==================== design 1
==> design_1/registers.png <==
Other sequential cells in the stronger gray, the rest of the logic in the fainter gray.
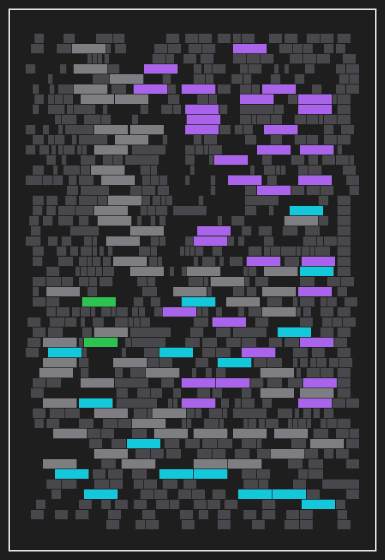

==> src/rtl/mlp_bus_pkg.sv <==
// Shared address map, register bit positions and region encoding for the
// Multilayer_Perceptron host bus responder.
package mlp_bus_pkg;

    localparam logic [31:0] A_ID     = 32'h0000_0000;
    localparam logic [31:0] A_CTRL   = 32'h0000_0004;
    localparam logic [31:0] A_STATUS = 32'h0000_0008;
    localparam logic [31:0] A_N      = 32'h0000_0010;
    localparam logic [31:0] A_M      = 32'h0000_0014;
    localparam logic [31:0] A_H      = 32'h0000_0018;

    localparam logic [31:0] INPUT_BASE  = 32'h0000_1000;
    localparam logic [31:0] INPUT_LIMIT = 32'h0000_17FF;
    localparam logic [31:0] RES_BASE    = 32'h0000_1800;
    localparam logic [31:0] RES_LIMIT   = 32'h0000_18FF;
    localparam logic [31:0] HID_BASE    = 32'h0000_8000;
    localparam logic [31:0] HID_LIMIT   = 32'h0000_9FFF;
    localparam logic [31:0] OUTW_BASE   = 32'h0000_A000;
    localparam logic [31:0] OUTW_LIMIT  = 32'h0000_BFFF;

    localparam int CTRL_HOST = 0;
    localparam int CTRL_RUN  = 1;
    localparam int ST_DONE   = 0;
    localparam int ST_BUSY   = 1;
    localparam int ST_ERR    = 2;

    localparam logic [31:0] ID_DEFAULT = 32'h4D4C_5001;
    localparam logic [31:0] RD_DEFAULT = 32'hFFFF_FFFF;

    // Encoding doubles as the mem_sel value driven to the memories.
    typedef enum logic [1:0] {
        RGN_INPUT  = 2'd0,
        RGN_HIDDEN = 2'd1,
        RGN_OUTW   = 2'd2,
        RGN_RESULT = 2'd3
    } region_e;

    function automatic logic in_rgn(input logic [31:0] a, input logic [31:0] lo,
                                    input logic [31:0] hi);
        return (a >= lo) && (a <= hi);
    endfunction

endpackage

==> src/rtl/mlp_addr_decode.sv <==
// Combinational host address decode into memory region, region-relative
// word address and write permission.
module mlp_addr_decode
    import mlp_bus_pkg::*;
#(
    parameter int ADDR_W = 16,
    parameter int MEM_AW = 13
) (
    input  logic [ADDR_W-1:0] address,
    output logic [1:0]        region,
    output logic [MEM_AW-1:0] mem_addr,
    output logic              writable,
    output logic              valid
);

    logic [31:0] a32;
    region_e     rgn;

    assign a32    = 32'(address);
    assign region = rgn;

    always_comb begin
        rgn      = RGN_INPUT;
        mem_addr = '0;
        writable = 1'b0;
        valid    = 1'b0;
        if (in_rgn(a32, INPUT_BASE, INPUT_LIMIT)) begin
            rgn      = RGN_INPUT;
            mem_addr = MEM_AW'(a32 - INPUT_BASE);
            writable = 1'b1;
            valid    = 1'b1;
        end else if (in_rgn(a32, RES_BASE, RES_LIMIT)) begin
            rgn      = RGN_RESULT;
            mem_addr = MEM_AW'(a32 - RES_BASE);
            valid    = 1'b1;
        end else if (in_rgn(a32, HID_BASE, HID_LIMIT)) begin
            rgn      = RGN_HIDDEN;
            mem_addr = MEM_AW'(a32 - HID_BASE);
            writable = 1'b1;
            valid    = 1'b1;
        end else if (in_rgn(a32, OUTW_BASE, OUTW_LIMIT)) begin
            rgn      = RGN_OUTW;
            mem_addr = MEM_AW'(a32 - OUTW_BASE);
            writable = 1'b1;
            valid    = 1'b1;
        end
    end

endmodule

==> src/rtl/mlp_bus_responder.sv <==
// Host bus responder for the MLP core: config/status registers, memory write
// strobes with run-time lockout, 1-cycle registered reads, start/done handshake.
module mlp_bus_responder
    import mlp_bus_pkg::*;
#(
    parameter int          ADDR_W   = 16,
    parameter int          DATA_W   = 32,
    parameter int          MEM_AW   = 13,
    parameter logic [31:0] ID_VALUE = ID_DEFAULT
) (
    input  logic              clk,
    input  logic              reset,
    input  logic [ADDR_W-1:0] address,
    input  logic [DATA_W-1:0] din,
    input  logic              write,
    input  logic              read,
    output logic [DATA_W-1:0] dout,
    output logic              core_start,
    input  logic              core_done,
    output logic [15:0]       n_reg,
    output logic [15:0]       m_reg,
    output logic [15:0]       h_reg,
    output logic              mem_we,
    output logic [1:0]        mem_sel,
    output logic [MEM_AW-1:0] mem_addr,
    output logic [DATA_W-1:0] mem_wdata,
    input  logic [DATA_W-1:0] mem_rdata
);

    localparam logic [ADDR_W-1:0] AD_ID     = ADDR_W'(A_ID);
    localparam logic [ADDR_W-1:0] AD_CTRL   = ADDR_W'(A_CTRL);
    localparam logic [ADDR_W-1:0] AD_STATUS = ADDR_W'(A_STATUS);
    localparam logic [ADDR_W-1:0] AD_N      = ADDR_W'(A_N);
    localparam logic [ADDR_W-1:0] AD_M      = ADDR_W'(A_M);
    localparam logic [ADDR_W-1:0] AD_H      = ADDR_W'(A_H);

    // Reads happen on every non-write cycle; the qualifier carries no meaning.
    logic unused_read;
    assign unused_read = read;

    logic              mem_hit, mem_wr_ok;
    logic [1:0]        ctrl;
    logic              st_done, st_busy, st_err;
    logic [2:0]        status;
    logic              locked, wr_ctrl, ctrl_bad, start_req, err_wr;
    logic              rd_vld_q, rd_mem_q;
    logic [ADDR_W-1:0] rd_addr_q;
    logic [DATA_W-1:0] reg_rd;

    mlp_addr_decode #(.ADDR_W(ADDR_W), .MEM_AW(MEM_AW)) u_dec (
        .address  (address),
        .region   (mem_sel),
        .mem_addr (mem_addr),
        .writable (mem_wr_ok),
        .valid    (mem_hit)
    );

    assign locked    = st_busy | ctrl[CTRL_RUN];
    assign mem_we    = write & mem_hit & mem_wr_ok & ~locked;
    assign mem_wdata = din;

    assign wr_ctrl   = write && (address == AD_CTRL);
    assign ctrl_bad  = (din[1:0] == 2'b11);
    assign start_req = wr_ctrl && !ctrl_bad && din[CTRL_RUN] && !ctrl[CTRL_RUN] && !st_busy;

    assign status[ST_DONE] = st_done;
    assign status[ST_BUSY] = st_busy;
    assign status[ST_ERR]  = st_err;

    // Any write that cannot take effect flags ERR.
    always_comb begin
        err_wr = 1'b0;
        if (write) begin
            if (mem_hit) begin
                err_wr = !mem_wr_ok || locked;
            end else begin
                case (address)
                    AD_CTRL:            err_wr = ctrl_bad;
                    AD_N, AD_M, AD_H:   err_wr = st_busy;
                    default:            err_wr = 1'b1;
                endcase
            end
        end
    end

    always_ff @(posedge clk or negedge reset) begin
        if (!reset) begin
            ctrl       <= '0;
            st_done    <= 1'b0;
            st_busy    <= 1'b0;
            st_err     <= 1'b0;
            core_start <= 1'b0;
            n_reg      <= '0;
            m_reg      <= '0;
            h_reg      <= '0;
        end else begin
            core_start <= start_req;
            if (wr_ctrl) begin
                if (!ctrl_bad) ctrl <= din[1:0];
                st_done <= 1'b0;
                st_err  <= 1'b0;
            end
            if (err_wr) st_err <= 1'b1;
            if (write && !st_busy) begin
                if (address == AD_N) n_reg <= din[15:0];
                if (address == AD_M) m_reg <= din[15:0];
                if (address == AD_H) h_reg <= din[15:0];
            end
            if (core_done) begin
                st_done        <= 1'b1;
                st_busy        <= 1'b0;
                ctrl[CTRL_RUN] <= 1'b0;
            end
            // A fresh start overrides a stray done from an idle core.
            if (start_req) begin
                st_busy        <= 1'b1;
                ctrl[CTRL_RUN] <= 1'b1;
            end
        end
    end

    // Register mux evaluates one edge after the address was sampled, so it
    // sees state updated at the sampling edge and lines up with memory data.
    always_comb begin
        reg_rd = DATA_W'(RD_DEFAULT);
        case (rd_addr_q)
            AD_ID:     reg_rd = DATA_W'(ID_VALUE);
            AD_CTRL:   reg_rd = DATA_W'(ctrl);
            AD_STATUS: reg_rd = DATA_W'(status);
            AD_N:      reg_rd = DATA_W'(n_reg);
            AD_M:      reg_rd = DATA_W'(m_reg);
            AD_H:      reg_rd = DATA_W'(h_reg);
            default:   ;
        endcase
    end

    always_ff @(posedge clk or negedge reset) begin
        if (!reset) begin
            rd_vld_q  <= 1'b0;
            rd_mem_q  <= 1'b0;
            rd_addr_q <= '0;
            dout      <= '0;
        end else begin
            rd_vld_q  <= !write;
            rd_mem_q  <= mem_hit;
            rd_addr_q <= address;
            if (rd_vld_q) dout <= rd_mem_q ? mem_rdata : reg_rd;
        end
    end

endmodule

==> config.mk <==
export PLATFORM = sky130hd
export DESIGN_NAME = mlp_bus_responder
export DESIGN_NICKNAME = d
export VERILOG_FILES = /design/src/rtl/mlp_bus_pkg.sv /design/src/rtl/mlp_addr_decode.sv /design/src/rtl/mlp_bus_responder.sv
export SDC_FILE = /design/constraint.sdc
export NUM_CORES = 1
export LEC_CHECK = 0
export CORE_AREA = 4 4 94 141
export CTS_CLUSTER_SIZE = 24
export DETAILED_ROUTE_END_ITERATION = 6
export DIE_AREA = 0 0 98 145
export GPL_ROUTABILITY_DRIVEN = 0
export GPL_TIMING_DRIVEN = 0
export PLACE_DENSITY_LB_ADDON = 0.1
export SYNTH_ARGS = -nofsm -noshare
export SYNTH_HDL_FRONTEND = slang
export SYNTH_SLANG_ARGS = --single-unit
==> constraint.sdc <==
create_clock -name clk -period 2.9 [get_ports clk]
set_input_delay 0.58 -clock clk [delete_from_list [all_inputs] [get_ports clk]]
set_output_delay 0.58 -clock clk [all_outputs]
set_load 0.02 [all_outputs]
==================== design 2
**src/rtl/digitalclock_pkg.sv**
```systemverilog
// Shared mode codes and field limits for the digital clock.
// The mode FSM and the timekeeper both import this so the codes stay in step.
package digitalclock_pkg;

  typedef enum logic [1:0] {
    RUN     = 2'b00,
    SET_HR  = 2'b01,
    SET_MIN = 2'b10
  } mode_t;

  localparam int unsigned MAX_SEC = 59;
  localparam int unsigned MAX_MIN = 59;
  localparam int unsigned MAX_HR  = 23;

  // Increment a time field, wrapping to zero after its maximum value.
  function automatic logic [5:0] inc_wrap(input logic [5:0] v, input logic [5:0] max);
    return (v == max) ? '0 : v + 6'd1;
  endfunction

endpackage

```
**src/rtl/digitalclock_timekeeper_if.sv**
```systemverilog
// Mode/adjust inputs and time/visibility outputs of the timekeeper.
// state_enum stays a raw 2-bit code because 2'b11 is a legal input (acts as RUN).
interface digitalclock_timekeeper_if;
  import digitalclock_pkg::*;

  logic [1:0] state_enum;
  logic       inc;
  logic [4:0] hours;
  logic [5:0] minutes;
  logic [5:0] seconds;
  logic       sec_tick;
  logic       hours_vis;
  logic       minutes_vis;

  modport master (
    output state_enum, inc,
    input  hours, minutes, seconds, sec_tick, hours_vis, minutes_vis
  );

  modport slave (
    input  state_enum, inc,
    output hours, minutes, seconds, sec_tick, hours_vis, minutes_vis
  );

endinterface

```
**src/rtl/digitalclock_prescaler.sv**
```systemverilog
// Free-running seconds prescaler: one-cycle tick per CLK_DIV cycles and a
// 50 % duty blink phase. Never held or cleared outside reset.
module digitalclock_prescaler #(
  parameter int unsigned CLK_DIV = 50_000_000
) (
  input  logic clk,
  input  logic rst,
  output logic tick,
  output logic phase
);

  localparam int unsigned W = (CLK_DIV > 1) ? $clog2(CLK_DIV) : 1;
  localparam logic [W-1:0] LAST = W'(CLK_DIV - 1);
  localparam logic [W-1:0] HALF = W'(CLK_DIV / 2);

  logic [W-1:0] r_cnt;
  logic         r_tick;
  logic         r_phase;

  // Count 0..CLK_DIV-1; tick and phase are registered decodes of the count.
  always_ff @(posedge clk or negedge rst) begin
    if (!rst) begin
      r_cnt   <= '0;
      r_tick  <= 1'b0;
      r_phase <= 1'b0;
    end else begin
      r_cnt   <= (r_cnt == LAST) ? '0 : r_cnt + W'(1);
      r_tick  <= (r_cnt == LAST);
      r_phase <= (r_cnt >= HALF);
    end
  end

  assign tick  = r_tick;
  assign phase = r_phase;

endmodule

```
**src/rtl/digitalclock_timekeeper.sv**
```systemverilog
// Time-of-day keeper (hh:mm:ss, 24 h) driven by the clock's mode code.
// Counts in RUN, edits hours/minutes in SET_HR/SET_MIN, blinks the edited field.
module digitalclock_timekeeper
  import digitalclock_pkg::*;
#(
  parameter int unsigned CLK_DIV = 50_000_000
) (
  input  logic                       clk,
  input  logic                       rst,
  digitalclock_timekeeper_if.slave   bus
);

  logic       w_tick;
  logic       w_phase;
  logic [4:0] r_hours;
  logic [5:0] r_min;
  logic [5:0] r_sec;
  logic       r_hours_vis;
  logic       r_min_vis;
  logic [4:0] w_hours_nxt;
  logic [5:0] w_min_nxt;
  logic [5:0] w_sec_nxt;

  digitalclock_prescaler #(.CLK_DIV(CLK_DIV)) u_prescaler (
    .clk   (clk),
    .rst   (rst),
    .tick  (w_tick),
    .phase (w_phase)
  );

  // Mode-decoded next time; in SET modes inc wins and ticks are dropped,
  // in RUN (and the unused 2'b11 code) ticks count and inc is dropped.
  always_comb begin
    w_hours_nxt = r_hours;
    w_min_nxt   = r_min;
    w_sec_nxt   = r_sec;
    case (bus.state_enum)
      SET_HR: begin
        if (bus.inc) begin
          w_hours_nxt = 5'(inc_wrap({1'b0, r_hours}, 6'(MAX_HR)));
        end
      end
      SET_MIN: begin
        if (bus.inc) begin
          w_min_nxt = inc_wrap(r_min, 6'(MAX_MIN));
          w_sec_nxt = '0;
        end
      end
      default: begin
        if (w_tick) begin
          w_sec_nxt = inc_wrap(r_sec, 6'(MAX_SEC));
          if (r_sec == 6'(MAX_SEC)) begin
            w_min_nxt = inc_wrap(r_min, 6'(MAX_MIN));
            if (r_min == 6'(MAX_MIN)) begin
              w_hours_nxt = 5'(inc_wrap({1'b0, r_hours}, 6'(MAX_HR)));
            end
          end
        end
      end
    endcase
  end

  // Time registers and blink-gated visibility of the field being edited.
  always_ff @(posedge clk or negedge rst) begin
    if (!rst) begin
      r_hours     <= '0;
      r_min       <= '0;
      r_sec       <= '0;
      r_hours_vis <= 1'b1;
      r_min_vis   <= 1'b1;
    end else begin
      r_hours     <= w_hours_nxt;
      r_min       <= w_min_nxt;
      r_sec       <= w_sec_nxt;
      r_hours_vis <= !((bus.state_enum == SET_HR)  && w_phase);
      r_min_vis   <= !((bus.state_enum == SET_MIN) && w_phase);
    end
  end

  assign bus.hours       = r_hours;
  assign bus.minutes     = r_min;
  assign bus.seconds     = r_sec;
  assign bus.sec_tick    = w_tick;
  assign bus.hours_vis   = r_hours_vis;
  assign bus.minutes_vis = r_min_vis;

endmodule
```
**src/flat_wrapper.sv**
```systemverilog
// flat-port wrapper written by rule: the top's interface ports become plain ports
module digitalclock_timekeeper_flat import digitalclock_pkg::*;
#(
  parameter int unsigned CLK_DIV = 50_000_000
)
  (clk, rst, bus_state_enum, bus_inc, bus_hours, bus_minutes, bus_seconds, bus_sec_tick, bus_hours_vis, bus_minutes_vis);
  digitalclock_timekeeper_if bus_i ();
  input  logic clk;
  input  logic rst;
  input wire logic [$bits(bus_i.state_enum)-1:0] bus_state_enum;
  input wire logic [$bits(bus_i.inc)-1:0] bus_inc;
  output wire logic [$bits(bus_i.hours)-1:0] bus_hours;
  output wire logic [$bits(bus_i.minutes)-1:0] bus_minutes;
  output wire logic [$bits(bus_i.seconds)-1:0] bus_seconds;
  output wire logic [$bits(bus_i.sec_tick)-1:0] bus_sec_tick;
  output wire logic [$bits(bus_i.hours_vis)-1:0] bus_hours_vis;
  output wire logic [$bits(bus_i.minutes_vis)-1:0] bus_minutes_vis;
  assign bus_i.state_enum = bus_state_enum;
  assign bus_i.inc = bus_inc;
  assign bus_hours = bus_i.hours;
  assign bus_minutes = bus_i.minutes;
  assign bus_seconds = bus_i.seconds;
  assign bus_sec_tick = bus_i.sec_tick;
  assign bus_hours_vis = bus_i.hours_vis;
  assign bus_minutes_vis = bus_i.minutes_vis;
  digitalclock_timekeeper #(.CLK_DIV(CLK_DIV)) u_core (.clk(clk), .rst(rst), .bus(bus_i));
endmodule
```
**config.mk**
```make
export PLATFORM = sky130hd
export DESIGN_NAME = digitalclock_timekeeper_flat
export DESIGN_NICKNAME = d
export VERILOG_FILES = /design/src/rtl/digitalclock_pkg.sv /design/src/rtl/digitalclock_timekeeper_if.sv /design/src/rtl/digitalclock_prescaler.sv /design/src/rtl/digitalclock_timekeeper.sv /design/src/flat_wrapper.sv
export SDC_FILE = /design/constraint.sdc
export NUM_CORES = 1
export LEC_CHECK = 0
export CORE_MARGIN = 5
export CORE_UTILIZATION = 65
export CTS_BUF_LIST = sky130_fd_sc_hd__clkbuf_4
export CTS_CLUSTER_SIZE = 24
export DETAILED_ROUTE_END_ITERATION = 16
export DONT_BUFFER_PORTS = 1
export PLACE_DENSITY = 0.81
export SETUP_SLACK_MARGIN = 0.2
export SLEW_MARGIN = 10
export SYNTH_ARGS = -nofsm -noshare
export SYNTH_HDL_FRONTEND = slang
export SYNTH_SLANG_ARGS = --single-unit
```
**constraint.sdc**
```tcl
create_clock -name clk -period 5.2 [get_ports clk]
set_input_delay 0.52 -clock clk [delete_from_list [all_inputs] [get_ports clk]]
set_output_delay 0.52 -clock clk [all_outputs]
set_load 0.01 [all_outputs]
```
==> design_1/final_clocks.png <==
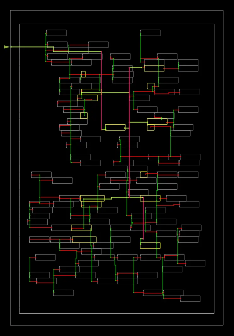
CTS Buf Count: 9
CLK BUF: 9
Clock group: 1.31 mW
Flops: 104

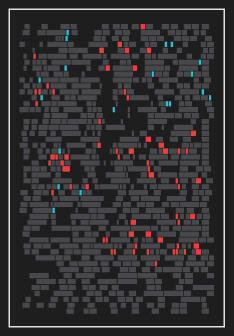
(design_1/gate_families.png)
[NAND gates] red | cells: 62 | most used: nand2_1
[inverters] cyan | cells: 19 | most used: inv_1

## Picture notes: design_1/registers.png
[ctrl] green | sequential cells: 2
[m_reg] cyan | sequential cells: 16
[dout] purple | sequential cells: 32
not colored: 54

==> impl_metrics.py, design 1 <==
# Flow results
metrics = {
    "timing": {
        "slew_violations": 0,
        "rsz0062_at_grt": "true",
        "setup_violations": 1,
        "fin_worst_skew_ps": 13.0,
        "setup_ws_ps": -2.21,
    },
    "worst_setup_path": {
        "critical_path_peak_fanout": 7,
        "arrival_ps": 2320,
        "cp_num_buf_inv": 2,
    },
    "run_status": {
        "status": "finished, violations left",
        "violations": "setup timing",
    },
    "place": {
        "port_buffers": 196,
    },
    "clock_network": {
        "post_cts_buffers": 6,
        "htreeDepth": 3,
    },
    "final_layout": {
        "largest_register_ff_count": 32,
        "largest_class": "flip-flops and latches",
        "layout.nets": 761,
        "fillers": 1011,
        "multiInputCombCellCount": 283,
        "nonClkBufAreaFrac_pct": 30.0,
    },
    "floorplan": {
        "rows": 49,
        "num_tap_cells": 153,
        "die_w_um": 98,
    },
    "detailed_routing": {
        "first_pass_iters": 4,
        "drc": 0,
    },
    "synthesis": {
        "ys_sh_xor_pct": 0,
        "synthAoiAreaFrac_pct": 12.7,
    },
    "power": {
        "finalPower_mw": 3.40,
    },
}
## design 1: per-layer routing
metal	vias to the layer above	track usage, %	routed length [µm]	share of wire, %
li1	2058	-	-	-
met4	0	4.85	187	1.2
met1	2182	24.9	5990	38
met5	-	0	0	0
met2	142	41.6	8930	56
met3	16	4.18	818	5.1
## design 1: where the power goes
group / switching [mW] / leakage [nW] / internal [mW]
logic: 0.284 / 1.97 / 0.281
clock network: 0.547 / 0.161 / 0.766
registers: 0.0278 / 1.29 / 1.50
total: 0.859 / 3.42 / 2.54
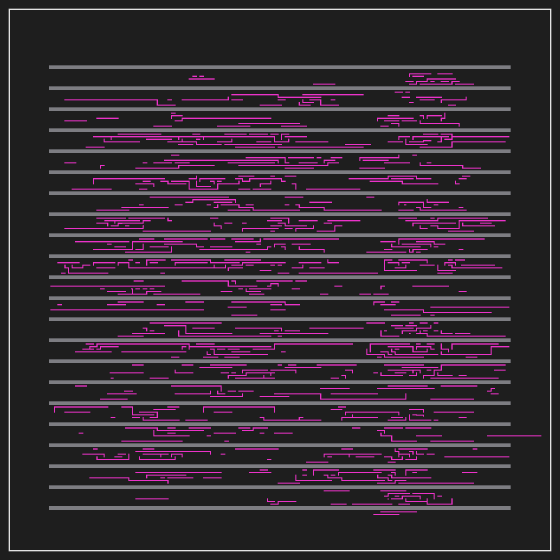
(design_2/met1.png)
Supply wires on this layer in gray.
share of all routed wire: 43%
wire length on this layer: 1,890 µm

==> impl_metrics.py, design 2 <==
# Flow results
metrics = {
    "synthesis": {
        "netlist_instances": 230,
        "synth_stat.cells": 230,
        "top_cell": "dfrtp_1",
        "flop_cell": "dfrtp_1",
    },
    "final_layout": {
        "nonClockBufferCount": 2,
        "largest_class": "flip-flops and latches",
        "layout.nets": 245,
        "largest_register_ff_count": 26,
    },
    "worst_setup_path": {
        "r2r-start": "u_core.bus.minutes[0]",
        "critical-path-max-stage-delay_ps": 490,
    },
    "timing": {
        "fin_worst_skew_ps": 12.5,
        "setup_violations": 0,
    },
    "clock_network": {
        "cts.sink_count": 47,
    },
    "power": {
        "finalPower_uw": 829,
    },
    "global_routing": {
        "grt_pass1_vias": 1782,
        "grt_pass1_wl_um": 7990,
        "grt_max_degree": 48,
        "grt_use_met1_pct": 23.8,
    },
    "hold_path": {
        "hold_path_class": "input pin to register",
    },
    "run_status": {
        "status": "completed",
    },
    "job": {
        "warning_count": 28,
    },
}
-- design 2: metrics by stage --
stage	instances	utilization [%]	hold slack, ps	area, µm²
4_1_cts	282	73.4	208	2510
2_1_floorplan	230	-	224	2340
3_5_place_dp	272	69.3	226	2370
5_1_grt	282	73.4	199	2510
6_report	282	73.4	221	2510
3_3_place_gp	272	69.3	225	2370
-- design 2: power by group through the flow --
stage               clock network [mW]  registers, mW  logic, mW
global route                     0.289          0.475      0.108
finish                           0.268          0.468     0.0933
global placement                     0          0.471     0.0746
CTS                              0.271          0.469     0.0950
detailed placement                   0          0.477     0.0841
floorplan                            0          0.462     0.0694

==================== design 3
==> design_3/pdn.png <==
Pins as bars on the die edge.
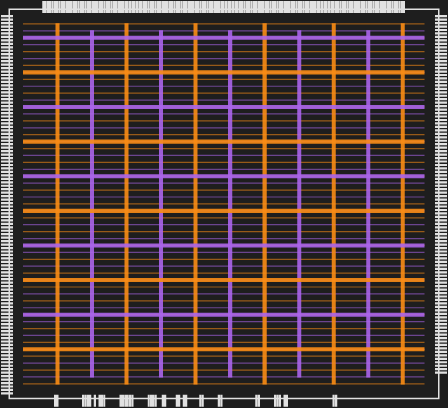

File: config.mk
export PLATFORM = sky130hd
export DESIGN_NAME = apb_rr_arbiter_flat
export DESIGN_NICKNAME = d
export VERILOG_FILES = /design/src/rtl/apb_rr_arbiter_pkg.sv /design/src/rtl/apb_rr_arbiter_if.sv /design/src/rtl/apb_rr_arbiter_rr_pick.sv /design/src/rtl/apb_rr_arbiter.sv /design/src/flat_wrapper.sv
export SDC_FILE = /design/constraint.sdc
export NUM_CORES = 1
export LEC_CHECK = 0
export CAP_MARGIN = 10
export CELL_PAD_IN_SITES_DETAIL_PLACEMENT = 1
export CELL_PAD_IN_SITES_GLOBAL_PLACEMENT = 1
export CORE_ASPECT_RATIO = 0.9
export CORE_MARGIN = 5
export CORE_UTILIZATION = 23
export DETAILED_ROUTE_END_ITERATION = 6
export HOLD_SLACK_MARGIN = 0.12
export PLACE_DENSITY_LB_ADDON = 0.1
export SKIP_LAST_GASP = 1
export SLEW_MARGIN = 25
export SYNTH_ARGS = -nofsm -noshare
export SYNTH_HDL_FRONTEND = slang
export SYNTH_SLANG_ARGS = --single-unit
File: constraint.sdc
create_clock -name i_pclk -period 4.3 [get_ports i_pclk]
set_input_delay 1.29 -clock i_pclk [delete_from_list [all_inputs] [get_ports i_pclk]]
set_output_delay 1.29 -clock i_pclk [all_outputs]
set_load 0.01 [all_outputs]
File: src/rtl/apb_rr_arbiter_pkg.sv
// Shared FSM encoding, requester limit and width helper for the round-robin APB arbiter.
package apb_rr_arbiter_pkg;

  localparam int MAX_REQ = 8;

  typedef enum logic [2:0] {
    ST_IDLE   = 3'b001,
    ST_SETUP  = 3'b010,
    ST_ACCESS = 3'b100
  } state_t;

  function automatic int idx_w(input int n);
    return (n > 1) ? $clog2(n) : 1;
  endfunction

endpackage

File: src/rtl/apb_rr_arbiter_if.sv
// Requester-side command/response bundle plus the shared APB master port.
// The arbiter uses the master modport; the requesters and the APB slave sit on the slave side.
interface apb_rr_arbiter_if #(
  parameter int N_REQ = 4,
  parameter int AW    = 32,
  parameter int DW    = 32
) ();
  logic [N_REQ-1:0]    req_valid;
  logic [N_REQ-1:0]    req_write;
  logic [N_REQ*AW-1:0] req_addr;
  logic [N_REQ*DW-1:0] req_wdata;
  logic [N_REQ-1:0]    req_ready;
  logic [N_REQ-1:0]    rsp_valid;
  logic [DW-1:0]       rsp_rdata;
  logic                rsp_err;
  logic                psel;
  logic                penable;
  logic                pwrite;
  logic [AW-1:0]       paddr;
  logic [DW-1:0]       pwdata;
  logic [DW-1:0]       prdata;
  logic                pready;
  logic                pslverr;

  modport master (
    input  req_valid, req_write, req_addr, req_wdata, prdata, pready, pslverr,
    output req_ready, rsp_valid, rsp_rdata, rsp_err, psel, penable, pwrite, paddr, pwdata
  );

  modport slave (
    output req_valid, req_write, req_addr, req_wdata, prdata, pready, pslverr,
    input  req_ready, rsp_valid, rsp_rdata, rsp_err, psel, penable, pwrite, paddr, pwdata
  );
endinterface

File: src/rtl/apb_rr_arbiter_rr_pick.sv
// Round-robin picker: first set request at or after the pointer, wrapping; purely combinational.
// No state and no backpressure; grant is valid in the same cycle as the request vector.
module apb_rr_arbiter_rr_pick
  import apb_rr_arbiter_pkg::*;
#(
  parameter int N  = 4,
  parameter int PW = idx_w(N)
) (
  input  logic [N-1:0]  i_req,
  input  logic [PW-1:0] i_ptr,
  output logic [N-1:0]  o_gnt,
  output logic [PW-1:0] o_idx,
  output logic          o_any
);

  logic [PW-1:0] w_j;

  always_comb begin
    o_gnt = '0;
    o_idx = '0;
    o_any = 1'b0;
    w_j   = '0;
    for (int k = 0; k < MAX_REQ; k++) begin
      if (k < N) begin
        w_j = PW'((int'(i_ptr) + k) % N);
        if (!o_any && i_req[w_j]) begin
          o_any      = 1'b1;
          o_idx      = w_j;
          o_gnt[w_j] = 1'b1;
        end
      end
    end
  end

endmodule

File: src/rtl/apb_rr_arbiter.sv
// Shares one APB master among N_REQ requesters, round-robin; req_ready to earliest rsp_valid is 3 cycles.
// Requesters hold their command until req_ready; a slow slave stretches ACCESS up to TIMEOUT cycles.
module apb_rr_arbiter
  import apb_rr_arbiter_pkg::*;
#(
  parameter int N_REQ   = 4,
  parameter int AW      = 32,
  parameter int DW      = 32,
  parameter int TIMEOUT = 16
) (
  input  logic                 i_pclk,
  input  logic                 i_prst,
  apb_rr_arbiter_if.master     io_bus
);

  localparam int PW = idx_w(N_REQ);
  localparam int CW = idx_w(TIMEOUT + 1);

  state_t           r_state;
  state_t           w_next;
  logic [PW-1:0]    r_ptr;
  logic [PW-1:0]    r_idx;
  logic [PW-1:0]    w_idx;
  logic [N_REQ-1:0] w_gnt;
  logic             w_any;
  logic             w_decide;
  logic             w_complete;
  logic             w_timeout;
  logic             r_write;
  logic [AW-1:0]    r_addr;
  logic [DW-1:0]    r_wdata;
  logic [CW-1:0]    r_cnt;
  logic [N_REQ-1:0] r_rsp_vld;
  logic [DW-1:0]    r_rsp_rdata;
  logic             r_rsp_err;

  apb_rr_arbiter_rr_pick #(.N(N_REQ), .PW(PW)) u_pick (
    .i_req (io_bus.req_valid),
    .i_ptr (r_ptr),
    .o_gnt (w_gnt),
    .o_idx (w_idx),
    .o_any (w_any)
  );

  // r_cnt holds the number of wait cycles already spent, so this fires on the TIMEOUT-th ACCESS cycle.
  generate
    if (TIMEOUT > 0) begin : g_to
      assign w_timeout = (r_state == ST_ACCESS) && !io_bus.pready && (r_cnt == CW'(TIMEOUT - 1));
    end else begin : g_no_to
      assign w_timeout = 1'b0;
    end
  endgenerate

  always_ff @(posedge i_pclk) begin
    if (i_prst) r_state <= ST_IDLE;
    else        r_state <= w_next;
  end

  always_comb begin
    w_next           = r_state;
    w_decide         = 1'b0;
    w_complete       = 1'b0;
    io_bus.req_ready = '0;
    io_bus.psel      = 1'b0;
    io_bus.penable   = 1'b0;
    case (r_state)
      ST_IDLE: w_decide = 1'b1;
      ST_SETUP: begin
        io_bus.psel = 1'b1;
        w_next      = ST_ACCESS;
      end
      ST_ACCESS: begin
        io_bus.psel    = 1'b1;
        io_bus.penable = 1'b1;
        w_complete     = io_bus.pready | w_timeout;
        w_decide       = w_complete;
        if (w_complete) w_next = ST_IDLE;
      end
      default: w_next = ST_IDLE;
    endcase
    if (w_decide && w_any) begin
      w_next           = ST_SETUP;
      io_bus.req_ready = w_gnt;
    end
  end

  always_ff @(posedge i_pclk) begin
    if (i_prst) begin
      r_ptr       <= '0;
      r_idx       <= '0;
      r_write     <= 1'b0;
      r_addr      <= '0;
      r_wdata     <= '0;
      r_cnt       <= '0;
      r_rsp_vld   <= '0;
      r_rsp_rdata <= '0;
      r_rsp_err   <= 1'b0;
    end else begin
      if (w_decide && w_any) begin
        r_ptr   <= (w_idx == PW'(N_REQ - 1)) ? '0 : w_idx + 1'b1;
        r_idx   <= w_idx;
        r_write <= io_bus.req_write[w_idx];
        r_addr  <= io_bus.req_addr[w_idx*AW +: AW];
        r_wdata <= io_bus.req_wdata[w_idx*DW +: DW];
      end
      if (w_next == ST_SETUP) r_cnt <= '0;
      else if (r_state == ST_ACCESS && !io_bus.pready) r_cnt <= r_cnt + 1'b1;
      r_rsp_vld   <= '0;
      r_rsp_rdata <= '0;
      r_rsp_err   <= 1'b0;
      if (w_complete) begin
        r_rsp_vld   <= N_REQ'(1) << r_idx;
        r_rsp_rdata <= (!r_write && io_bus.pready && !io_bus.pslverr) ? io_bus.prdata : '0;
        r_rsp_err   <= w_timeout | (io_bus.pready & io_bus.pslverr);
      end
    end
  end

  assign io_bus.pwrite    = r_write;
  assign io_bus.paddr     = r_addr;
  assign io_bus.pwdata    = r_wdata;
  assign io_bus.rsp_valid = r_rsp_vld;
  assign io_bus.rsp_rdata = r_rsp_rdata;
  assign io_bus.rsp_err   = r_rsp_err;

endmodule

File: src/flat_wrapper.sv
// flat-port wrapper written by rule: the top's interface ports become plain ports
module apb_rr_arbiter_flat import apb_rr_arbiter_pkg::*;
#(
  parameter int N_REQ   = 4,
  parameter int AW      = 32,
  parameter int DW      = 32,
  parameter int TIMEOUT = 16
)
  (i_pclk, i_prst, io_bus_req_valid, io_bus_req_write, io_bus_req_addr, io_bus_req_wdata, io_bus_prdata, io_bus_pready, io_bus_pslverr, io_bus_req_ready, io_bus_rsp_valid, io_bus_rsp_rdata, io_bus_rsp_err, io_bus_psel, io_bus_penable, io_bus_pwrite, io_bus_paddr, io_bus_pwdata);
  apb_rr_arbiter_if #(.N_REQ(N_REQ), .AW(AW), .DW(DW)) io_bus_i ();
  input  logic i_pclk;
  input  logic i_prst;
  input wire logic [$bits(io_bus_i.req_valid)-1:0] io_bus_req_valid;
  input wire logic [$bits(io_bus_i.req_write)-1:0] io_bus_req_write;
  input wire logic [$bits(io_bus_i.req_addr)-1:0] io_bus_req_addr;
  input wire logic [$bits(io_bus_i.req_wdata)-1:0] io_bus_req_wdata;
  input wire logic [$bits(io_bus_i.prdata)-1:0] io_bus_prdata;
  input wire logic [$bits(io_bus_i.pready)-1:0] io_bus_pready;
  input wire logic [$bits(io_bus_i.pslverr)-1:0] io_bus_pslverr;
  output wire logic [$bits(io_bus_i.req_ready)-1:0] io_bus_req_ready;
  output wire logic [$bits(io_bus_i.rsp_valid)-1:0] io_bus_rsp_valid;
  output wire logic [$bits(io_bus_i.rsp_rdata)-1:0] io_bus_rsp_rdata;
  output wire logic [$bits(io_bus_i.rsp_err)-1:0] io_bus_rsp_err;
  output wire logic [$bits(io_bus_i.psel)-1:0] io_bus_psel;
  output wire logic [$bits(io_bus_i.penable)-1:0] io_bus_penable;
  output wire logic [$bits(io_bus_i.pwrite)-1:0] io_bus_pwrite;
  output wire logic [$bits(io_bus_i.paddr)-1:0] io_bus_paddr;
  output wire logic [$bits(io_bus_i.pwdata)-1:0] io_bus_pwdata;
  assign io_bus_i.req_valid = io_bus_req_valid;
  assign io_bus_i.req_write = io_bus_req_write;
  assign io_bus_i.req_addr = io_bus_req_addr;
  assign io_bus_i.req_wdata = io_bus_req_wdata;
  assign io_bus_i.prdata = io_bus_prdata;
  assign io_bus_i.pready = io_bus_pready;
  assign io_bus_i.pslverr = io_bus_pslverr;
  assign io_bus_req_ready = io_bus_i.req_ready;
  assign io_bus_rsp_valid = io_bus_i.rsp_valid;
  assign io_bus_rsp_rdata = io_bus_i.rsp_rdata;
  assign io_bus_rsp_err = io_bus_i.rsp_err;
  assign io_bus_psel = io_bus_i.psel;
  assign io_bus_penable = io_bus_i.penable;
  assign io_bus_pwrite = io_bus_i.pwrite;
  assign io_bus_paddr = io_bus_i.paddr;
  assign io_bus_pwdata = io_bus_i.pwdata;
  apb_rr_arbiter #(.N_REQ(N_REQ), .AW(AW), .DW(DW), .TIMEOUT(TIMEOUT)) u_core (.i_pclk(i_pclk), .i_prst(i_prst), .io_bus(io_bus_i));
endmodule
==================== design 4
--- config.mk ---
export PLATFORM = sky130hd
export DESIGN_NAME = vedic32_seq_mult_flat
export DESIGN_NICKNAME = d
export VERILOG_FILES = /design/src/rtl/vedic_pkg.sv /design/src/rtl/vedic32_seq_mult_if.sv /design/src/rtl/vedic16x16.sv /design/src/rtl/vedic32_seq_mult.sv /design/src/flat_wrapper.sv
export SDC_FILE = /design/constraint.sdc
export NUM_CORES = 1
export LEC_CHECK = 0
export ABC_AREA = 1
export CORE_MARGIN = 2
export CORE_UTILIZATION = 55
export CTS_BUF_LIST = sky130_fd_sc_hd__clkbuf_16
export DETAILED_ROUTE_END_ITERATION = 7
export PLACE_DENSITY = 0.76
export SLEW_MARGIN = 40
export SYNTH_ARGS = -nofsm -noshare
export SYNTH_HDL_FRONTEND = slang
export SYNTH_SLANG_ARGS = --single-unit
--- constraint.sdc ---
create_clock -name clk -period 23.5 [get_ports clk]
set_input_delay 5.875 -clock clk [delete_from_list [all_inputs] [get_ports clk]]
set_output_delay 5.875 -clock clk [all_outputs]
set_load 0.01 [all_outputs]
--- src/rtl/vedic_pkg.sv ---
// Shared widths, FSM state encoding and step-to-shift lookup for the Vedic sequential multiplier.
package vedic_pkg;

    localparam int unsigned OP_W   = 32;
    localparam int unsigned HALF_W = 16;
    localparam int unsigned PROD_W = 64;

    localparam logic [1:0] LAST_STEP = 2'd3;

    // Partial-product alignment per step: aL*bL, aH*bL, aL*bH, aH*bH.
    localparam logic [5:0] STEP_SHIFT [0:3] = '{6'd0, 6'd16, 6'd16, 6'd32};

    typedef enum logic [1:0] {
        ST_IDLE = 2'd0,
        ST_MUL  = 2'd1,
        ST_DONE = 2'd2
    } state_t;

endpackage

--- src/rtl/vedic32_seq_mult_if.sv ---
// Operand/result handshake bundle for vedic32_seq_mult; master drives operands, slave is the multiplier.
interface vedic32_seq_mult_if;

    logic                          in_valid;
    logic                          in_ready;
    logic [vedic_pkg::OP_W-1:0]    a;
    logic [vedic_pkg::OP_W-1:0]    b;
    logic                          out_valid;
    logic                          out_ready;
    logic [vedic_pkg::PROD_W-1:0]  prod;

    modport master (
        output in_valid, a, b, out_ready,
        input  in_ready, out_valid, prod
    );

    modport slave (
        input  in_valid, a, b, out_ready,
        output in_ready, out_valid, prod
    );

endinterface

--- src/rtl/vedic16x16.sv ---
// Combinational 16x16 Vedic (Urdhva) multiplier built from four 8x8 vertical/crosswise products.
module vedic16x16
    import vedic_pkg::*;
(
    input  logic [HALF_W-1:0]   a,
    input  logic [HALF_W-1:0]   b,
    input  logic                ground,
    output logic [OP_W-1:0]     prod,
    output logic                overflow
);

    logic [15:0] w_ll;
    logic [15:0] w_hl;
    logic [15:0] w_lh;
    logic [15:0] w_hh;
    logic [16:0] w_mid;
    logic [32:0] w_sum;

    assign w_ll  = {8'b0, a[7:0]}  * {8'b0, b[7:0]};
    assign w_hl  = {8'b0, a[15:8]} * {8'b0, b[7:0]};
    assign w_lh  = {8'b0, a[7:0]}  * {8'b0, b[15:8]};
    assign w_hh  = {8'b0, a[15:8]} * {8'b0, b[15:8]};

    // Crosswise terms share weight 2^8; vertical terms concatenate without overlap.
    assign w_mid = {1'b0, w_hl} + {1'b0, w_lh};
    assign w_sum = {1'b0, w_hh, w_ll} + {8'b0, w_mid, 8'b0} + {32'b0, ground};

    assign prod     = w_sum[31:0];
    assign overflow = w_sum[32];

endmodule

--- src/rtl/vedic32_seq_mult.sv ---
// 32x32 unsigned sequential multiplier: four steps through one shared vedic16x16.
// Define VEDIC32_PP_PIPE_EN to register the partial product before the accumulator adder.
module vedic32_seq_mult
    import vedic_pkg::*;
(
    input  logic                clk,
    input  logic                rst,
    vedic32_seq_mult_if.slave   bus
);

    state_t              r_state;
    logic [OP_W-1:0]     r_a;
    logic [OP_W-1:0]     r_b;
    logic [1:0]          r_step;
    logic [PROD_W-1:0]   r_acc;
    logic [PROD_W-1:0]   r_prod;
    logic                r_out_valid;

    logic [HALF_W-1:0]   w_mul_a;
    logic [HALF_W-1:0]   w_mul_b;
    logic [OP_W-1:0]     w_pp;
    logic [PROD_W-1:0]   w_pp_shifted;
    logic [PROD_W-1:0]   w_add;
    logic                w_accept;
    logic                w_overflow_unused;

    // step[0] picks the high half of a, step[1] the high half of b.
    assign w_mul_a = r_step[0] ? r_a[OP_W-1:HALF_W] : r_a[HALF_W-1:0];
    assign w_mul_b = r_step[1] ? r_b[OP_W-1:HALF_W] : r_b[HALF_W-1:0];

    vedic16x16 u_mul (
        .a        (w_mul_a),
        .b        (w_mul_b),
        .ground   (1'b0),
        .prod     (w_pp),
        .overflow (w_overflow_unused)
    );

    assign w_pp_shifted = {{(PROD_W-OP_W){1'b0}}, w_pp} << STEP_SHIFT[r_step];

    assign w_accept      = bus.in_valid && bus.in_ready;
    assign bus.in_ready  = (r_state == ST_IDLE) && !rst;
    assign bus.out_valid = r_out_valid;
    assign bus.prod      = r_prod;

`ifdef VEDIC32_PP_PIPE_EN
    logic [PROD_W-1:0]   r_pp;
    logic                r_pp_vld;
    logic                r_drain;

    assign w_add = r_acc + r_pp;
`else
    assign w_add = r_acc + w_pp_shifted;
`endif

    always_ff @(posedge clk) begin
        if (rst) begin
            r_state     <= ST_IDLE;
            r_a         <= '0;
            r_b         <= '0;
            r_step      <= '0;
            r_acc       <= '0;
            r_prod      <= '0;
            r_out_valid <= 1'b0;
`ifdef VEDIC32_PP_PIPE_EN
            r_pp        <= '0;
            r_pp_vld    <= 1'b0;
            r_drain     <= 1'b0;
`endif
        end else begin
            case (r_state)
                ST_IDLE: begin
                    if (w_accept) begin
                        r_a     <= bus.a;
                        r_b     <= bus.b;
                        r_step  <= '0;
                        r_acc   <= '0;
                        r_state <= ST_MUL;
`ifdef VEDIC32_PP_PIPE_EN
                        r_pp_vld <= 1'b0;
                        r_drain  <= 1'b0;
`endif
                    end
                end
                ST_MUL: begin
`ifdef VEDIC32_PP_PIPE_EN
                    // Accumulation trails issue by one cycle; a drain cycle folds in the last product.
                    if (r_pp_vld) begin
                        r_acc <= w_add;
                    end
                    r_pp     <= w_pp_shifted;
                    r_pp_vld <= !r_drain;
                    if (r_drain) begin
                        r_prod      <= w_add;
                        r_out_valid <= 1'b1;
                        r_state     <= ST_DONE;
                    end else if (r_step == LAST_STEP) begin
                        r_drain <= 1'b1;
                    end else begin
                        r_step <= r_step + 2'd1;
                    end
`else
                    r_acc <= w_add;
                    if (r_step == LAST_STEP) begin
                        r_prod      <= w_add;
                        r_out_valid <= 1'b1;
                        r_state     <= ST_DONE;
                    end else begin
                        r_step <= r_step + 2'd1;
                    end
`endif
                end
                ST_DONE: begin
                    if (r_out_valid && bus.out_ready) begin
                        r_out_valid <= 1'b0;
                        r_state     <= ST_IDLE;
                    end
                end
                default: begin
                    r_state <= ST_IDLE;
                end
            endcase
        end
    end

endmodule

--- src/flat_wrapper.sv ---
// flat-port wrapper written by rule: the top's interface ports become plain ports
module vedic32_seq_mult_flat import vedic_pkg::*;
  (clk, rst, bus_in_valid, bus_a, bus_b, bus_out_ready, bus_in_ready, bus_out_valid, bus_prod);
  vedic32_seq_mult_if bus_i ();
  input  logic clk;
  input  logic rst;
  input wire logic [$bits(bus_i.in_valid)-1:0] bus_in_valid;
  input wire logic [$bits(bus_i.a)-1:0] bus_a;
  input wire logic [$bits(bus_i.b)-1:0] bus_b;
  input wire logic [$bits(bus_i.out_ready)-1:0] bus_out_ready;
  output wire logic [$bits(bus_i.in_ready)-1:0] bus_in_ready;
  output wire logic [$bits(bus_i.out_valid)-1:0] bus_out_valid;
  output wire logic [$bits(bus_i.prod)-1:0] bus_prod;
  assign bus_i.in_valid = bus_in_valid;
  assign bus_i.a = bus_a;
  assign bus_i.b = bus_b;
  assign bus_i.out_ready = bus_out_ready;
  assign bus_in_ready = bus_i.in_ready;
  assign bus_out_valid = bus_i.out_valid;
  assign bus_prod = bus_i.prod;
  vedic32_seq_mult u_core (.clk(clk), .rst(rst), .bus(bus_i));
endmodule
==================== design 5
<file path="src/rtl/al422_frame_writer.sv">
// al422_frame_writer: streams byte frames into an AL422 FIFO write port.
// al_wck toggles every in_clk cycle; one slot = low phase + high phase.
// Bytes are accepted only in the high phase, and the resulting write is
// launched at the start of the next slot.
// Build option: define AL422_WR_PAD_EN to zero-pad a short frame up to
// FRAME_BYTES before the next frame starts. Without it, a short frame is
// left truncated in the FIFO.
module al422_frame_writer #(
    parameter int FRAME_BYTES = 6144,
    parameter int WRST_CYCLES = 4
) (
    input  logic       in_clk,
    input  logic       in_nrst,
    input  logic [7:0] in_data,
    input  logic       in_valid,
    input  logic       in_sof,
    output logic       in_ready,
    output logic       al_wck,
    output logic       al_we_n,
    output logic       al_wrst_n,
    output logic [7:0] al_data,
    output logic       frame_done,
    output logic       frame_err
);

    localparam int CW = $clog2(FRAME_BYTES + 1);
    localparam int RW = $clog2(WRST_CYCLES + 1);
    localparam logic [CW-1:0] CNT_FULL = CW'(FRAME_BYTES);
    localparam logic [RW-1:0] RST_LAST = RW'(WRST_CYCLES);

`ifdef AL422_WR_PAD_EN
    typedef enum logic [1:0] {S_IDLE, S_RST, S_WRITE, S_PAD} state_t;
`else
    typedef enum logic [1:0] {S_IDLE, S_RST, S_WRITE} state_t;
`endif

    state_t        state_q, state_d;
    logic [CW-1:0] cnt_q, cnt_d;
    logic [RW-1:0] rst_cnt_q, rst_cnt_d;
    logic [7:0]    hold_q, hold_d;
    logic [7:0]    data_q, data_d;
    logic          wck_q, wck_d;
    logic          we_n_q, we_n_d;
    logic          wrst_n_q, wrst_n_d;
    logic          done_q, done_d;
    logic          err_q, err_d;

    logic slot_end;    // current cycle is the high phase; next edge starts a slot
    logic accept;
    logic sof_acc;
    logic last_write;  // the write launched now would be the frame's final byte

    assign slot_end   = wck_q;
    assign in_ready   = wck_q && (state_q == S_IDLE || state_q == S_WRITE);
    assign accept     = in_valid && in_ready;
    assign sof_acc    = accept && in_sof;
    assign last_write = (cnt_q + CW'(1)) == CNT_FULL;

    assign al_wck     = wck_q;
    assign al_we_n    = we_n_q;
    assign al_wrst_n  = wrst_n_q;
    assign al_data    = data_q;
    assign frame_done = done_q;
    assign frame_err  = err_q;

    // State and datapath registers, all cleared asynchronously.
    // NOTE: sequential state uses non-blocking (<=) so every register samples
    // the values from before the edge, independent of statement order.
    always_ff @(posedge in_clk or negedge in_nrst) begin
        if (!in_nrst) begin
            state_q   <= S_IDLE;
            cnt_q     <= '0;
            rst_cnt_q <= '0;
            hold_q    <= 8'h00;
            data_q    <= 8'h00;
            wck_q     <= 1'b0;
            we_n_q    <= 1'b1;
            wrst_n_q  <= 1'b1;
            done_q    <= 1'b0;
            err_q     <= 1'b0;
        end else begin
            state_q   <= state_d;
            cnt_q     <= cnt_d;
            rst_cnt_q <= rst_cnt_d;
            hold_q    <= hold_d;
            data_q    <= data_d;
            wck_q     <= wck_d;
            we_n_q    <= we_n_d;
            wrst_n_q  <= wrst_n_d;
            done_q    <= done_d;
            err_q     <= err_d;
        end
    end

    // Next-state decision, taken only at slot boundaries.
    // NOTE: every combinational output gets a default first so no path leaves
    // it unassigned, which would otherwise infer a latch.
    always_comb begin
        state_d = state_q;
        if (slot_end) begin
            case (state_q)
                S_IDLE:  if (sof_acc) state_d = S_RST;
                S_RST:   if (rst_cnt_q == RST_LAST) state_d = last_write ? S_IDLE : S_WRITE;
                S_WRITE: begin
                    if (sof_acc) begin
`ifdef AL422_WR_PAD_EN
                        state_d = S_PAD;
`else
                        state_d = S_RST;
`endif
                    end else if (accept && last_write) begin
                        state_d = S_IDLE;
                    end
                end
`ifdef AL422_WR_PAD_EN
                S_PAD:   if (cnt_q == CNT_FULL) state_d = S_RST;
`endif
                default: state_d = S_IDLE;
            endcase
        end
    end

    // Registered-output and datapath next values for the slot being launched.
    always_comb begin
        wck_d     = ~wck_q;
        done_d    = 1'b0;
        err_d     = 1'b0;
        cnt_d     = cnt_q;
        rst_cnt_d = rst_cnt_q;
        hold_d    = hold_q;
        data_d    = data_q;
        we_n_d    = we_n_q;
        wrst_n_d  = wrst_n_q;
        if (slot_end) begin
            // Each new slot is idle unless one of the cases below launches something.
            we_n_d   = 1'b1;
            wrst_n_d = 1'b1;
            case (state_q)
                S_IDLE: begin
                    if (sof_acc) begin
                        hold_d    = in_data;
                        wrst_n_d  = 1'b0;
                        rst_cnt_d = RW'(1);
                        cnt_d     = '0;
                    end
                end
                S_RST: begin
                    if (rst_cnt_q == RST_LAST) begin
                        data_d = hold_q;
                        we_n_d = 1'b0;
                        cnt_d  = cnt_q + CW'(1);
                        done_d = last_write;
                    end else begin
                        wrst_n_d  = 1'b0;
                        rst_cnt_d = rst_cnt_q + RW'(1);
                    end
                end
                S_WRITE: begin
                    if (sof_acc) begin
                        err_d  = 1'b1;
                        hold_d = in_data;
`ifdef AL422_WR_PAD_EN
                        data_d = 8'h00;
                        we_n_d = 1'b0;
                        cnt_d  = cnt_q + CW'(1);
`else
                        wrst_n_d  = 1'b0;
                        rst_cnt_d = RW'(1);
                        cnt_d     = '0;
`endif
                    end else if (accept) begin
                        data_d = in_data;
                        we_n_d = 1'b0;
                        cnt_d  = cnt_q + CW'(1);
                        done_d = last_write;
                    end
                end
`ifdef AL422_WR_PAD_EN
                S_PAD: begin
                    if (cnt_q == CNT_FULL) begin
                        wrst_n_d  = 1'b0;
                        rst_cnt_d = RW'(1);
                        cnt_d     = '0;
                    end else begin
                        data_d = 8'h00;
                        we_n_d = 1'b0;
                        cnt_d  = cnt_q + CW'(1);
                    end
                end
`endif
                default: ;
            endcase
        end
    end

endmodule

</file>
<file path="config.mk">
export PLATFORM = sky130hd
export DESIGN_NAME = al422_frame_writer
export DESIGN_NICKNAME = d
export VERILOG_FILES = /design/src/rtl/al422_frame_writer.sv
export SDC_FILE = /design/constraint.sdc
export NUM_CORES = 1
export LEC_CHECK = 0
export CAP_MARGIN = 20
export CORE_AREA = 5 5 96 53
export CTS_CLUSTER_SIZE = 28
export DETAILED_ROUTE_END_ITERATION = 12
export DIE_AREA = 0 0 101 58
export PLACE_DENSITY = 0.85
export RECOVER_POWER = 25
export SLEW_MARGIN = 20
export SYNTH_ARGS = -nofsm -noshare
export SYNTH_HDL_FRONTEND = slang
export SYNTH_SLANG_ARGS = --single-unit
</file>
<file path="constraint.sdc">
create_clock -name in_clk -period 5.6 [get_ports in_clk]
set_input_delay 1.12 -clock in_clk [delete_from_list [all_inputs] [get_ports in_clk]]
set_output_delay 1.12 -clock in_clk [all_outputs]
set_load 0.1 [all_outputs]
</file>
==================== design 6
==> config.mk <==
export PLATFORM = sky130hd
export DESIGN_NAME = sample_dump_ctrl
export DESIGN_NICKNAME = d
export VERILOG_FILES = /design/src/rtl/sample_dump_pkg.sv /design/src/rtl/sample_dump_ctrl_addr_counter.sv /design/src/rtl/sample_dump_ctrl.sv
export SDC_FILE = /design/constraint.sdc
export NUM_CORES = 1
export LEC_CHECK = 0
export CORE_ASPECT_RATIO = 2
export CORE_MARGIN = 10
export CORE_UTILIZATION = 45
export DETAILED_ROUTE_END_ITERATION = 7
export MAX_ROUTING_LAYER = met4
export PLACE_DENSITY = 0.89
export SLEW_MARGIN = 15
export SYNTH_ARGS = -nofsm -noshare
export SYNTH_HDL_FRONTEND = slang
export SYNTH_SLANG_ARGS = --single-unit
==> constraint.sdc <==
create_clock -name iClock -period 2.5 [get_ports iClock]
set_clock_uncertainty 0.15 [all_clocks]
set_input_delay 0.25 -clock iClock [delete_from_list [all_inputs] [get_ports iClock]]
set_output_delay 0.25 -clock iClock [all_outputs]
set_load 0.02 [all_outputs]
==> src/rtl/sample_dump_pkg.sv <==
// Shared definitions for the sample capture / dump controller.
package sample_dump_pkg;

  typedef enum logic [2:0] {
    ST_IDLE,
    ST_SAMPLING,
    ST_READ,
    ST_SEND,
    ST_WAIT_TX
  } state_t;

  localparam logic [7:0] CMD_START_DEFAULT = 8'h53;
  localparam logic [7:0] CMD_ABORT_DEFAULT = 8'h41;

endpackage

==> src/rtl/sample_dump_ctrl_addr_counter.sv <==
// Modulo-2**ADDR_W address counter with synchronous clear and terminal-count flag.
module addr_counter #(
  parameter int ADDR_W = 8
) (
  input  logic              iClock,
  input  logic              iReset,
  input  logic              iClear,
  input  logic              iInc,
  output logic [ADDR_W-1:0] oCount,
  output logic              oTermCount
);

  // NOTE: clocked state uses non-blocking assignments so every register
  // samples pre-edge values regardless of process evaluation order.
  always_ff @(posedge iClock) begin
    if (iReset || iClear) begin
      oCount <= '0;
    end else if (iInc) begin
      oCount <= oCount + 1'b1;
    end
  end

  assign oTermCount = &oCount;

endmodule

==> src/rtl/sample_dump_ctrl.sv <==
// Captures 2**ADDR_W samples into an external RAM on a UART start command,
// then streams them back out through the UART transmitter in address order.
module sample_dump_ctrl
  import sample_dump_pkg::*;
#(
  parameter int          ADDR_W    = 8,
  parameter logic [7:0]  CMD_START = CMD_START_DEFAULT,
  parameter logic [7:0]  CMD_ABORT = CMD_ABORT_DEFAULT
) (
  input  logic              iClock,
  input  logic              iReset,
  input  logic              iRxDone,
  input  logic [7:0]        iRxData,
  input  logic              iSampleValid,
  input  logic [7:0]        iSample,
  input  logic [7:0]        iMemRData,
  input  logic              iTxDone,
  output logic              oMemWrite,
  output logic [ADDR_W-1:0] oMemAddr,
  output logic [7:0]        oMemWData,
  output logic              oTxStart,
  output logic [7:0]        oTxData,
  output logic              oBusy
);

  state_t              state;
  state_t              stateNext;
  logic [ADDR_W-1:0]   count;
  logic [ADDR_W-1:0]   countNext;
  logic                termCount;
  logic                cntClear;
  logic                cntInc;
  logic                startCmd;
  logic                abortCmd;
  logic                captureDone;
  logic                memWriteNext;
  logic [ADDR_W-1:0]   memAddrNext;
  logic [7:0]          memWDataNext;
  logic                txStartNext;
  logic [7:0]          txDataNext;

  assign startCmd    = iRxDone && (iRxData == CMD_START);
  assign abortCmd    = iRxDone && (iRxData == CMD_ABORT) && (state != ST_IDLE);
  // The last write is on the bus and the counter has already wrapped to 0.
  assign captureDone = oMemWrite && (count == '0);
  assign countNext   = count + 1'b1;
  assign oBusy       = (state != ST_IDLE);

  addr_counter #(.ADDR_W(ADDR_W)) u_addr_counter (
    .iClock     (iClock),
    .iReset     (iReset),
    .iClear     (cntClear),
    .iInc       (cntInc),
    .oCount     (count),
    .oTermCount (termCount)
  );

  always_ff @(posedge iClock) begin
    if (iReset) begin
      state     <= ST_IDLE;
      oMemWrite <= 1'b0;
      oMemAddr  <= '0;
      oMemWData <= '0;
      oTxStart  <= 1'b0;
      oTxData   <= '0;
    end else begin
      state     <= stateNext;
      oMemWrite <= memWriteNext;
      oMemAddr  <= memAddrNext;
      oMemWData <= memWDataNext;
      oTxStart  <= txStartNext;
      oTxData   <= txDataNext;
    end
  end

  always_comb begin
    stateNext = state;
    unique case (state)
      ST_IDLE:     if (startCmd) stateNext = ST_SAMPLING;
      ST_SAMPLING: if (captureDone) stateNext = ST_READ;
      ST_READ:     stateNext = ST_SEND;
      ST_SEND:     stateNext = ST_WAIT_TX;
      ST_WAIT_TX:  if (iTxDone) stateNext = termCount ? ST_IDLE : ST_READ;
      default:     stateNext = ST_IDLE;
    endcase
    if (abortCmd) stateNext = ST_IDLE;
  end

  always_comb begin
    // NOTE: every signal gets a default before the case so no path leaves
    // it unassigned, which would otherwise infer a latch.
    cntClear     = 1'b0;
    cntInc       = 1'b0;
    memWriteNext = 1'b0;
    memAddrNext  = oMemAddr;
    memWDataNext = oMemWData;
    txStartNext  = 1'b0;
    txDataNext   = oTxData;
    if (!abortCmd) begin
      unique case (state)
        ST_IDLE: cntClear = startCmd;
        ST_SAMPLING: begin
          if (captureDone) begin
            memAddrNext = count;
          end else if (iSampleValid) begin
            memWriteNext = 1'b1;
            memAddrNext  = count;
            memWDataNext = iSample;
            cntInc       = 1'b1;
          end
        end
        ST_SEND: begin
          txStartNext = 1'b1;
          txDataNext  = iMemRData;
        end
        ST_WAIT_TX: begin
          if (iTxDone && !termCount) begin
            cntInc      = 1'b1;
            memAddrNext = countNext;
          end
        end
        default: ;
      endcase
    end
  end

endmodule

==> design_6/met1.png <==
Supply wires on this layer in gray.
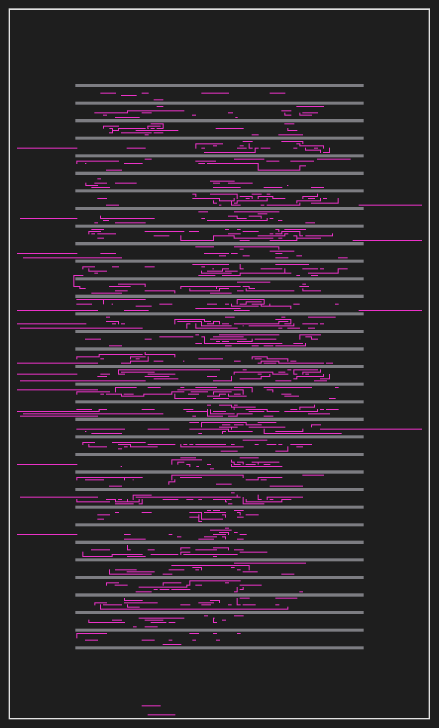
main direction: horizontal
share of all routed wire: 38%

==> impl_metrics.py, design 6 <==
# Flow results
metrics = {
    "run_status": {
        "status": "completed",
    },
    "clock_network": {
        "post_cts_buffers": 0,
        "clock_path_buffers": 2,
        "insertion_delay_ps": 290,
    },
    "worst_setup_path": {
        "critical_path_peak_fanout": 9,
        "end_kind": "register",
        "critical-path-max-stage-delay_ps": 530,
        "endpoint": "u_addr_counter.oCount[6]",
        "path_delay_family": "AND-OR/OR-AND gates",
    },
    "final_layout": {
        "drive_gt1_share_pct": 10.0,
        "fin_cells": 301,
        "lay_top_cells": "clkdlybuf4s50_1, dfxtp_1, nor2_1",
    },
    "timing": {
        "setup_ws_ps": 131,
        "hold_slack_ps": 333,
    },
    "detailed_routing": {
        "drc": 0,
        "drtIter0Drc": 46,
        "wl_met3_um": 213,
        "top_layer_used": "met4",
    },
    "power": {
        "peakVddDrop_uv": 459,
        "powerComb_uw": 218,
        "power_leader": "registers",
    },
    "synthesis": {
        "synth_area_per_cell_um2": 9.46,
    },
}
[design 6: registers in the layout, indices dropped and copies added, names as in the netlist]
signal                 count
oMemWrite                  1
oTxStart                   1
oMemAddr                   8
oMemWData                  8
oTxData                    8
state                      3
u_addr_counter.oCount      8
[design 6: cell type report]
type	instances	area, µm²
clock buffers	7	96.3
clock inverters	1	8.76
fillers	323	1370
inverters	7	26.3
multi-input cells	135	965
flip-flops and latches	37	741
well taps	51	63.8
repair buffers	63	611
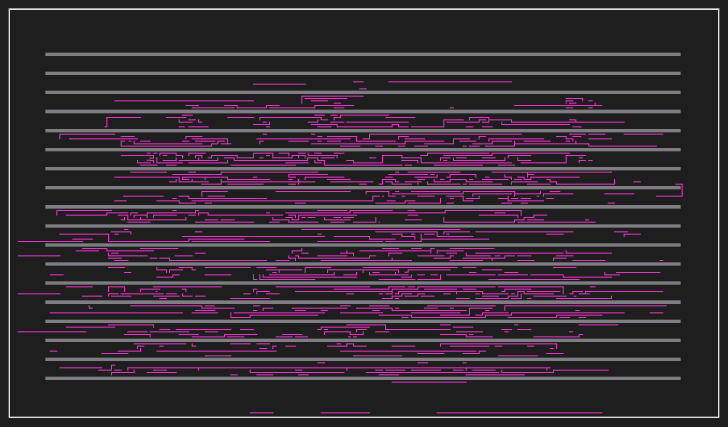
(design_5/met1.png)
Supply wires on this layer in gray.
share of all routed wire: 53%
main direction: horizontal
wire length on this layer: 2,700 µm

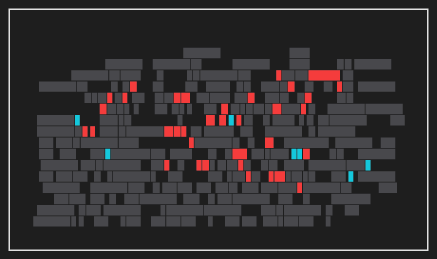
(design_5/gate_families.png)
[NAND gates] red | cells: 35 | most used: nand2_1
[inverters] cyan | cells: 7 | most used: inv_1

==> impl_metrics.py, design 5 <==
# Flow results
metrics = {
    "power": {
        "power_density_mw_per_mm2": 595,
        "powerComb_uw": 859,
        "peakVddDrop_uv": 377,
        "cell_internal_pwr_uw": 771,
    },
    "hold_path": {
        "min_to": "hold_q[7]",
    },
    "worst_setup_path": {
        "worst-setup-path-type": "register to output port",
        "r2r-start": "state_q[0]",
        "end_kind": "output port",
        "critical-path-max-stage-delay_ps": 1130,
    },
    "timing": {
        "setup_ws_ps": 1320,
        "finalCritPeriodShare_pct": 76.5,
        "rsz0062_at_grt": "false",
        "slew_violations": 40,
    },
    "synthesis": {
        "edf_count": 0,
        "syn-num-nets": 249,
    },
    "run_status": {
        "status": "finished, violations left",
        "violations": "capacitance limit, slew limit",
    },
    "clock_network": {
        "cts_resized": 0,
        "cts.sink_count": 39,
    },
    "global_routing": {
        "grt_pass1_wl_um": 8460,
    },
    "detailed_routing": {
        "via_per_inst": 5.89,
    },
    "job": {
        "maxCapViolations": 1,
    },
}
-- design 5: cell usage in the layout, fill, tap and decap left out, drive strengths merged, types with 3 or more instances in the layout --
cell type,n
a21oi,16
and2,6
and3,3
and4,5
clkbuf,7
clkdlybuf4s50,24
dfrtp,37
ha,8
inv,7
mux2,8
mux2i,8
nand2,16
nand3,12
nand4,5
nor2,23
nor4b,3
o21ai,24
o31ai,7
-- design 5: layer usage --
layer	wire length [µm]	up-vias
met5	0	-
met4	72	0
met1	2700	867
li1	-	880
met2	2040	53
met3	297	8
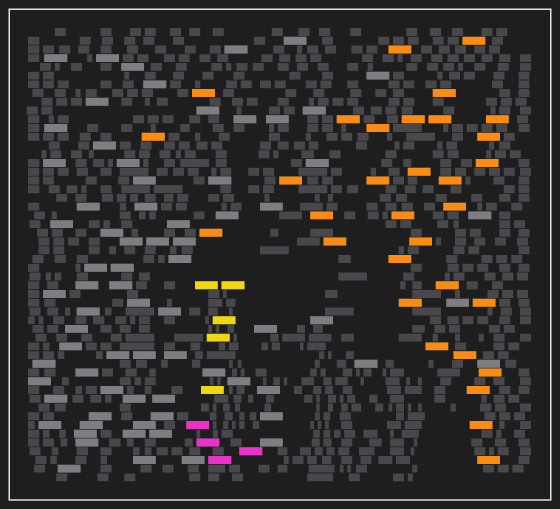
(design_3/registers.png)
Other sequential cells in the stronger gray, the rest of the logic in the fainter gray.
[u_core.io_bus.rsp_valid] magenta | sequential cells: 4
[u_core.r_cnt] yellow | sequential cells: 5
[u_core.io_bus.pwdata] orange | sequential cells: 32

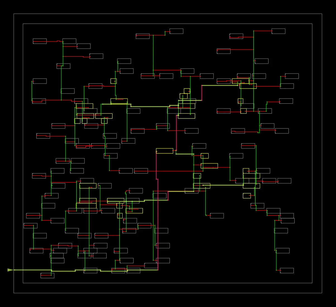
(design_3/final_clocks.png)
# clock sinks: 114
CTS Buf Count: 17
CLK BUF: 17
worst skew pair latency: 410 ps
Clock group: 1.43 mW

Notes on design_3/pdn.png above:
[VSS] orange
[VDD] purple
met5 straps: 10
signal pins: 408
rows: 52
met4 straps: 11

==> impl_metrics.py, design 3 <==
# Flow results
metrics = {
    "place": {
        "pre_cts_ws_ps": -596,
        "port_buffers": 407,
    },
    "final_layout": {
        "final_util_pct": 46.1,
        "n_all_inverters": 8,
        "flop-count": 114,
        "fin_cells": 1222,
    },
    "worst_setup_path": {
        "crit_top_cell": "nor2_1",
        "cp_num_buf_inv": 3,
    },
    "detailed_routing": {
        "wl_um": 28900,
        "wl_met3_um": 2600,
    },
    "synthesis": {
        "ys_sh_mux_pct": 14.6,
        "ys_sh_adder_pct": 2.42,
        "yosys_area_mm2": 0.00518,
    },
    "clock_network": {
        "clock_path_buffers": 2,
        "cts_tree": "yes",
    },
    "floorplan": {
        "pin_count": 408,
    },
    "timing": {
        "rsz0062_at_grt": "false",
    },
    "power": {
        "power_leader": "combinational logic",
        "pwr-share-seq_pct": 27.0,
    },
    "run_status": {
        "status": "completed",
    },
}
## design 3: metal layers
layer  up-vias  GRT usage, %
met1      2866          23.0
met2       299          39.2
li1       2767             -
met4         0          6.88
met5         -             0
met3        38          8.43
## design 3: through the flow
| stage | hold slack [ps] | setup TNS, ps |
|---|---|---|
| floorplan | 430 | 0 |
| global placement | 472 | -1980 |
| detailed placement | 486 | -2300 |
| CTS | 492 | 0 |
| global route | 529 | 0 |
| finish | 492 | 0 |
## design 3: repair_timing
item / in CTS / in global routing
gates resized: 29 / 2
endpoints found under the setup margin: 4 / 2
hold endpoints to repair: 0 / 0
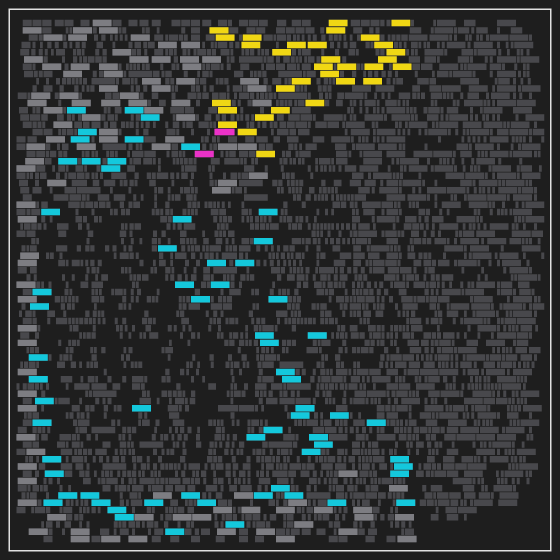
(design_4/registers.png)
Other sequential cells in the stronger gray, the rest of the logic in the fainter gray.
[u_core.r_b] yellow | sequential cells: 32 | where: top middle
[u_core.r_acc] cyan | sequential cells: 64
[u_core.r_step] magenta | sequential cells: 2

==> impl_metrics.py, design 4 <==
# Flow results
metrics = {
    "run_status": {
        "status": "completed",
    },
    "clock_network": {
        "post_cts_buffers": 0,
    },
    "hold_path": {
        "hp-start": "u_core.r_a[31]",
        "min_to": "u_core.r_a[31]",
    },
    "worst_setup_path": {
        "end_kind": "output port",
        "path_delay_family": "buffers and inverters",
        "timing.rr.end": "u_core.bus.prod[44]",
        "cp_num_buf_inv": 3,
        "critical-path-max-stage-delay_ps": 610,
    },
    "final_layout": {
        "largest_class": "logic gates",
        "drive_gt1_share_pct": 4.51,
    },
    "synthesis": {
        "edf_count": 0,
        "ys_seq_share_pct": 18.3,
    },
    "global_routing": {
        "grt_max_degree": 118,
        "grt_pass1_wl_um": 110000,
    },
    "timing": {
        "finalCritPeriodShare_pct": 55.8,
        "rsz0062_at_grt": "false",
    },
    "place": {
        "place_area_mm2": 0.0235,
    },
    "detailed_routing": {
        "vias": 20700,
    },
}
==> design 4: state kept, by name (all words and copies together), names as in the netlist <==
name / cells
u_core.r_state: 2
u_core.bus.prod: 64
u_core.r_a: 32
u_core.r_step: 2
u_core.r_b: 32
u_core.bus.out_valid: 1
u_core.r_acc: 64
==> design 4: metal layers <==
metal	vias up	GRT usage (%)
met2	697	59.1
met5	-	0
met4	0	16.7
li1	9998	-
met1	9799	43.2
met3	178	5.29
==> design 4: where the power goes <==
part,switching (mW),internal (mW)
Sequential,0.0155,0.359
Clock,0.162,0.157
Combinational,1.20,0.545

==> layout pictures side by side <==
PDN straps and rails.
Pins as bars on the die edge.
panel A
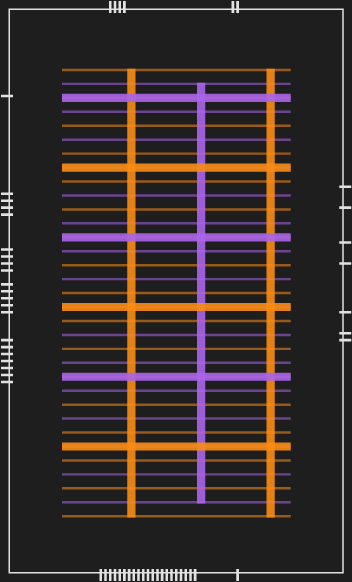
panel B
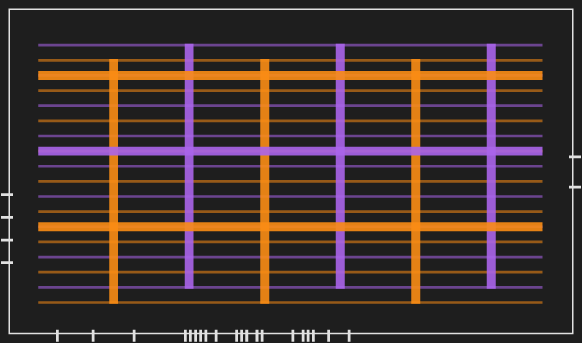
panel C
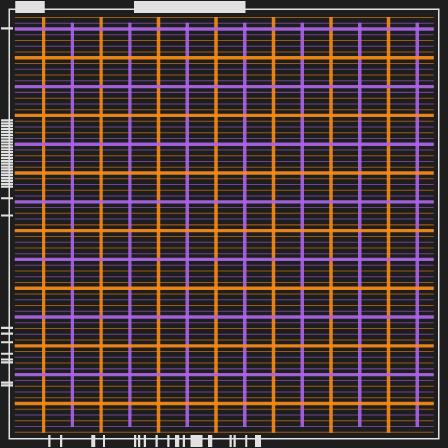
- most pins: panel C
- design 6 = panel A
- design 4 = panel C
- design 5 = panel B


==================== design 7
==> design_7/gate_families.png <==
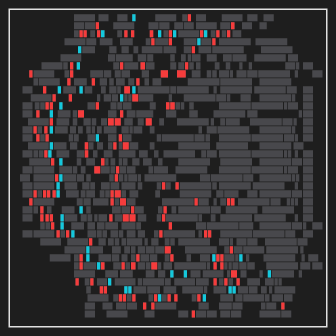

--- src/rtl/my_tstamp_delta.sv ---
// my_tstamp_delta: elapsed-cycle measurement against the cnt32 free-running
// counter, wrapped in the ivalid/iready/ovalid/oready stall handshake.
//
// A START command stores the current counter value. A LAP or STOP command
// returns counter - start (mod 2^WIDTH), and STOP also disarms. Every
// accepted command pushes exactly one result into a DEPTH-entry output FIFO,
// so downstream back-pressure stalls the input instead of dropping results.
//
// Optional feature: define MY_TSTAMP_MAX_EN to track the largest LAP/STOP
// delta. Opcode 3 then returns that maximum; without the macro it returns
// the all-ones error sentinel.
//
// Ports:
//   clock    kernel clock, shared with the counter source
//   reset    synchronous, active-high reset
//   ivalid   upstream command valid
//   oready   command accepted this cycle if ivalid is also high
//   counter  timestamp from cnt32, sampled in the accept cycle
//   cmd      bits[1:0] opcode: 0=START 1=STOP 2=LAP 3=MAX/reserved
//   ovalid   output FIFO non-empty
//   iready   downstream takes the head result this cycle
//   result   head of the output FIFO, zero when empty
module my_tstamp_delta #(
  parameter int WIDTH = 32,
  parameter int DEPTH = 2
) (
  input  logic             clock,
  input  logic             reset,
  input  logic             ivalid,
  input  logic             iready,
  output logic             ovalid,
  output logic             oready,
  input  logic [WIDTH-1:0] counter,
  input  logic [31:0]      cmd,
  output logic [WIDTH-1:0] result
);

  localparam int PTR_W = (DEPTH > 1) ? $clog2(DEPTH) : 1;
  localparam int CNT_W = $clog2(DEPTH + 1);
  localparam logic [CNT_W-1:0] DEPTH_C  = CNT_W'(DEPTH);
  localparam logic [PTR_W-1:0] LAST_PTR = PTR_W'(DEPTH - 1);

  typedef enum logic {
    IDLE,
    RUNNING
  } state_t;

  // Unsigned subtract; the mod-2^WIDTH wrap of the counter cancels out.
  function automatic logic [WIDTH-1:0] wrap_delta(input logic [WIDTH-1:0] now,
                                                  input logic [WIDTH-1:0] mark);
    return now - mark;
  endfunction

  // Pointer increment that also works when DEPTH is not a power of two.
  function automatic logic [PTR_W-1:0] next_ptr(input logic [PTR_W-1:0] p);
    return (p == LAST_PTR) ? '0 : p + 1'b1;
  endfunction

  state_t             state_q, state_d;
  logic [WIDTH-1:0]   start_ts_q, start_ts_d;
  logic [CNT_W-1:0]   count_q;
  logic [PTR_W-1:0]   wr_ptr_q, rd_ptr_q;
  logic [WIDTH-1:0]   fifo_q [DEPTH];

  logic               accept, pop, push, push_delta;
  logic [WIDTH-1:0]   push_data, delta;
  logic               cmd_unused;

  assign cmd_unused = ^cmd[31:2];

  // The input is stalled while the FIFO is full, even if a pop happens in
  // the same cycle; this keeps oready a pure function of registered state.
  assign oready = !reset && (count_q < DEPTH_C);
  assign ovalid = (count_q != '0);
  assign result = ovalid ? fifo_q[rd_ptr_q] : '0;
  assign accept = ivalid && oready;
  assign pop    = ovalid && iready;
  assign delta  = wrap_delta(counter, start_ts_q);

`ifdef MY_TSTAMP_MAX_EN
  logic [WIDTH-1:0] max_q, max_d;

  always_comb begin
    max_d = max_q;
    if (push_delta && (delta > max_q)) max_d = delta;
  end

  always_ff @(posedge clock) begin
    if (reset) max_q <= '0;
    else       max_q <= max_d;
  end
`endif

  // Command decode: exactly one push per accepted command.
  always_comb begin
    state_d    = state_q;
    start_ts_d = start_ts_q;
    push       = 1'b0;
    push_delta = 1'b0;
    push_data  = '1;
    if (accept) begin
      push = 1'b1;
      unique case (cmd[1:0])
        2'd0: begin
          start_ts_d = counter;
          push_data  = '0;
          state_d    = RUNNING;
        end
        2'd1, 2'd2: begin
          if (state_q == RUNNING) begin
            push_data  = delta;
            push_delta = 1'b1;
            if (cmd[1:0] == 2'd1) state_d = IDLE;
          end
        end
        default: begin
`ifdef MY_TSTAMP_MAX_EN
          push_data = max_q;
`else
          push_data = '1;
`endif
        end
      endcase
    end
  end

  always_ff @(posedge clock) begin
    if (reset) begin
      state_q    <= IDLE;
      start_ts_q <= '0;
    end else begin
      state_q    <= state_d;
      start_ts_q <= start_ts_d;
    end
  end

  // Output FIFO: control is reset, storage is not (result is masked to 0
  // while empty).
  always_ff @(posedge clock) begin
    if (reset) begin
      count_q  <= '0;
      wr_ptr_q <= '0;
      rd_ptr_q <= '0;
    end else begin
      if (push) wr_ptr_q <= next_ptr(wr_ptr_q);
      if (pop)  rd_ptr_q <= next_ptr(rd_ptr_q);
      if (push && !pop)      count_q <= count_q + 1'b1;
      else if (pop && !push) count_q <= count_q - 1'b1;
    end
  end

  always_ff @(posedge clock) begin
    if (push) fifo_q[wr_ptr_q] <= push_data;
  end

endmodule

--- config.mk ---
export PLATFORM = sky130hd
export DESIGN_NAME = my_tstamp_delta
export DESIGN_NICKNAME = d
export VERILOG_FILES = /design/src/rtl/my_tstamp_delta.sv
export SDC_FILE = /design/constraint.sdc
export NUM_CORES = 1
export LEC_CHECK = 0
export CAP_MARGIN = 20
export CORE_UTILIZATION = 54
export CTS_CLUSTER_DIAMETER = 150
export CTS_CLUSTER_SIZE = 20
export DETAILED_ROUTE_END_ITERATION = 6
export PLACE_DENSITY = 0.81
export REMOVE_ABC_BUFFERS = 1
export SLEW_MARGIN = 20
export SYNTH_ARGS = -nofsm -noshare
export SYNTH_HDL_FRONTEND = slang
export SYNTH_SLANG_ARGS = --single-unit
--- constraint.sdc ---
create_clock -name clock -period 6.7 [get_ports clock]
set_input_delay 1.34 -clock clock [delete_from_list [all_inputs] [get_ports clock]]
set_output_delay 1.34 -clock clock [all_outputs]
set_load 0.1 [all_outputs]
==================== design 8
==> src/rtl/pll_scan_responder.sv <==
// Behavioural responder for a PLL dynamic-reconfiguration scan chain: shifts the
// serial image in, applies it on configupdate, then emulates a relock sequence.
module pll_scan_responder #(
  parameter int unsigned          CHAIN_LEN     = 144,
  parameter logic [CHAIN_LEN-1:0] INIT_CFG      = '0,
  parameter int unsigned          UPDATE_CYCLES = 4,
  parameter int unsigned          LOCK_CYCLES   = 16
) (
  input  logic                 clock,
  input  logic                 reset,
  input  logic                 areset,
  input  logic                 pfdena,
  input  logic                 scanclk,
  input  logic                 scanclkena,
  input  logic                 scandata,
  input  logic                 configupdate,
  output logic                 scandataout,
  output logic                 scandone,
  output logic                 locked,
  output logic [CHAIN_LEN-1:0] active_cfg,
  output logic [7:0]           shift_count
);

  typedef enum logic [1:0] {
    RELOCK = 2'd0,
    IDLE   = 2'd1,
    SHIFT  = 2'd2,
    UPDATE = 2'd3
  } state_t;

  localparam logic [7:0]  UPD_LAST  = 8'(UPDATE_CYCLES - 1);
  localparam logic [15:0] LOCK_LAST = 16'(LOCK_CYCLES - 1);

  state_t               state, state_next;
  logic [CHAIN_LEN-1:0] chain, chain_next;
  logic [7:0]           upd_cnt;
  logic [15:0]          lock_cnt;
  logic                 lock_flag;
  logic                 prev_scanclk, prev_cfgupd;
  logic                 shift_ev, cu_edge, enter_update;

  // scanclk is treated as data: a single register gives the edge, no synchroniser.
  assign shift_ev = scanclk && !prev_scanclk && scanclkena && (state != UPDATE);
  assign cu_edge  = configupdate && !prev_cfgupd;

  always_comb begin
    // NOTE: every always_comb output gets a default first so no path can infer a latch.
    state_next   = state;
    chain_next   = shift_ev ? {chain[CHAIN_LEN-2:0], scandata} : chain;
    if (areset) begin
      state_next = RELOCK;
    end else begin
      case (state)
        RELOCK: if (lock_cnt == LOCK_LAST) state_next = IDLE;
        IDLE: begin
          if (cu_edge)       state_next = UPDATE;
          else if (shift_ev) state_next = SHIFT;
        end
        SHIFT:  if (cu_edge) state_next = UPDATE;
        UPDATE: if (upd_cnt == UPD_LAST) state_next = RELOCK;
        default: state_next = RELOCK;
      endcase
    end
    enter_update = (state_next == UPDATE) && (state != UPDATE);
  end

  // NOTE: the wide chain/active_cfg registers are plain flops, not RAM, so resetting
  // them to INIT_CFG is legal and required to discard partial images.
  always_ff @(posedge clock or posedge reset) begin
    if (reset) begin
      state        <= RELOCK;
      chain        <= INIT_CFG;
      active_cfg   <= INIT_CFG;
      shift_count  <= '0;
      upd_cnt      <= '0;
      lock_cnt     <= '0;
      lock_flag    <= 1'b0;
      prev_scanclk <= 1'b0;
      prev_cfgupd  <= 1'b0;
    end else begin
      // NOTE: sequential state uses non-blocking assignments so all flops update together.
      prev_scanclk <= scanclk;
      prev_cfgupd  <= configupdate;
      state        <= state_next;
      chain        <= chain_next;

      // The update captures the post-shift image when a shift lands in the same cycle.
      if (enter_update) begin
        active_cfg  <= chain_next;
        shift_count <= '0;
      end else if (shift_ev && shift_count != 8'hFF) begin
        shift_count <= shift_count + 8'd1;
      end

      upd_cnt  <= (state == UPDATE && state_next == UPDATE) ? upd_cnt + 8'd1 : '0;
      lock_cnt <= (state == RELOCK && state_next == RELOCK && !areset) ? lock_cnt + 16'd1 : '0;

      if (areset || enter_update)
        lock_flag <= 1'b0;
      else if (state == RELOCK && state_next == IDLE)
        lock_flag <= 1'b1;
    end
  end

  assign scandataout = chain[CHAIN_LEN-1];
  assign scandone    = (state == IDLE) && lock_flag;
  assign locked      = (state == IDLE || state == SHIFT) && lock_flag && pfdena;

endmodule

==> config.mk <==
export PLATFORM = sky130hd
export DESIGN_NAME = pll_scan_responder
export DESIGN_NICKNAME = d
export VERILOG_FILES = /design/src/rtl/pll_scan_responder.sv
export SDC_FILE = /design/constraint.sdc
export NUM_CORES = 1
export LEC_CHECK = 0
export ABC_AREA = 0
export CAP_MARGIN = 30
export CORE_MARGIN = 2
export CORE_UTILIZATION = 59
export CTS_BUF_LIST = sky130_fd_sc_hd__clkbuf_16
export CTS_CLUSTER_SIZE = 14
export DETAILED_ROUTE_END_ITERATION = 10
export MAX_ROUTING_LAYER = met4
export PLACE_DENSITY_LB_ADDON = 0.12
export SLEW_MARGIN = 20
export SYNTH_ARGS = -nofsm -noshare
export SYNTH_HDL_FRONTEND = slang
export SYNTH_SLANG_ARGS = --single-unit
==> constraint.sdc <==
create_clock -name clock -period 22.2 [get_ports clock]
set_input_delay 2.22 -clock clock [delete_from_list [all_inputs] [get_ports clock]]
set_output_delay 2.22 -clock clock [all_outputs]
set_load 0.01 [all_outputs]
==================== design 9
[config.mk]
export PLATFORM = sky130hd
export DESIGN_NAME = id_ex_stage_flat
export DESIGN_NICKNAME = d
export VERILOG_FILES = /design/src/rtl/riscv_pkg.sv /design/src/rtl/id_ex_stage_if.sv /design/src/rtl/alu_ctrl_dec.sv /design/src/rtl/id_ex_stage.sv /design/src/flat_wrapper.sv
export SDC_FILE = /design/constraint.sdc
export NUM_CORES = 1
export LEC_CHECK = 0
export CAP_MARGIN = 20
export CORE_ASPECT_RATIO = 2
export CORE_MARGIN = 1.5
export CORE_UTILIZATION = 25
export DETAILED_ROUTE_END_ITERATION = 16
export GPL_TIMING_DRIVEN = 0
export SLEW_MARGIN = 0
export SYNTH_ARGS = -nofsm -noshare
export SYNTH_HDL_FRONTEND = slang
export SYNTH_SLANG_ARGS = --single-unit
[constraint.sdc]
create_clock -name clk -period 3.29 [get_ports clk]
set_input_delay 0.8225 -clock clk [delete_from_list [all_inputs] [get_ports clk]]
set_output_delay 0.8225 -clock clk [all_outputs]
set_load 0.005 [all_outputs]
[src/rtl/riscv_pkg.sv]
// Shared RISC-V pipeline definitions: default widths, ALU control codes,
// ALUOp and funct3 encodings, and the EX-stage control bundle.
package riscv_pkg;

  localparam int DEF_XLEN   = 32;
  localparam int DEF_REG_AW = 5;

  localparam logic [3:0] ALU_AND = 4'b0000;
  localparam logic [3:0] ALU_OR  = 4'b0001;
  localparam logic [3:0] ALU_ADD = 4'b0010;
  localparam logic [3:0] ALU_SUB = 4'b0100;
  localparam logic [3:0] ALU_SLL = 4'b1001;
  localparam logic [3:0] ALU_SRL = 4'b1010;
  localparam logic [3:0] ALU_NOP = 4'b1111;

  localparam logic [1:0] ALUOP_ADD   = 2'b00;
  localparam logic [1:0] ALUOP_SUB   = 2'b01;
  localparam logic [1:0] ALUOP_RTYPE = 2'b10;
  localparam logic [1:0] ALUOP_ITYPE = 2'b11;

  localparam logic [2:0] F3_ADD_SUB = 3'b000;
  localparam logic [2:0] F3_SLL     = 3'b001;
  localparam logic [2:0] F3_SRL_SRA = 3'b101;
  localparam logic [2:0] F3_OR      = 3'b110;
  localparam logic [2:0] F3_AND     = 3'b111;

  typedef struct packed {
    logic reg_write;
    logic mem_read;
    logic mem_write;
    logic mem_to_reg;
    logic branch;
  } ex_ctrl_t;

  // Shift ops take only the low five bits of the B operand as the shift amount
  function automatic logic is_shift(input logic [3:0] ctrl);
    return (ctrl == ALU_SLL) || (ctrl == ALU_SRL);
  endfunction

endpackage

[src/rtl/id_ex_stage_if.sv]
// Bundle of ID-side inputs, forwarding sources and EX-side outputs of the
// ID/EX stage. master = surrounding pipeline, slave = the stage itself.
interface id_ex_stage_if #(
  parameter int XLEN   = 32,
  parameter int REG_AW = 5
);
  logic              stall;
  logic              flush;
  logic              id_valid;
  logic [XLEN-1:0]   id_rs1_data;
  logic [XLEN-1:0]   id_rs2_data;
  logic [XLEN-1:0]   id_imm;
  logic [REG_AW-1:0] id_rs1;
  logic [REG_AW-1:0] id_rs2;
  logic [REG_AW-1:0] id_rd;
  logic              id_alu_src;
  logic [1:0]        id_alu_op;
  logic [2:0]        id_funct3;
  logic              id_funct7_5;
  logic              id_reg_write;
  logic              id_mem_read;
  logic              id_mem_write;
  logic              id_mem_to_reg;
  logic              id_branch;
  logic [REG_AW-1:0] exmem_rd;
  logic              exmem_reg_write;
  logic [XLEN-1:0]   exmem_rslt;
  logic [REG_AW-1:0] memwb_rd;
  logic              memwb_reg_write;
  logic [XLEN-1:0]   memwb_data;
  logic [XLEN-1:0]   alu_a;
  logic [XLEN-1:0]   alu_b;
  logic [3:0]        alu_ctrl;
  logic [XLEN-1:0]   ex_store_data;
  logic [REG_AW-1:0] ex_rd;
  logic              ex_valid;
  logic              ex_reg_write;
  logic              ex_mem_read;
  logic              ex_mem_write;
  logic              ex_mem_to_reg;
  logic              ex_branch;
  logic              load_use_hazard;

  modport master (
    output stall, flush, id_valid, id_rs1_data, id_rs2_data, id_imm,
           id_rs1, id_rs2, id_rd, id_alu_src, id_alu_op, id_funct3,
           id_funct7_5, id_reg_write, id_mem_read, id_mem_write,
           id_mem_to_reg, id_branch, exmem_rd, exmem_reg_write, exmem_rslt,
           memwb_rd, memwb_reg_write, memwb_data,
    input  alu_a, alu_b, alu_ctrl, ex_store_data, ex_rd, ex_valid,
           ex_reg_write, ex_mem_read, ex_mem_write, ex_mem_to_reg, ex_branch,
           load_use_hazard
  );

  modport slave (
    input  stall, flush, id_valid, id_rs1_data, id_rs2_data, id_imm,
           id_rs1, id_rs2, id_rd, id_alu_src, id_alu_op, id_funct3,
           id_funct7_5, id_reg_write, id_mem_read, id_mem_write,
           id_mem_to_reg, id_branch, exmem_rd, exmem_reg_write, exmem_rslt,
           memwb_rd, memwb_reg_write, memwb_data,
    output alu_a, alu_b, alu_ctrl, ex_store_data, ex_rd, ex_valid,
           ex_reg_write, ex_mem_read, ex_mem_write, ex_mem_to_reg, ex_branch,
           load_use_hazard
  );
endinterface

[src/rtl/alu_ctrl_dec.sv]
// Combinational ALU control decoder: ALUOp + funct3 + funct7[5] -> 4-bit code.
module alu_ctrl_dec
  import riscv_pkg::*;
(
  input  logic [1:0] alu_op_i,
  input  logic [2:0] funct3_i,
  input  logic       funct7_5_i,
  output logic [3:0] ctrl_o
);

  // Decode; SRA and unlisted funct3 values fall to NOP, for which the ALU yields 0
  always_comb begin
    ctrl_o = ALU_NOP;
    case (alu_op_i)
      ALUOP_ADD: ctrl_o = ALU_ADD;
      ALUOP_SUB: ctrl_o = ALU_SUB;
      ALUOP_RTYPE, ALUOP_ITYPE: begin
        case (funct3_i)
          F3_ADD_SUB: ctrl_o = ((alu_op_i == ALUOP_RTYPE) && funct7_5_i) ? ALU_SUB : ALU_ADD;
          F3_AND:     ctrl_o = ALU_AND;
          F3_OR:      ctrl_o = ALU_OR;
          F3_SLL:     ctrl_o = ALU_SLL;
          F3_SRL_SRA: ctrl_o = funct7_5_i ? ALU_NOP : ALU_SRL;
          default:    ctrl_o = ALU_NOP;
        endcase
      end
      default: ctrl_o = ALU_NOP;
    endcase
  end

endmodule

[src/rtl/id_ex_stage.sv]
// ID/EX pipeline register feeding the ALU: registers decoded operands and
// control, forwards from EX/MEM and MEM/WB, and inserts load-use bubbles.
module id_ex_stage
  import riscv_pkg::*;
#(
  parameter int XLEN   = DEF_XLEN,
  parameter int REG_AW = DEF_REG_AW
) (
  input logic         clk,
  input logic         rst_n,
  id_ex_stage_if.slave pipe
);

  logic              valid_q, valid_d;
  ex_ctrl_t          ctrl_q, ctrl_d, id_ctrl;
  logic [REG_AW-1:0] rd_q, rd_d, rs1_q, rs1_d, rs2_q, rs2_d;
  logic [XLEN-1:0]   rs1_data_q, rs1_data_d, rs2_data_q, rs2_data_d;
  logic [XLEN-1:0]   imm_q, imm_d;
  logic              alu_src_q, alu_src_d;
  logic [3:0]        alu_ctrl_q, alu_ctrl_d, dec_ctrl;
  logic              hazard;
  logic              a_from_exmem, a_from_memwb, b_from_exmem, b_from_memwb;
  logic [XLEN-1:0]   fwd_a, fwd_b, b_raw, b_op;

  alu_ctrl_dec u_dec (
    .alu_op_i   (pipe.id_alu_op),
    .funct3_i   (pipe.id_funct3),
    .funct7_5_i (pipe.id_funct7_5),
    .ctrl_o     (dec_ctrl)
  );

  assign id_ctrl = '{reg_write:  pipe.id_reg_write,
                     mem_read:   pipe.id_mem_read,
                     mem_write:  pipe.id_mem_write,
                     mem_to_reg: pipe.id_mem_to_reg,
                     branch:     pipe.id_branch};

  assign hazard = valid_q && ctrl_q.mem_read && (rd_q != '0) &&
                  ((rd_q == pipe.id_rs1) || (rd_q == pipe.id_rs2)) && pipe.id_valid;

  // Next-state: flush beats stall beats hazard bubble beats a normal load; bubbles keep data
  always_comb begin
    valid_d    = valid_q;
    ctrl_d     = ctrl_q;
    rd_d       = rd_q;
    rs1_d      = rs1_q;
    rs2_d      = rs2_q;
    rs1_data_d = rs1_data_q;
    rs2_data_d = rs2_data_q;
    imm_d      = imm_q;
    alu_src_d  = alu_src_q;
    alu_ctrl_d = alu_ctrl_q;
    if (pipe.flush || (!pipe.stall && hazard)) begin
      valid_d = 1'b0;
      ctrl_d  = '0;
    end else if (!pipe.stall) begin
      valid_d    = pipe.id_valid;
      ctrl_d     = id_ctrl;
      rd_d       = pipe.id_rd;
      rs1_d      = pipe.id_rs1;
      rs2_d      = pipe.id_rs2;
      rs1_data_d = pipe.id_rs1_data;
      rs2_data_d = pipe.id_rs2_data;
      imm_d      = pipe.id_imm;
      alu_src_d  = pipe.id_alu_src;
      alu_ctrl_d = dec_ctrl;
    end
  end

  // Stage registers; reset leaves an invalid slot with an ADD control code
  always_ff @(posedge clk or negedge rst_n) begin
    if (!rst_n) begin
      valid_q    <= 1'b0;
      ctrl_q     <= '0;
      rd_q       <= '0;
      rs1_q      <= '0;
      rs2_q      <= '0;
      rs1_data_q <= '0;
      rs2_data_q <= '0;
      imm_q      <= '0;
      alu_src_q  <= 1'b0;
      alu_ctrl_q <= ALU_ADD;
    end else begin
      valid_q    <= valid_d;
      ctrl_q     <= ctrl_d;
      rd_q       <= rd_d;
      rs1_q      <= rs1_d;
      rs2_q      <= rs2_d;
      rs1_data_q <= rs1_data_d;
      rs2_data_q <= rs2_data_d;
      imm_q      <= imm_d;
      alu_src_q  <= alu_src_d;
      alu_ctrl_q <= alu_ctrl_d;
    end
  end

  assign a_from_exmem = pipe.exmem_reg_write && (pipe.exmem_rd != '0) && (pipe.exmem_rd == rs1_q);
  assign a_from_memwb = pipe.memwb_reg_write && (pipe.memwb_rd != '0) && (pipe.memwb_rd == rs1_q);
  assign b_from_exmem = pipe.exmem_reg_write && (pipe.exmem_rd != '0) && (pipe.exmem_rd == rs2_q);
  assign b_from_memwb = pipe.memwb_reg_write && (pipe.memwb_rd != '0) && (pipe.memwb_rd == rs2_q);

  // Forwarding muxes: the younger EX/MEM result wins over MEM/WB
  always_comb begin
    fwd_a = rs1_data_q;
    fwd_b = rs2_data_q;
    if (a_from_exmem)      fwd_a = pipe.exmem_rslt;
    else if (a_from_memwb) fwd_a = pipe.memwb_data;
    if (b_from_exmem)      fwd_b = pipe.exmem_rslt;
    else if (b_from_memwb) fwd_b = pipe.memwb_data;
  end

  // B operand select, trimmed to a 5-bit shift amount for shift ops
  always_comb begin
    b_raw = alu_src_q ? imm_q : fwd_b;
    b_op  = b_raw;
    if (is_shift(alu_ctrl_q)) b_op = {{(XLEN-5){1'b0}}, b_raw[4:0]};
  end

  assign pipe.alu_a           = fwd_a;
  assign pipe.alu_b           = b_op;
  assign pipe.alu_ctrl        = alu_ctrl_q;
  assign pipe.ex_store_data   = fwd_b;
  assign pipe.ex_rd           = rd_q;
  assign pipe.ex_valid        = valid_q;
  assign pipe.ex_reg_write    = valid_q & ctrl_q.reg_write;
  assign pipe.ex_mem_read     = valid_q & ctrl_q.mem_read;
  assign pipe.ex_mem_write    = valid_q & ctrl_q.mem_write;
  assign pipe.ex_mem_to_reg   = valid_q & ctrl_q.mem_to_reg;
  assign pipe.ex_branch       = valid_q & ctrl_q.branch;
  assign pipe.load_use_hazard = hazard;

endmodule

[src/flat_wrapper.sv]
// flat-port wrapper written by rule: the top's interface ports become plain ports
module id_ex_stage_flat import riscv_pkg::*;
#(
  parameter int XLEN   = DEF_XLEN,
  parameter int REG_AW = DEF_REG_AW
)
  (clk, rst_n, pipe_stall, pipe_flush, pipe_id_valid, pipe_id_rs1_data, pipe_id_rs2_data, pipe_id_imm, pipe_id_rs1, pipe_id_rs2, pipe_id_rd, pipe_id_alu_src, pipe_id_alu_op, pipe_id_funct3, pipe_id_funct7_5, pipe_id_reg_write, pipe_id_mem_read, pipe_id_mem_write, pipe_id_mem_to_reg, pipe_id_branch, pipe_exmem_rd, pipe_exmem_reg_write, pipe_exmem_rslt, pipe_memwb_rd, pipe_memwb_reg_write, pipe_memwb_data, pipe_alu_a, pipe_alu_b, pipe_alu_ctrl, pipe_ex_store_data, pipe_ex_rd, pipe_ex_valid, pipe_ex_reg_write, pipe_ex_mem_read, pipe_ex_mem_write, pipe_ex_mem_to_reg, pipe_ex_branch, pipe_load_use_hazard);
  id_ex_stage_if #(.XLEN(XLEN), .REG_AW(REG_AW)) pipe_i ();
  input logic clk;
  input logic rst_n;
  input wire logic [$bits(pipe_i.stall)-1:0] pipe_stall;
  input wire logic [$bits(pipe_i.flush)-1:0] pipe_flush;
  input wire logic [$bits(pipe_i.id_valid)-1:0] pipe_id_valid;
  input wire logic [$bits(pipe_i.id_rs1_data)-1:0] pipe_id_rs1_data;
  input wire logic [$bits(pipe_i.id_rs2_data)-1:0] pipe_id_rs2_data;
  input wire logic [$bits(pipe_i.id_imm)-1:0] pipe_id_imm;
  input wire logic [$bits(pipe_i.id_rs1)-1:0] pipe_id_rs1;
  input wire logic [$bits(pipe_i.id_rs2)-1:0] pipe_id_rs2;
  input wire logic [$bits(pipe_i.id_rd)-1:0] pipe_id_rd;
  input wire logic [$bits(pipe_i.id_alu_src)-1:0] pipe_id_alu_src;
  input wire logic [$bits(pipe_i.id_alu_op)-1:0] pipe_id_alu_op;
  input wire logic [$bits(pipe_i.id_funct3)-1:0] pipe_id_funct3;
  input wire logic [$bits(pipe_i.id_funct7_5)-1:0] pipe_id_funct7_5;
  input wire logic [$bits(pipe_i.id_reg_write)-1:0] pipe_id_reg_write;
  input wire logic [$bits(pipe_i.id_mem_read)-1:0] pipe_id_mem_read;
  input wire logic [$bits(pipe_i.id_mem_write)-1:0] pipe_id_mem_write;
  input wire logic [$bits(pipe_i.id_mem_to_reg)-1:0] pipe_id_mem_to_reg;
  input wire logic [$bits(pipe_i.id_branch)-1:0] pipe_id_branch;
  input wire logic [$bits(pipe_i.exmem_rd)-1:0] pipe_exmem_rd;
  input wire logic [$bits(pipe_i.exmem_reg_write)-1:0] pipe_exmem_reg_write;
  input wire logic [$bits(pipe_i.exmem_rslt)-1:0] pipe_exmem_rslt;
  input wire logic [$bits(pipe_i.memwb_rd)-1:0] pipe_memwb_rd;
  input wire logic [$bits(pipe_i.memwb_reg_write)-1:0] pipe_memwb_reg_write;
  input wire logic [$bits(pipe_i.memwb_data)-1:0] pipe_memwb_data;
  output wire logic [$bits(pipe_i.alu_a)-1:0] pipe_alu_a;
  output wire logic [$bits(pipe_i.alu_b)-1:0] pipe_alu_b;
  output wire logic [$bits(pipe_i.alu_ctrl)-1:0] pipe_alu_ctrl;
  output wire logic [$bits(pipe_i.ex_store_data)-1:0] pipe_ex_store_data;
  output wire logic [$bits(pipe_i.ex_rd)-1:0] pipe_ex_rd;
  output wire logic [$bits(pipe_i.ex_valid)-1:0] pipe_ex_valid;
  output wire logic [$bits(pipe_i.ex_reg_write)-1:0] pipe_ex_reg_write;
  output wire logic [$bits(pipe_i.ex_mem_read)-1:0] pipe_ex_mem_read;
  output wire logic [$bits(pipe_i.ex_mem_write)-1:0] pipe_ex_mem_write;
  output wire logic [$bits(pipe_i.ex_mem_to_reg)-1:0] pipe_ex_mem_to_reg;
  output wire logic [$bits(pipe_i.ex_branch)-1:0] pipe_ex_branch;
  output wire logic [$bits(pipe_i.load_use_hazard)-1:0] pipe_load_use_hazard;
  assign pipe_i.stall = pipe_stall;
  assign pipe_i.flush = pipe_flush;
  assign pipe_i.id_valid = pipe_id_valid;
  assign pipe_i.id_rs1_data = pipe_id_rs1_data;
  assign pipe_i.id_rs2_data = pipe_id_rs2_data;
  assign pipe_i.id_imm = pipe_id_imm;
  assign pipe_i.id_rs1 = pipe_id_rs1;
  assign pipe_i.id_rs2 = pipe_id_rs2;
  assign pipe_i.id_rd = pipe_id_rd;
  assign pipe_i.id_alu_src = pipe_id_alu_src;
  assign pipe_i.id_alu_op = pipe_id_alu_op;
  assign pipe_i.id_funct3 = pipe_id_funct3;
  assign pipe_i.id_funct7_5 = pipe_id_funct7_5;
  assign pipe_i.id_reg_write = pipe_id_reg_write;
  assign pipe_i.id_mem_read = pipe_id_mem_read;
  assign pipe_i.id_mem_write = pipe_id_mem_write;
  assign pipe_i.id_mem_to_reg = pipe_id_mem_to_reg;
  assign pipe_i.id_branch = pipe_id_branch;
  assign pipe_i.exmem_rd = pipe_exmem_rd;
  assign pipe_i.exmem_reg_write = pipe_exmem_reg_write;
  assign pipe_i.exmem_rslt = pipe_exmem_rslt;
  assign pipe_i.memwb_rd = pipe_memwb_rd;
  assign pipe_i.memwb_reg_write = pipe_memwb_reg_write;
  assign pipe_i.memwb_data = pipe_memwb_data;
  assign pipe_alu_a = pipe_i.alu_a;
  assign pipe_alu_b = pipe_i.alu_b;
  assign pipe_alu_ctrl = pipe_i.alu_ctrl;
  assign pipe_ex_store_data = pipe_i.ex_store_data;
  assign pipe_ex_rd = pipe_i.ex_rd;
  assign pipe_ex_valid = pipe_i.ex_valid;
  assign pipe_ex_reg_write = pipe_i.ex_reg_write;
  assign pipe_ex_mem_read = pipe_i.ex_mem_read;
  assign pipe_ex_mem_write = pipe_i.ex_mem_write;
  assign pipe_ex_mem_to_reg = pipe_i.ex_mem_to_reg;
  assign pipe_ex_branch = pipe_i.ex_branch;
  assign pipe_load_use_hazard = pipe_i.load_use_hazard;
  id_ex_stage #(.XLEN(XLEN), .REG_AW(REG_AW)) u_core (.clk(clk), .rst_n(rst_n), .pipe(pipe_i));
endmodule
==================== design 10
$ cat src/rtl/draw_sequencer.sv
// draw_sequencer: frame-level draw scheduler for the VGA pixel path.
//
// On each frame_tick the enabled layers (latched from layer_en) are walked in
// ascending index order. Each layer gets a one-cycle go pulse, then the
// sequencer waits for that drawer's done (or a watchdog expiry) before moving
// on. While a layer is active, pixel_sel holds its index and that drawer's
// plot strobe is forwarded to the VGA write enable.
//
// Ports:
//   clk, reset        - clock, synchronous active-high reset
//   frame_tick        - one-cycle request to redraw a frame
//   layer_en          - per-layer enable, sampled on the accepted frame_tick
//   layer_done        - per-drawer done (pulse or level), sampled only in WAIT
//   layer_plot        - per-drawer pixel-valid strobe
//   layer_go          - one-hot one-cycle start pulse to the active drawer
//   pixel_sel         - pixel mux select (active layer index, 0 when idle)
//   plot              - VGA write enable
//   busy              - frame in progress
//   frame_done        - one-cycle pulse when a frame completes
//   overrun           - pulses the cycle after a frame_tick arrives while busy
//   timeout_err       - pulses in the cycle a layer is force-advanced
module draw_sequencer #(
    parameter int NUM_LAYERS = 9,
    parameter int SEL_W      = 5,
    parameter int TIMEOUT    = 20000,
    parameter int TMR_W      = 15
) (
    input  logic                  clk,
    input  logic                  reset,
    input  logic                  frame_tick,
    input  logic [NUM_LAYERS-1:0] layer_en,
    input  logic [NUM_LAYERS-1:0] layer_done,
    input  logic [NUM_LAYERS-1:0] layer_plot,
    output logic [NUM_LAYERS-1:0] layer_go,
    output logic [SEL_W-1:0]      pixel_sel,
    output logic                  plot,
    output logic                  busy,
    output logic                  frame_done,
    output logic                  overrun,
    output logic                  timeout_err
);
    localparam int IDX_W = (NUM_LAYERS > 1) ? $clog2(NUM_LAYERS) : 1;

    typedef enum logic [1:0] {S_IDLE, S_START, S_WAIT, S_FINISH} state_t;

    state_t                  state_q, state_d;
    logic [NUM_LAYERS-1:0]   en_q, en_d;
    logic [IDX_W-1:0]        idx_q, idx_d;
    logic [TMR_W-1:0]        wdog_q, wdog_d;
    logic                    overrun_q, overrun_d;

    logic [NUM_LAYERS-1:0]   search_mask;
    logic [IDX_W-1:0]        search_idx;
    logic                    search_found;
    logic                    cur_done, cur_plot, wdog_expired;

    // Next-layer priority encoder. In IDLE the mask being latched this cycle
    // is searched from bit 0; otherwise only bits strictly above idx count.
    // Descending loop so the lowest qualifying bit is the last one written.
    always_comb begin
        search_mask  = (state_q == S_IDLE) ? layer_en : en_q;
        search_idx   = '0;
        search_found = 1'b0;
        for (int i = NUM_LAYERS - 1; i >= 0; i--) begin
            if (search_mask[i] && (state_q == S_IDLE || i > int'(idx_q))) begin
                search_idx   = IDX_W'(i);
                search_found = 1'b1;
            end
        end
    end

    // Only the active layer's done/plot are visible; all others are ignored.
    always_comb begin
        cur_done = 1'b0;
        cur_plot = 1'b0;
        for (int i = 0; i < NUM_LAYERS; i++) begin
            if (int'(idx_q) == i) begin
                cur_done = layer_done[i];
                cur_plot = layer_plot[i];
            end
        end
    end

    assign wdog_expired = (wdog_q == TMR_W'(TIMEOUT - 1));

    // State register
    always_ff @(posedge clk) begin
        if (reset) begin
            state_q   <= S_IDLE;
            en_q      <= '0;
            idx_q     <= '0;
            wdog_q    <= '0;
            overrun_q <= 1'b0;
        end else begin
            state_q   <= state_d;
            en_q      <= en_d;
            idx_q     <= idx_d;
            wdog_q    <= wdog_d;
            overrun_q <= overrun_d;
        end
    end

    // Next-state logic
    always_comb begin
        state_d   = state_q;
        en_d      = en_q;
        idx_d     = idx_q;
        wdog_d    = wdog_q;
        overrun_d = frame_tick && (state_q != S_IDLE);
        case (state_q)
            S_IDLE: begin
                if (frame_tick) begin
                    en_d = layer_en;
                    if (search_found) begin
                        idx_d   = search_idx;
                        state_d = S_START;
                    end else begin
                        state_d = S_FINISH;
                    end
                end
            end
            S_START: begin
                wdog_d  = '0;
                state_d = S_WAIT;
            end
            S_WAIT: begin
                wdog_d = wdog_q + TMR_W'(1);
                // A watchdog expiry advances exactly like a done.
                if (cur_done || wdog_expired) begin
                    if (search_found) begin
                        idx_d   = search_idx;
                        state_d = S_START;
                    end else begin
                        state_d = S_FINISH;
                    end
                end
            end
            default: state_d = S_IDLE;
        endcase
    end

    // Output logic
    always_comb begin
        layer_go    = '0;
        pixel_sel   = '0;
        plot        = 1'b0;
        busy        = (state_q != S_IDLE);
        frame_done  = (state_q == S_FINISH);
        timeout_err = 1'b0;
        overrun     = overrun_q;
        case (state_q)
            S_START: begin
                pixel_sel = SEL_W'(idx_q);
                for (int i = 0; i < NUM_LAYERS; i++) begin
                    layer_go[i] = (int'(idx_q) == i);
                end
            end
            S_WAIT: begin
                pixel_sel   = SEL_W'(idx_q);
                plot        = cur_plot;
                timeout_err = wdog_expired && !cur_done;
            end
            default: ;
        endcase
    end
endmodule

$ cat config.mk
export PLATFORM = sky130hd
export DESIGN_NAME = draw_sequencer
export DESIGN_NICKNAME = d
export VERILOG_FILES = /design/src/rtl/draw_sequencer.sv
export SDC_FILE = /design/constraint.sdc
export NUM_CORES = 1
export LEC_CHECK = 0
export CAP_MARGIN = 20
export CORE_AREA = 5 5 50 96
export CTS_BUF_LIST = sky130_fd_sc_hd__clkbuf_8
export DETAILED_ROUTE_END_ITERATION = 16
export DIE_AREA = 0 0 55 101
export PLACE_DENSITY = 0.81
export SLEW_MARGIN = 20
export SYNTH_ARGS = -nofsm -noshare
export SYNTH_HDL_FRONTEND = slang
export SYNTH_SLANG_ARGS = --single-unit
$ cat constraint.sdc
create_clock -name clk -period 3.18 [get_ports clk]
set_input_delay 0.477 -clock clk [delete_from_list [all_inputs] [get_ports clk]]
set_output_delay 0.477 -clock clk [all_outputs]
set_load 0.01 [all_outputs]

==> gallery <==
PDN straps and rails.
Pins as bars on the die edge.
shot_01.png
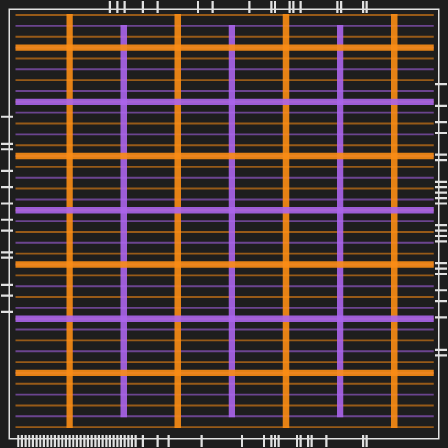
shot_02.png
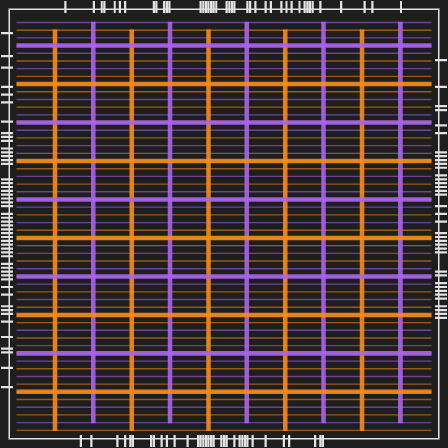
shot_03.png
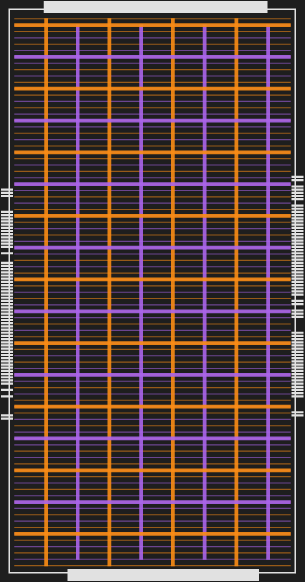
shot_04.png
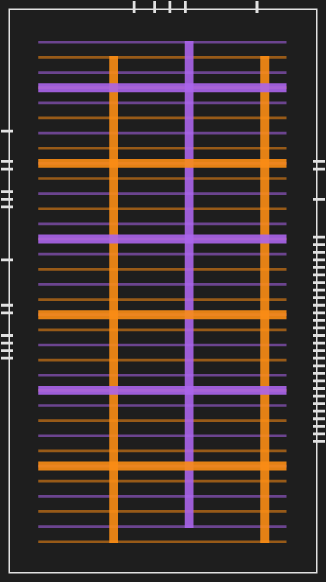
Of these, fewest pins: shot_04.png
Of these, most pins: shot_03.png
- shot_01.png = design 7
- shot_04.png = design 10
- shot_02.png = design 8
- shot_03.png = design 9

Key to shot_01.png:
[VDD] purple
[VSS] orange
met1 rails: 39
met4 straps: 7
signal pins: 102
met5 straps: 7

==> design_8/gate_families.png <==
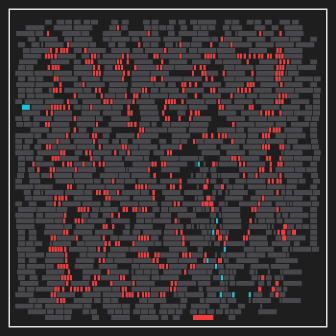
[NAND gates] red | cells: 456 | most used: nand2_1 | where: all over the die
[inverters] cyan | cells: 11 | most used: inv_1

==> impl_metrics.py, design 8 <==
# Flow results
metrics = {
    "run_status": {
        "status": "completed",
    },
    "worst_setup_path": {
        "setup.worst_path.start": "pfdena",
        "crit_path_start_kind": "input pin",
        "slowest_stage": "clkdlybuf4s50_1",
        "required_ps": 19980,
    },
    "detailed_routing": {
        "dr_wl_met2_um": 11600,
        "wl_met3_um": 1240,
        "top_layer_used": "met4",
    },
    "synthesis": {
        "synth_area_per_cell_um2": 11.6,
        "async_reset_ff_share_pct": 100,
        "synth_flop_count": 325,
        "synth.comb.largest_family": "simple AND/OR/NAND/NOR gates",
    },
    "power": {
        "comb_power_share_pct": 10.9,
        "seq_power_uw": 626,
        "p_leak_nw": 8.11,
    },
    "job": {
        "maxCapViolations": 0,
    },
    "hold_path": {
        "min_to": "chain[73]",
    },
    "final_layout": {
        "fillers": 1410,
        "flop_area_mm2": 0.00813,
        "seq_share_pct": 51.2,
        "lay_top_cells": "nand2_1, dfrtp_1, clkdlybuf4s50_1",
    },
    "floorplan": {
        "die_w_um": 151,
    },
    "global_routing": {
        "grt_overflow_total": 0,
    },
    "clock_network": {
        "cts_resized": 0,
        "clock_path_buffers": 3,
        "cts.sink_count": 325,
    },
}
## design 8: sequential cells by signal (all words and copies together), names as in the netlist
signal	cells
chain	144
lock_flag	1
state	2
active_cfg	144
prev_cfgupd	1
shift_count	8
lock_cnt	16
prev_scanclk	1
upd_cnt	8
## design 8: per-stage QoR
step	cells	util, %	setup slack [ps]	hold WS [ps]
floorplan	1100	-	10980	453
global placement	1494	69.1	16170	465
detailed placement	1495	69.2	16150	471
CTS	1553	74.6	16640	481
global route	1557	75.1	16590	500
finish	1557	75.1	16640	479
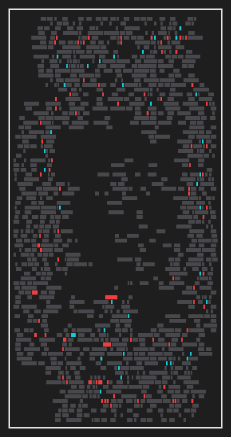
(design_9/gate_families.png)
[inverters] cyan | cells: 36 | most used: inv_1 | where: all over the die
[NAND gates] red | cells: 81 | most used: nand2_1 | where: all over the die

==> impl_metrics.py, design 9 <==
# Flow results
metrics = {
    "run_status": {
        "status": "finished, violations left",
        "violations": "setup timing",
    },
    "synthesis": {
        "synth_area_per_cell_um2": 10.5,
        "ys_warn_count": 0,
    },
    "timing": {
        "setup_ws_ps": -257,
        "hold_violations": 0,
        "setup_violations": 92,
    },
    "place": {
        "pre_cts_ws_ps": -1530,
    },
    "detailed_routing": {
        "first_pass_iters": 7,
        "drtIter0Drc": 250,
    },
    "power": {
        "comb_power_share_pct": 32.0,
    },
    "floorplan": {
        "die_h_um": 240,
    },
    "worst_setup_path": {
        "crit_path_start_kind": "input pin",
        "critical-path-max-stage-delay_ps": 520,
        "worst-setup-path-type": "input pin to output port",
        "path_delay_family": "simple AND/OR/NAND/NOR gates",
    },
    "global_routing": {
        "grt_antenna_before_repair": 2,
    },
    "clock_network": {
        "cts_hold_buf": 0,
        "clk_pin_slew_ps": 60,
    },
    "final_layout": {
        "fillers": 2644,
        "lay_top_count": "clkdlybuf4s50_1",
    },
    "hold_path": {
        "hold_path_class": "input pin to async pin",
    },
}
design 9: registers in the layout, indices dropped and copies added (netlist names), 4 cells and up:
signal / flops
u_core.imm_q: 32
u_core.rs1_data_q: 32
u_core.rs2_data_q: 32
u_core.ctrl_q: 5
u_core.pipe.ex_rd: 5
u_core.rs1_q: 5
u_core.rs2_q: 5
u_core.pipe.alu_ctrl: 4
design 9: routing by layer:
layer / vias to the layer above / part of all wire, % / track usage (%)
li1: 3142 / - / -
met1: 3415 / 35 / 21.2
met2: 253 / 58 / 42.5
met3: 56 / 3.6 / 3.77
met4: 0 / 3.4 / 9.34
met5: - / 0 / 0
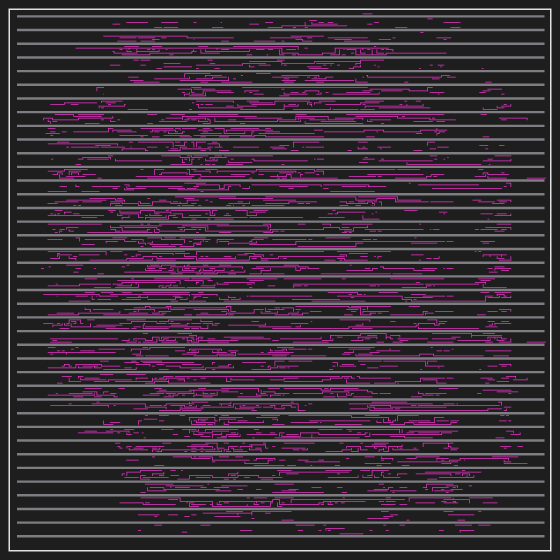
(design_7/met1.png)
Supply wires on this layer in gray.
longest straight run: 40.9 µm
share of all routed wire: 46%

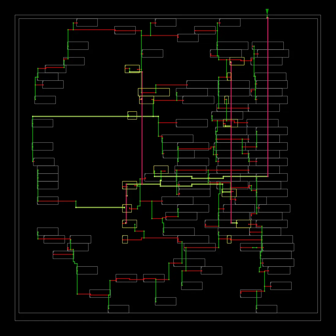
(design_7/final_clocks.png)
# clock sinks: 102
Flops: 102
Clock group: 384 µW
worst skew pair latency: 370 ps
CLK BUF: 11

## Picture notes: design_7/gate_families.png
[NAND gates] red | cells: 126 | most used: nand2_1
[inverters] cyan | cells: 41 | most used: inv_1

==> impl_metrics.py, design 7 <==
# Flow results
metrics = {
    "run_status": {
        "status": "completed",
    },
    "floorplan": {
        "rows": 38,
    },
    "hold_path": {
        "hold_path_class": "register to register",
    },
    "power": {
        "peakVddDrop_uv": 384,
        "power_density_mw_per_mm2": 414,
        "p_switching_mw": 1.59,
        "powerComb_mw": 1.73,
    },
    "worst_setup_path": {
        "slowest_stage": "clkdlybuf4s50_1",
        "path_cells": "clkdlybuf4s50_1, nor2_1, clkdlybuf4s50_1",
        "path_delay_family": "buffers and inverters",
        "path_depth": 3,
    },
    "final_layout": {
        "clock_cell_area_share_pct": 2.69,
    },
    "global_routing": {
        "use_met2_pct": 37.4,
        "grt_overflow_total": 0,
        "gr-usage-met3_pct": 2.54,
    },
    "timing": {
        "tightest_slew_ps": 985,
        "maxSlewHeadroom_pct": 34.1,
    },
    "synthesis": {
        "common_cells": "nand2_1, a21oi_1, edfxtp_1",
        "netlist_instances": 660,
    },
    "detailed_routing": {
        "top_layer_used": "met4",
        "first_pass_iters": 4,
    },
}
==> design 7: cell families after synthesis <==
| family | after synthesis | synth area share [%] |
|---|---|---|
| buf+inv | 77 | 4.91 |
| compound gates | 167 | 17.3 |
| flops | 102 | 44.8 |
| fa+ha+maj | 36 | 7.64 |
| simple gates | 212 | 15.0 |
| mux | 33 | 5.51 |
| xor+xnor | 33 | 4.82 |
==> design 7: final timing paths <==
path                                  endpoint  slack [ps]
worst max-delay path                    oready        2120
worst min-delay path            start_ts_q[17]         460
worst max register to register   fifo_q[1][24]        3940
worst min register to register  start_ts_q[17]         460
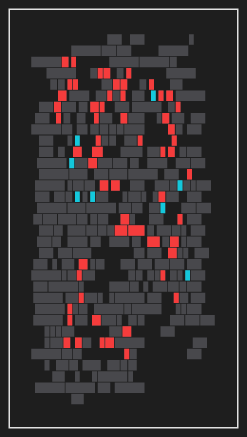
(design_10/gate_families.png)
[NAND gates] red | cells: 57 | most used: nand2_1
[inverters] cyan | cells: 8 | most used: inv_1 | where: middle

==> impl_metrics.py, design 10 <==
# Flow results
metrics = {
    "run_status": {
        "status": "completed",
    },
    "timing": {
        "setup_violations": 0,
        "hold_violations": 0,
        "maxSlewHeadroom_pct": 51.0,
    },
    "final_layout": {
        "flop-count": 30,
        "lay_top_cells": "clkdlybuf4s50_1, nor2_1, dfxtp_1",
        "comb_share_pct": 49.6,
        "layout.nets": 331,
        "nonClkBufAreaFrac_pct": 19.6,
    },
    "worst_setup_path": {
        "reg2reg_slack_ps": 280,
        "end_kind": "register",
    },
    "synthesis": {
        "ys_sh_mux_pct": 4.83,
        "async_reset_ff_share_pct": 0,
        "synth_area_per_cell_um2": 7.67,
        "yosys_area_mm2": 0.00197,
        "ys_sh_xor_pct": 5.33,
        "synthAoiAreaFrac_pct": 16.3,
    },
    "power": {
        "finalPower_mw": 1.73,
    },
    "clock_network": {
        "clock_path_buffers": 2,
        "root_buffer": "clkbuf_8",
        "clk_pin_slew_ps": 60,
    },
    "detailed_routing": {
        "dr_wl_met2_um": 2350,
        "vias": 1987,
    },
    "global_routing": {
        "grt_overflow_total": 0,
    },
}
[design 10: power groups by stage]
stage          logic [mW]  registers (mW)  clock network [mW]
2_1_floorplan       0.725           0.474                   0
3_3_place_gp        0.869           0.541                   0
3_5_place_dp        0.895           0.544                   0
4_1_cts             0.901           0.536               0.282
5_1_grt              1.03           0.554               0.298
6_report            0.918           0.538               0.272
[design 10: sequential cells by signal, indices dropped and copies added (netlist names)]
signal,count
wdog_q,15
overrun,1
state_q,2
idx_q,4
en_q,8


==> screenshots <==
Gate families picked out.
Plate I
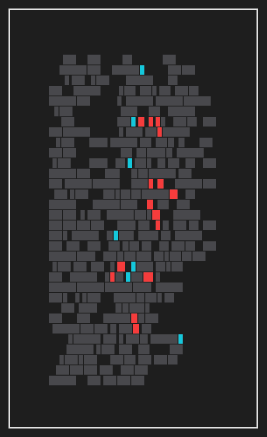
Plate II
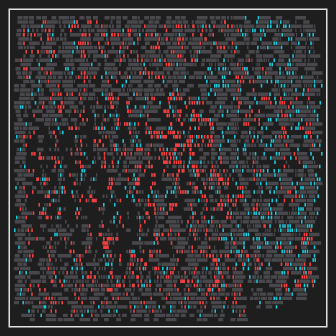
Plate III
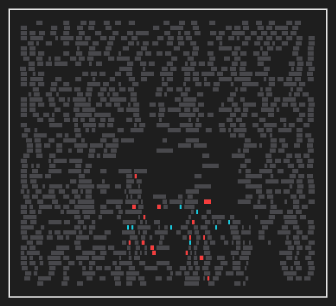
Plate IV
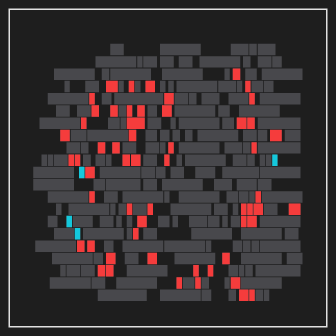
Of these, most cells: Plate II
- Plate III = design 3
- Plate I = design 6
- Plate II = design 4
- Plate IV = design 2

Key to Plate III:
[inverters] cyan | cells: 8 | most used: inv_1 | where: bottom middle
[NAND gates] red | cells: 15 | most used: nand2_1 | where: bottom middle


==> gallery <==
M1 wires.
Supply wires on this layer in gray.
picture 1
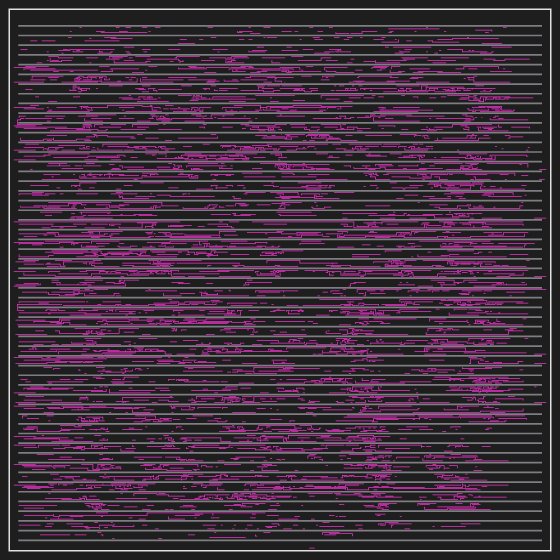
picture 2
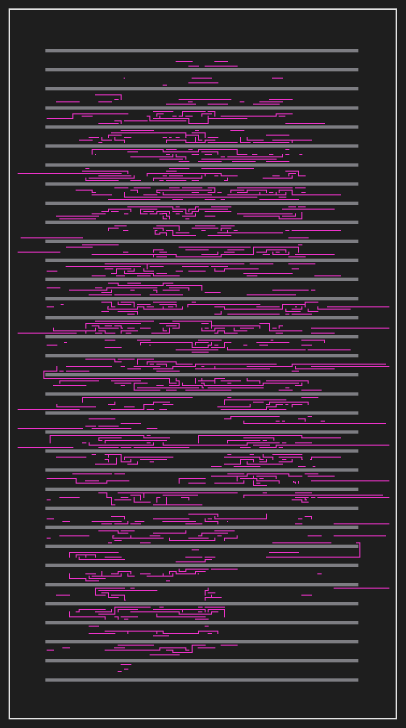
picture 3
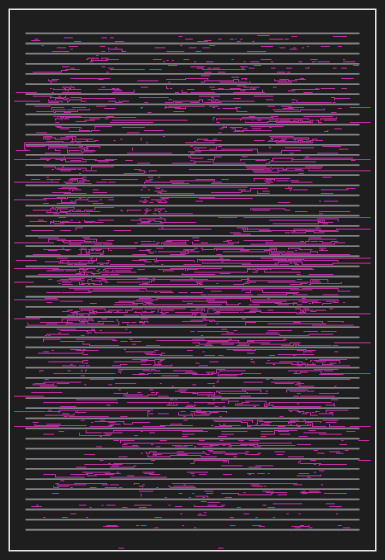
picture 4
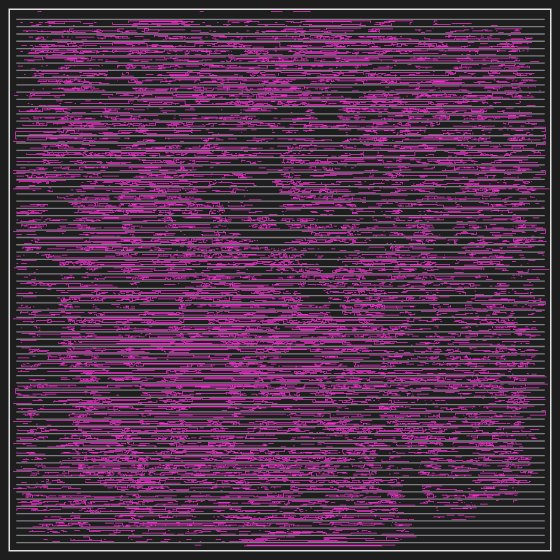
picture 5
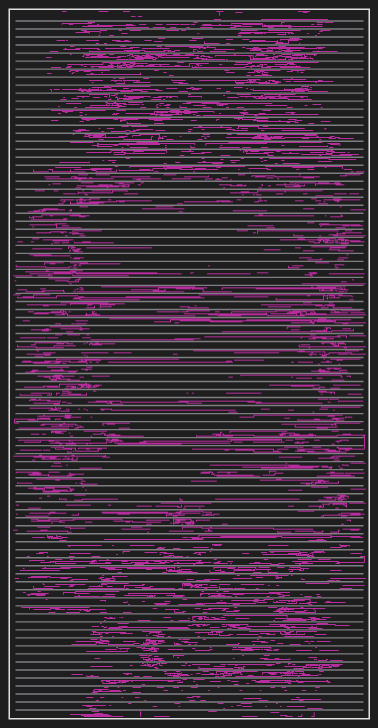
picture 6
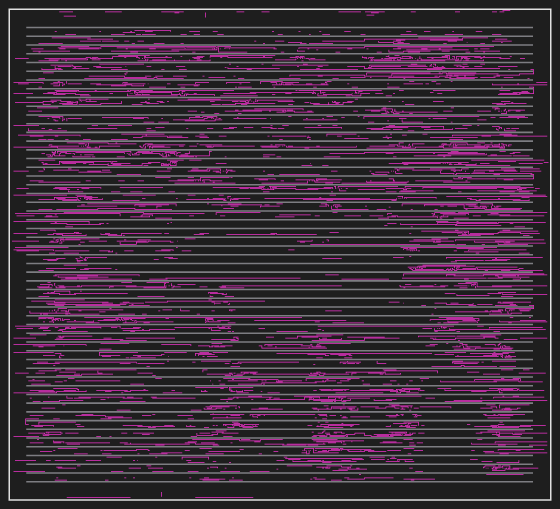
Picture 3 is design 1.
Picture 4 is design 4.
Picture 5 is design 9.
Picture 6 is design 3.
Picture 2 is design 10.
Picture 1 is design 8.

Key to picture 4:
share of all routed wire: 41%
longest straight run: 74.5 µm

Power is estimated from default activity; no workload was simulated.
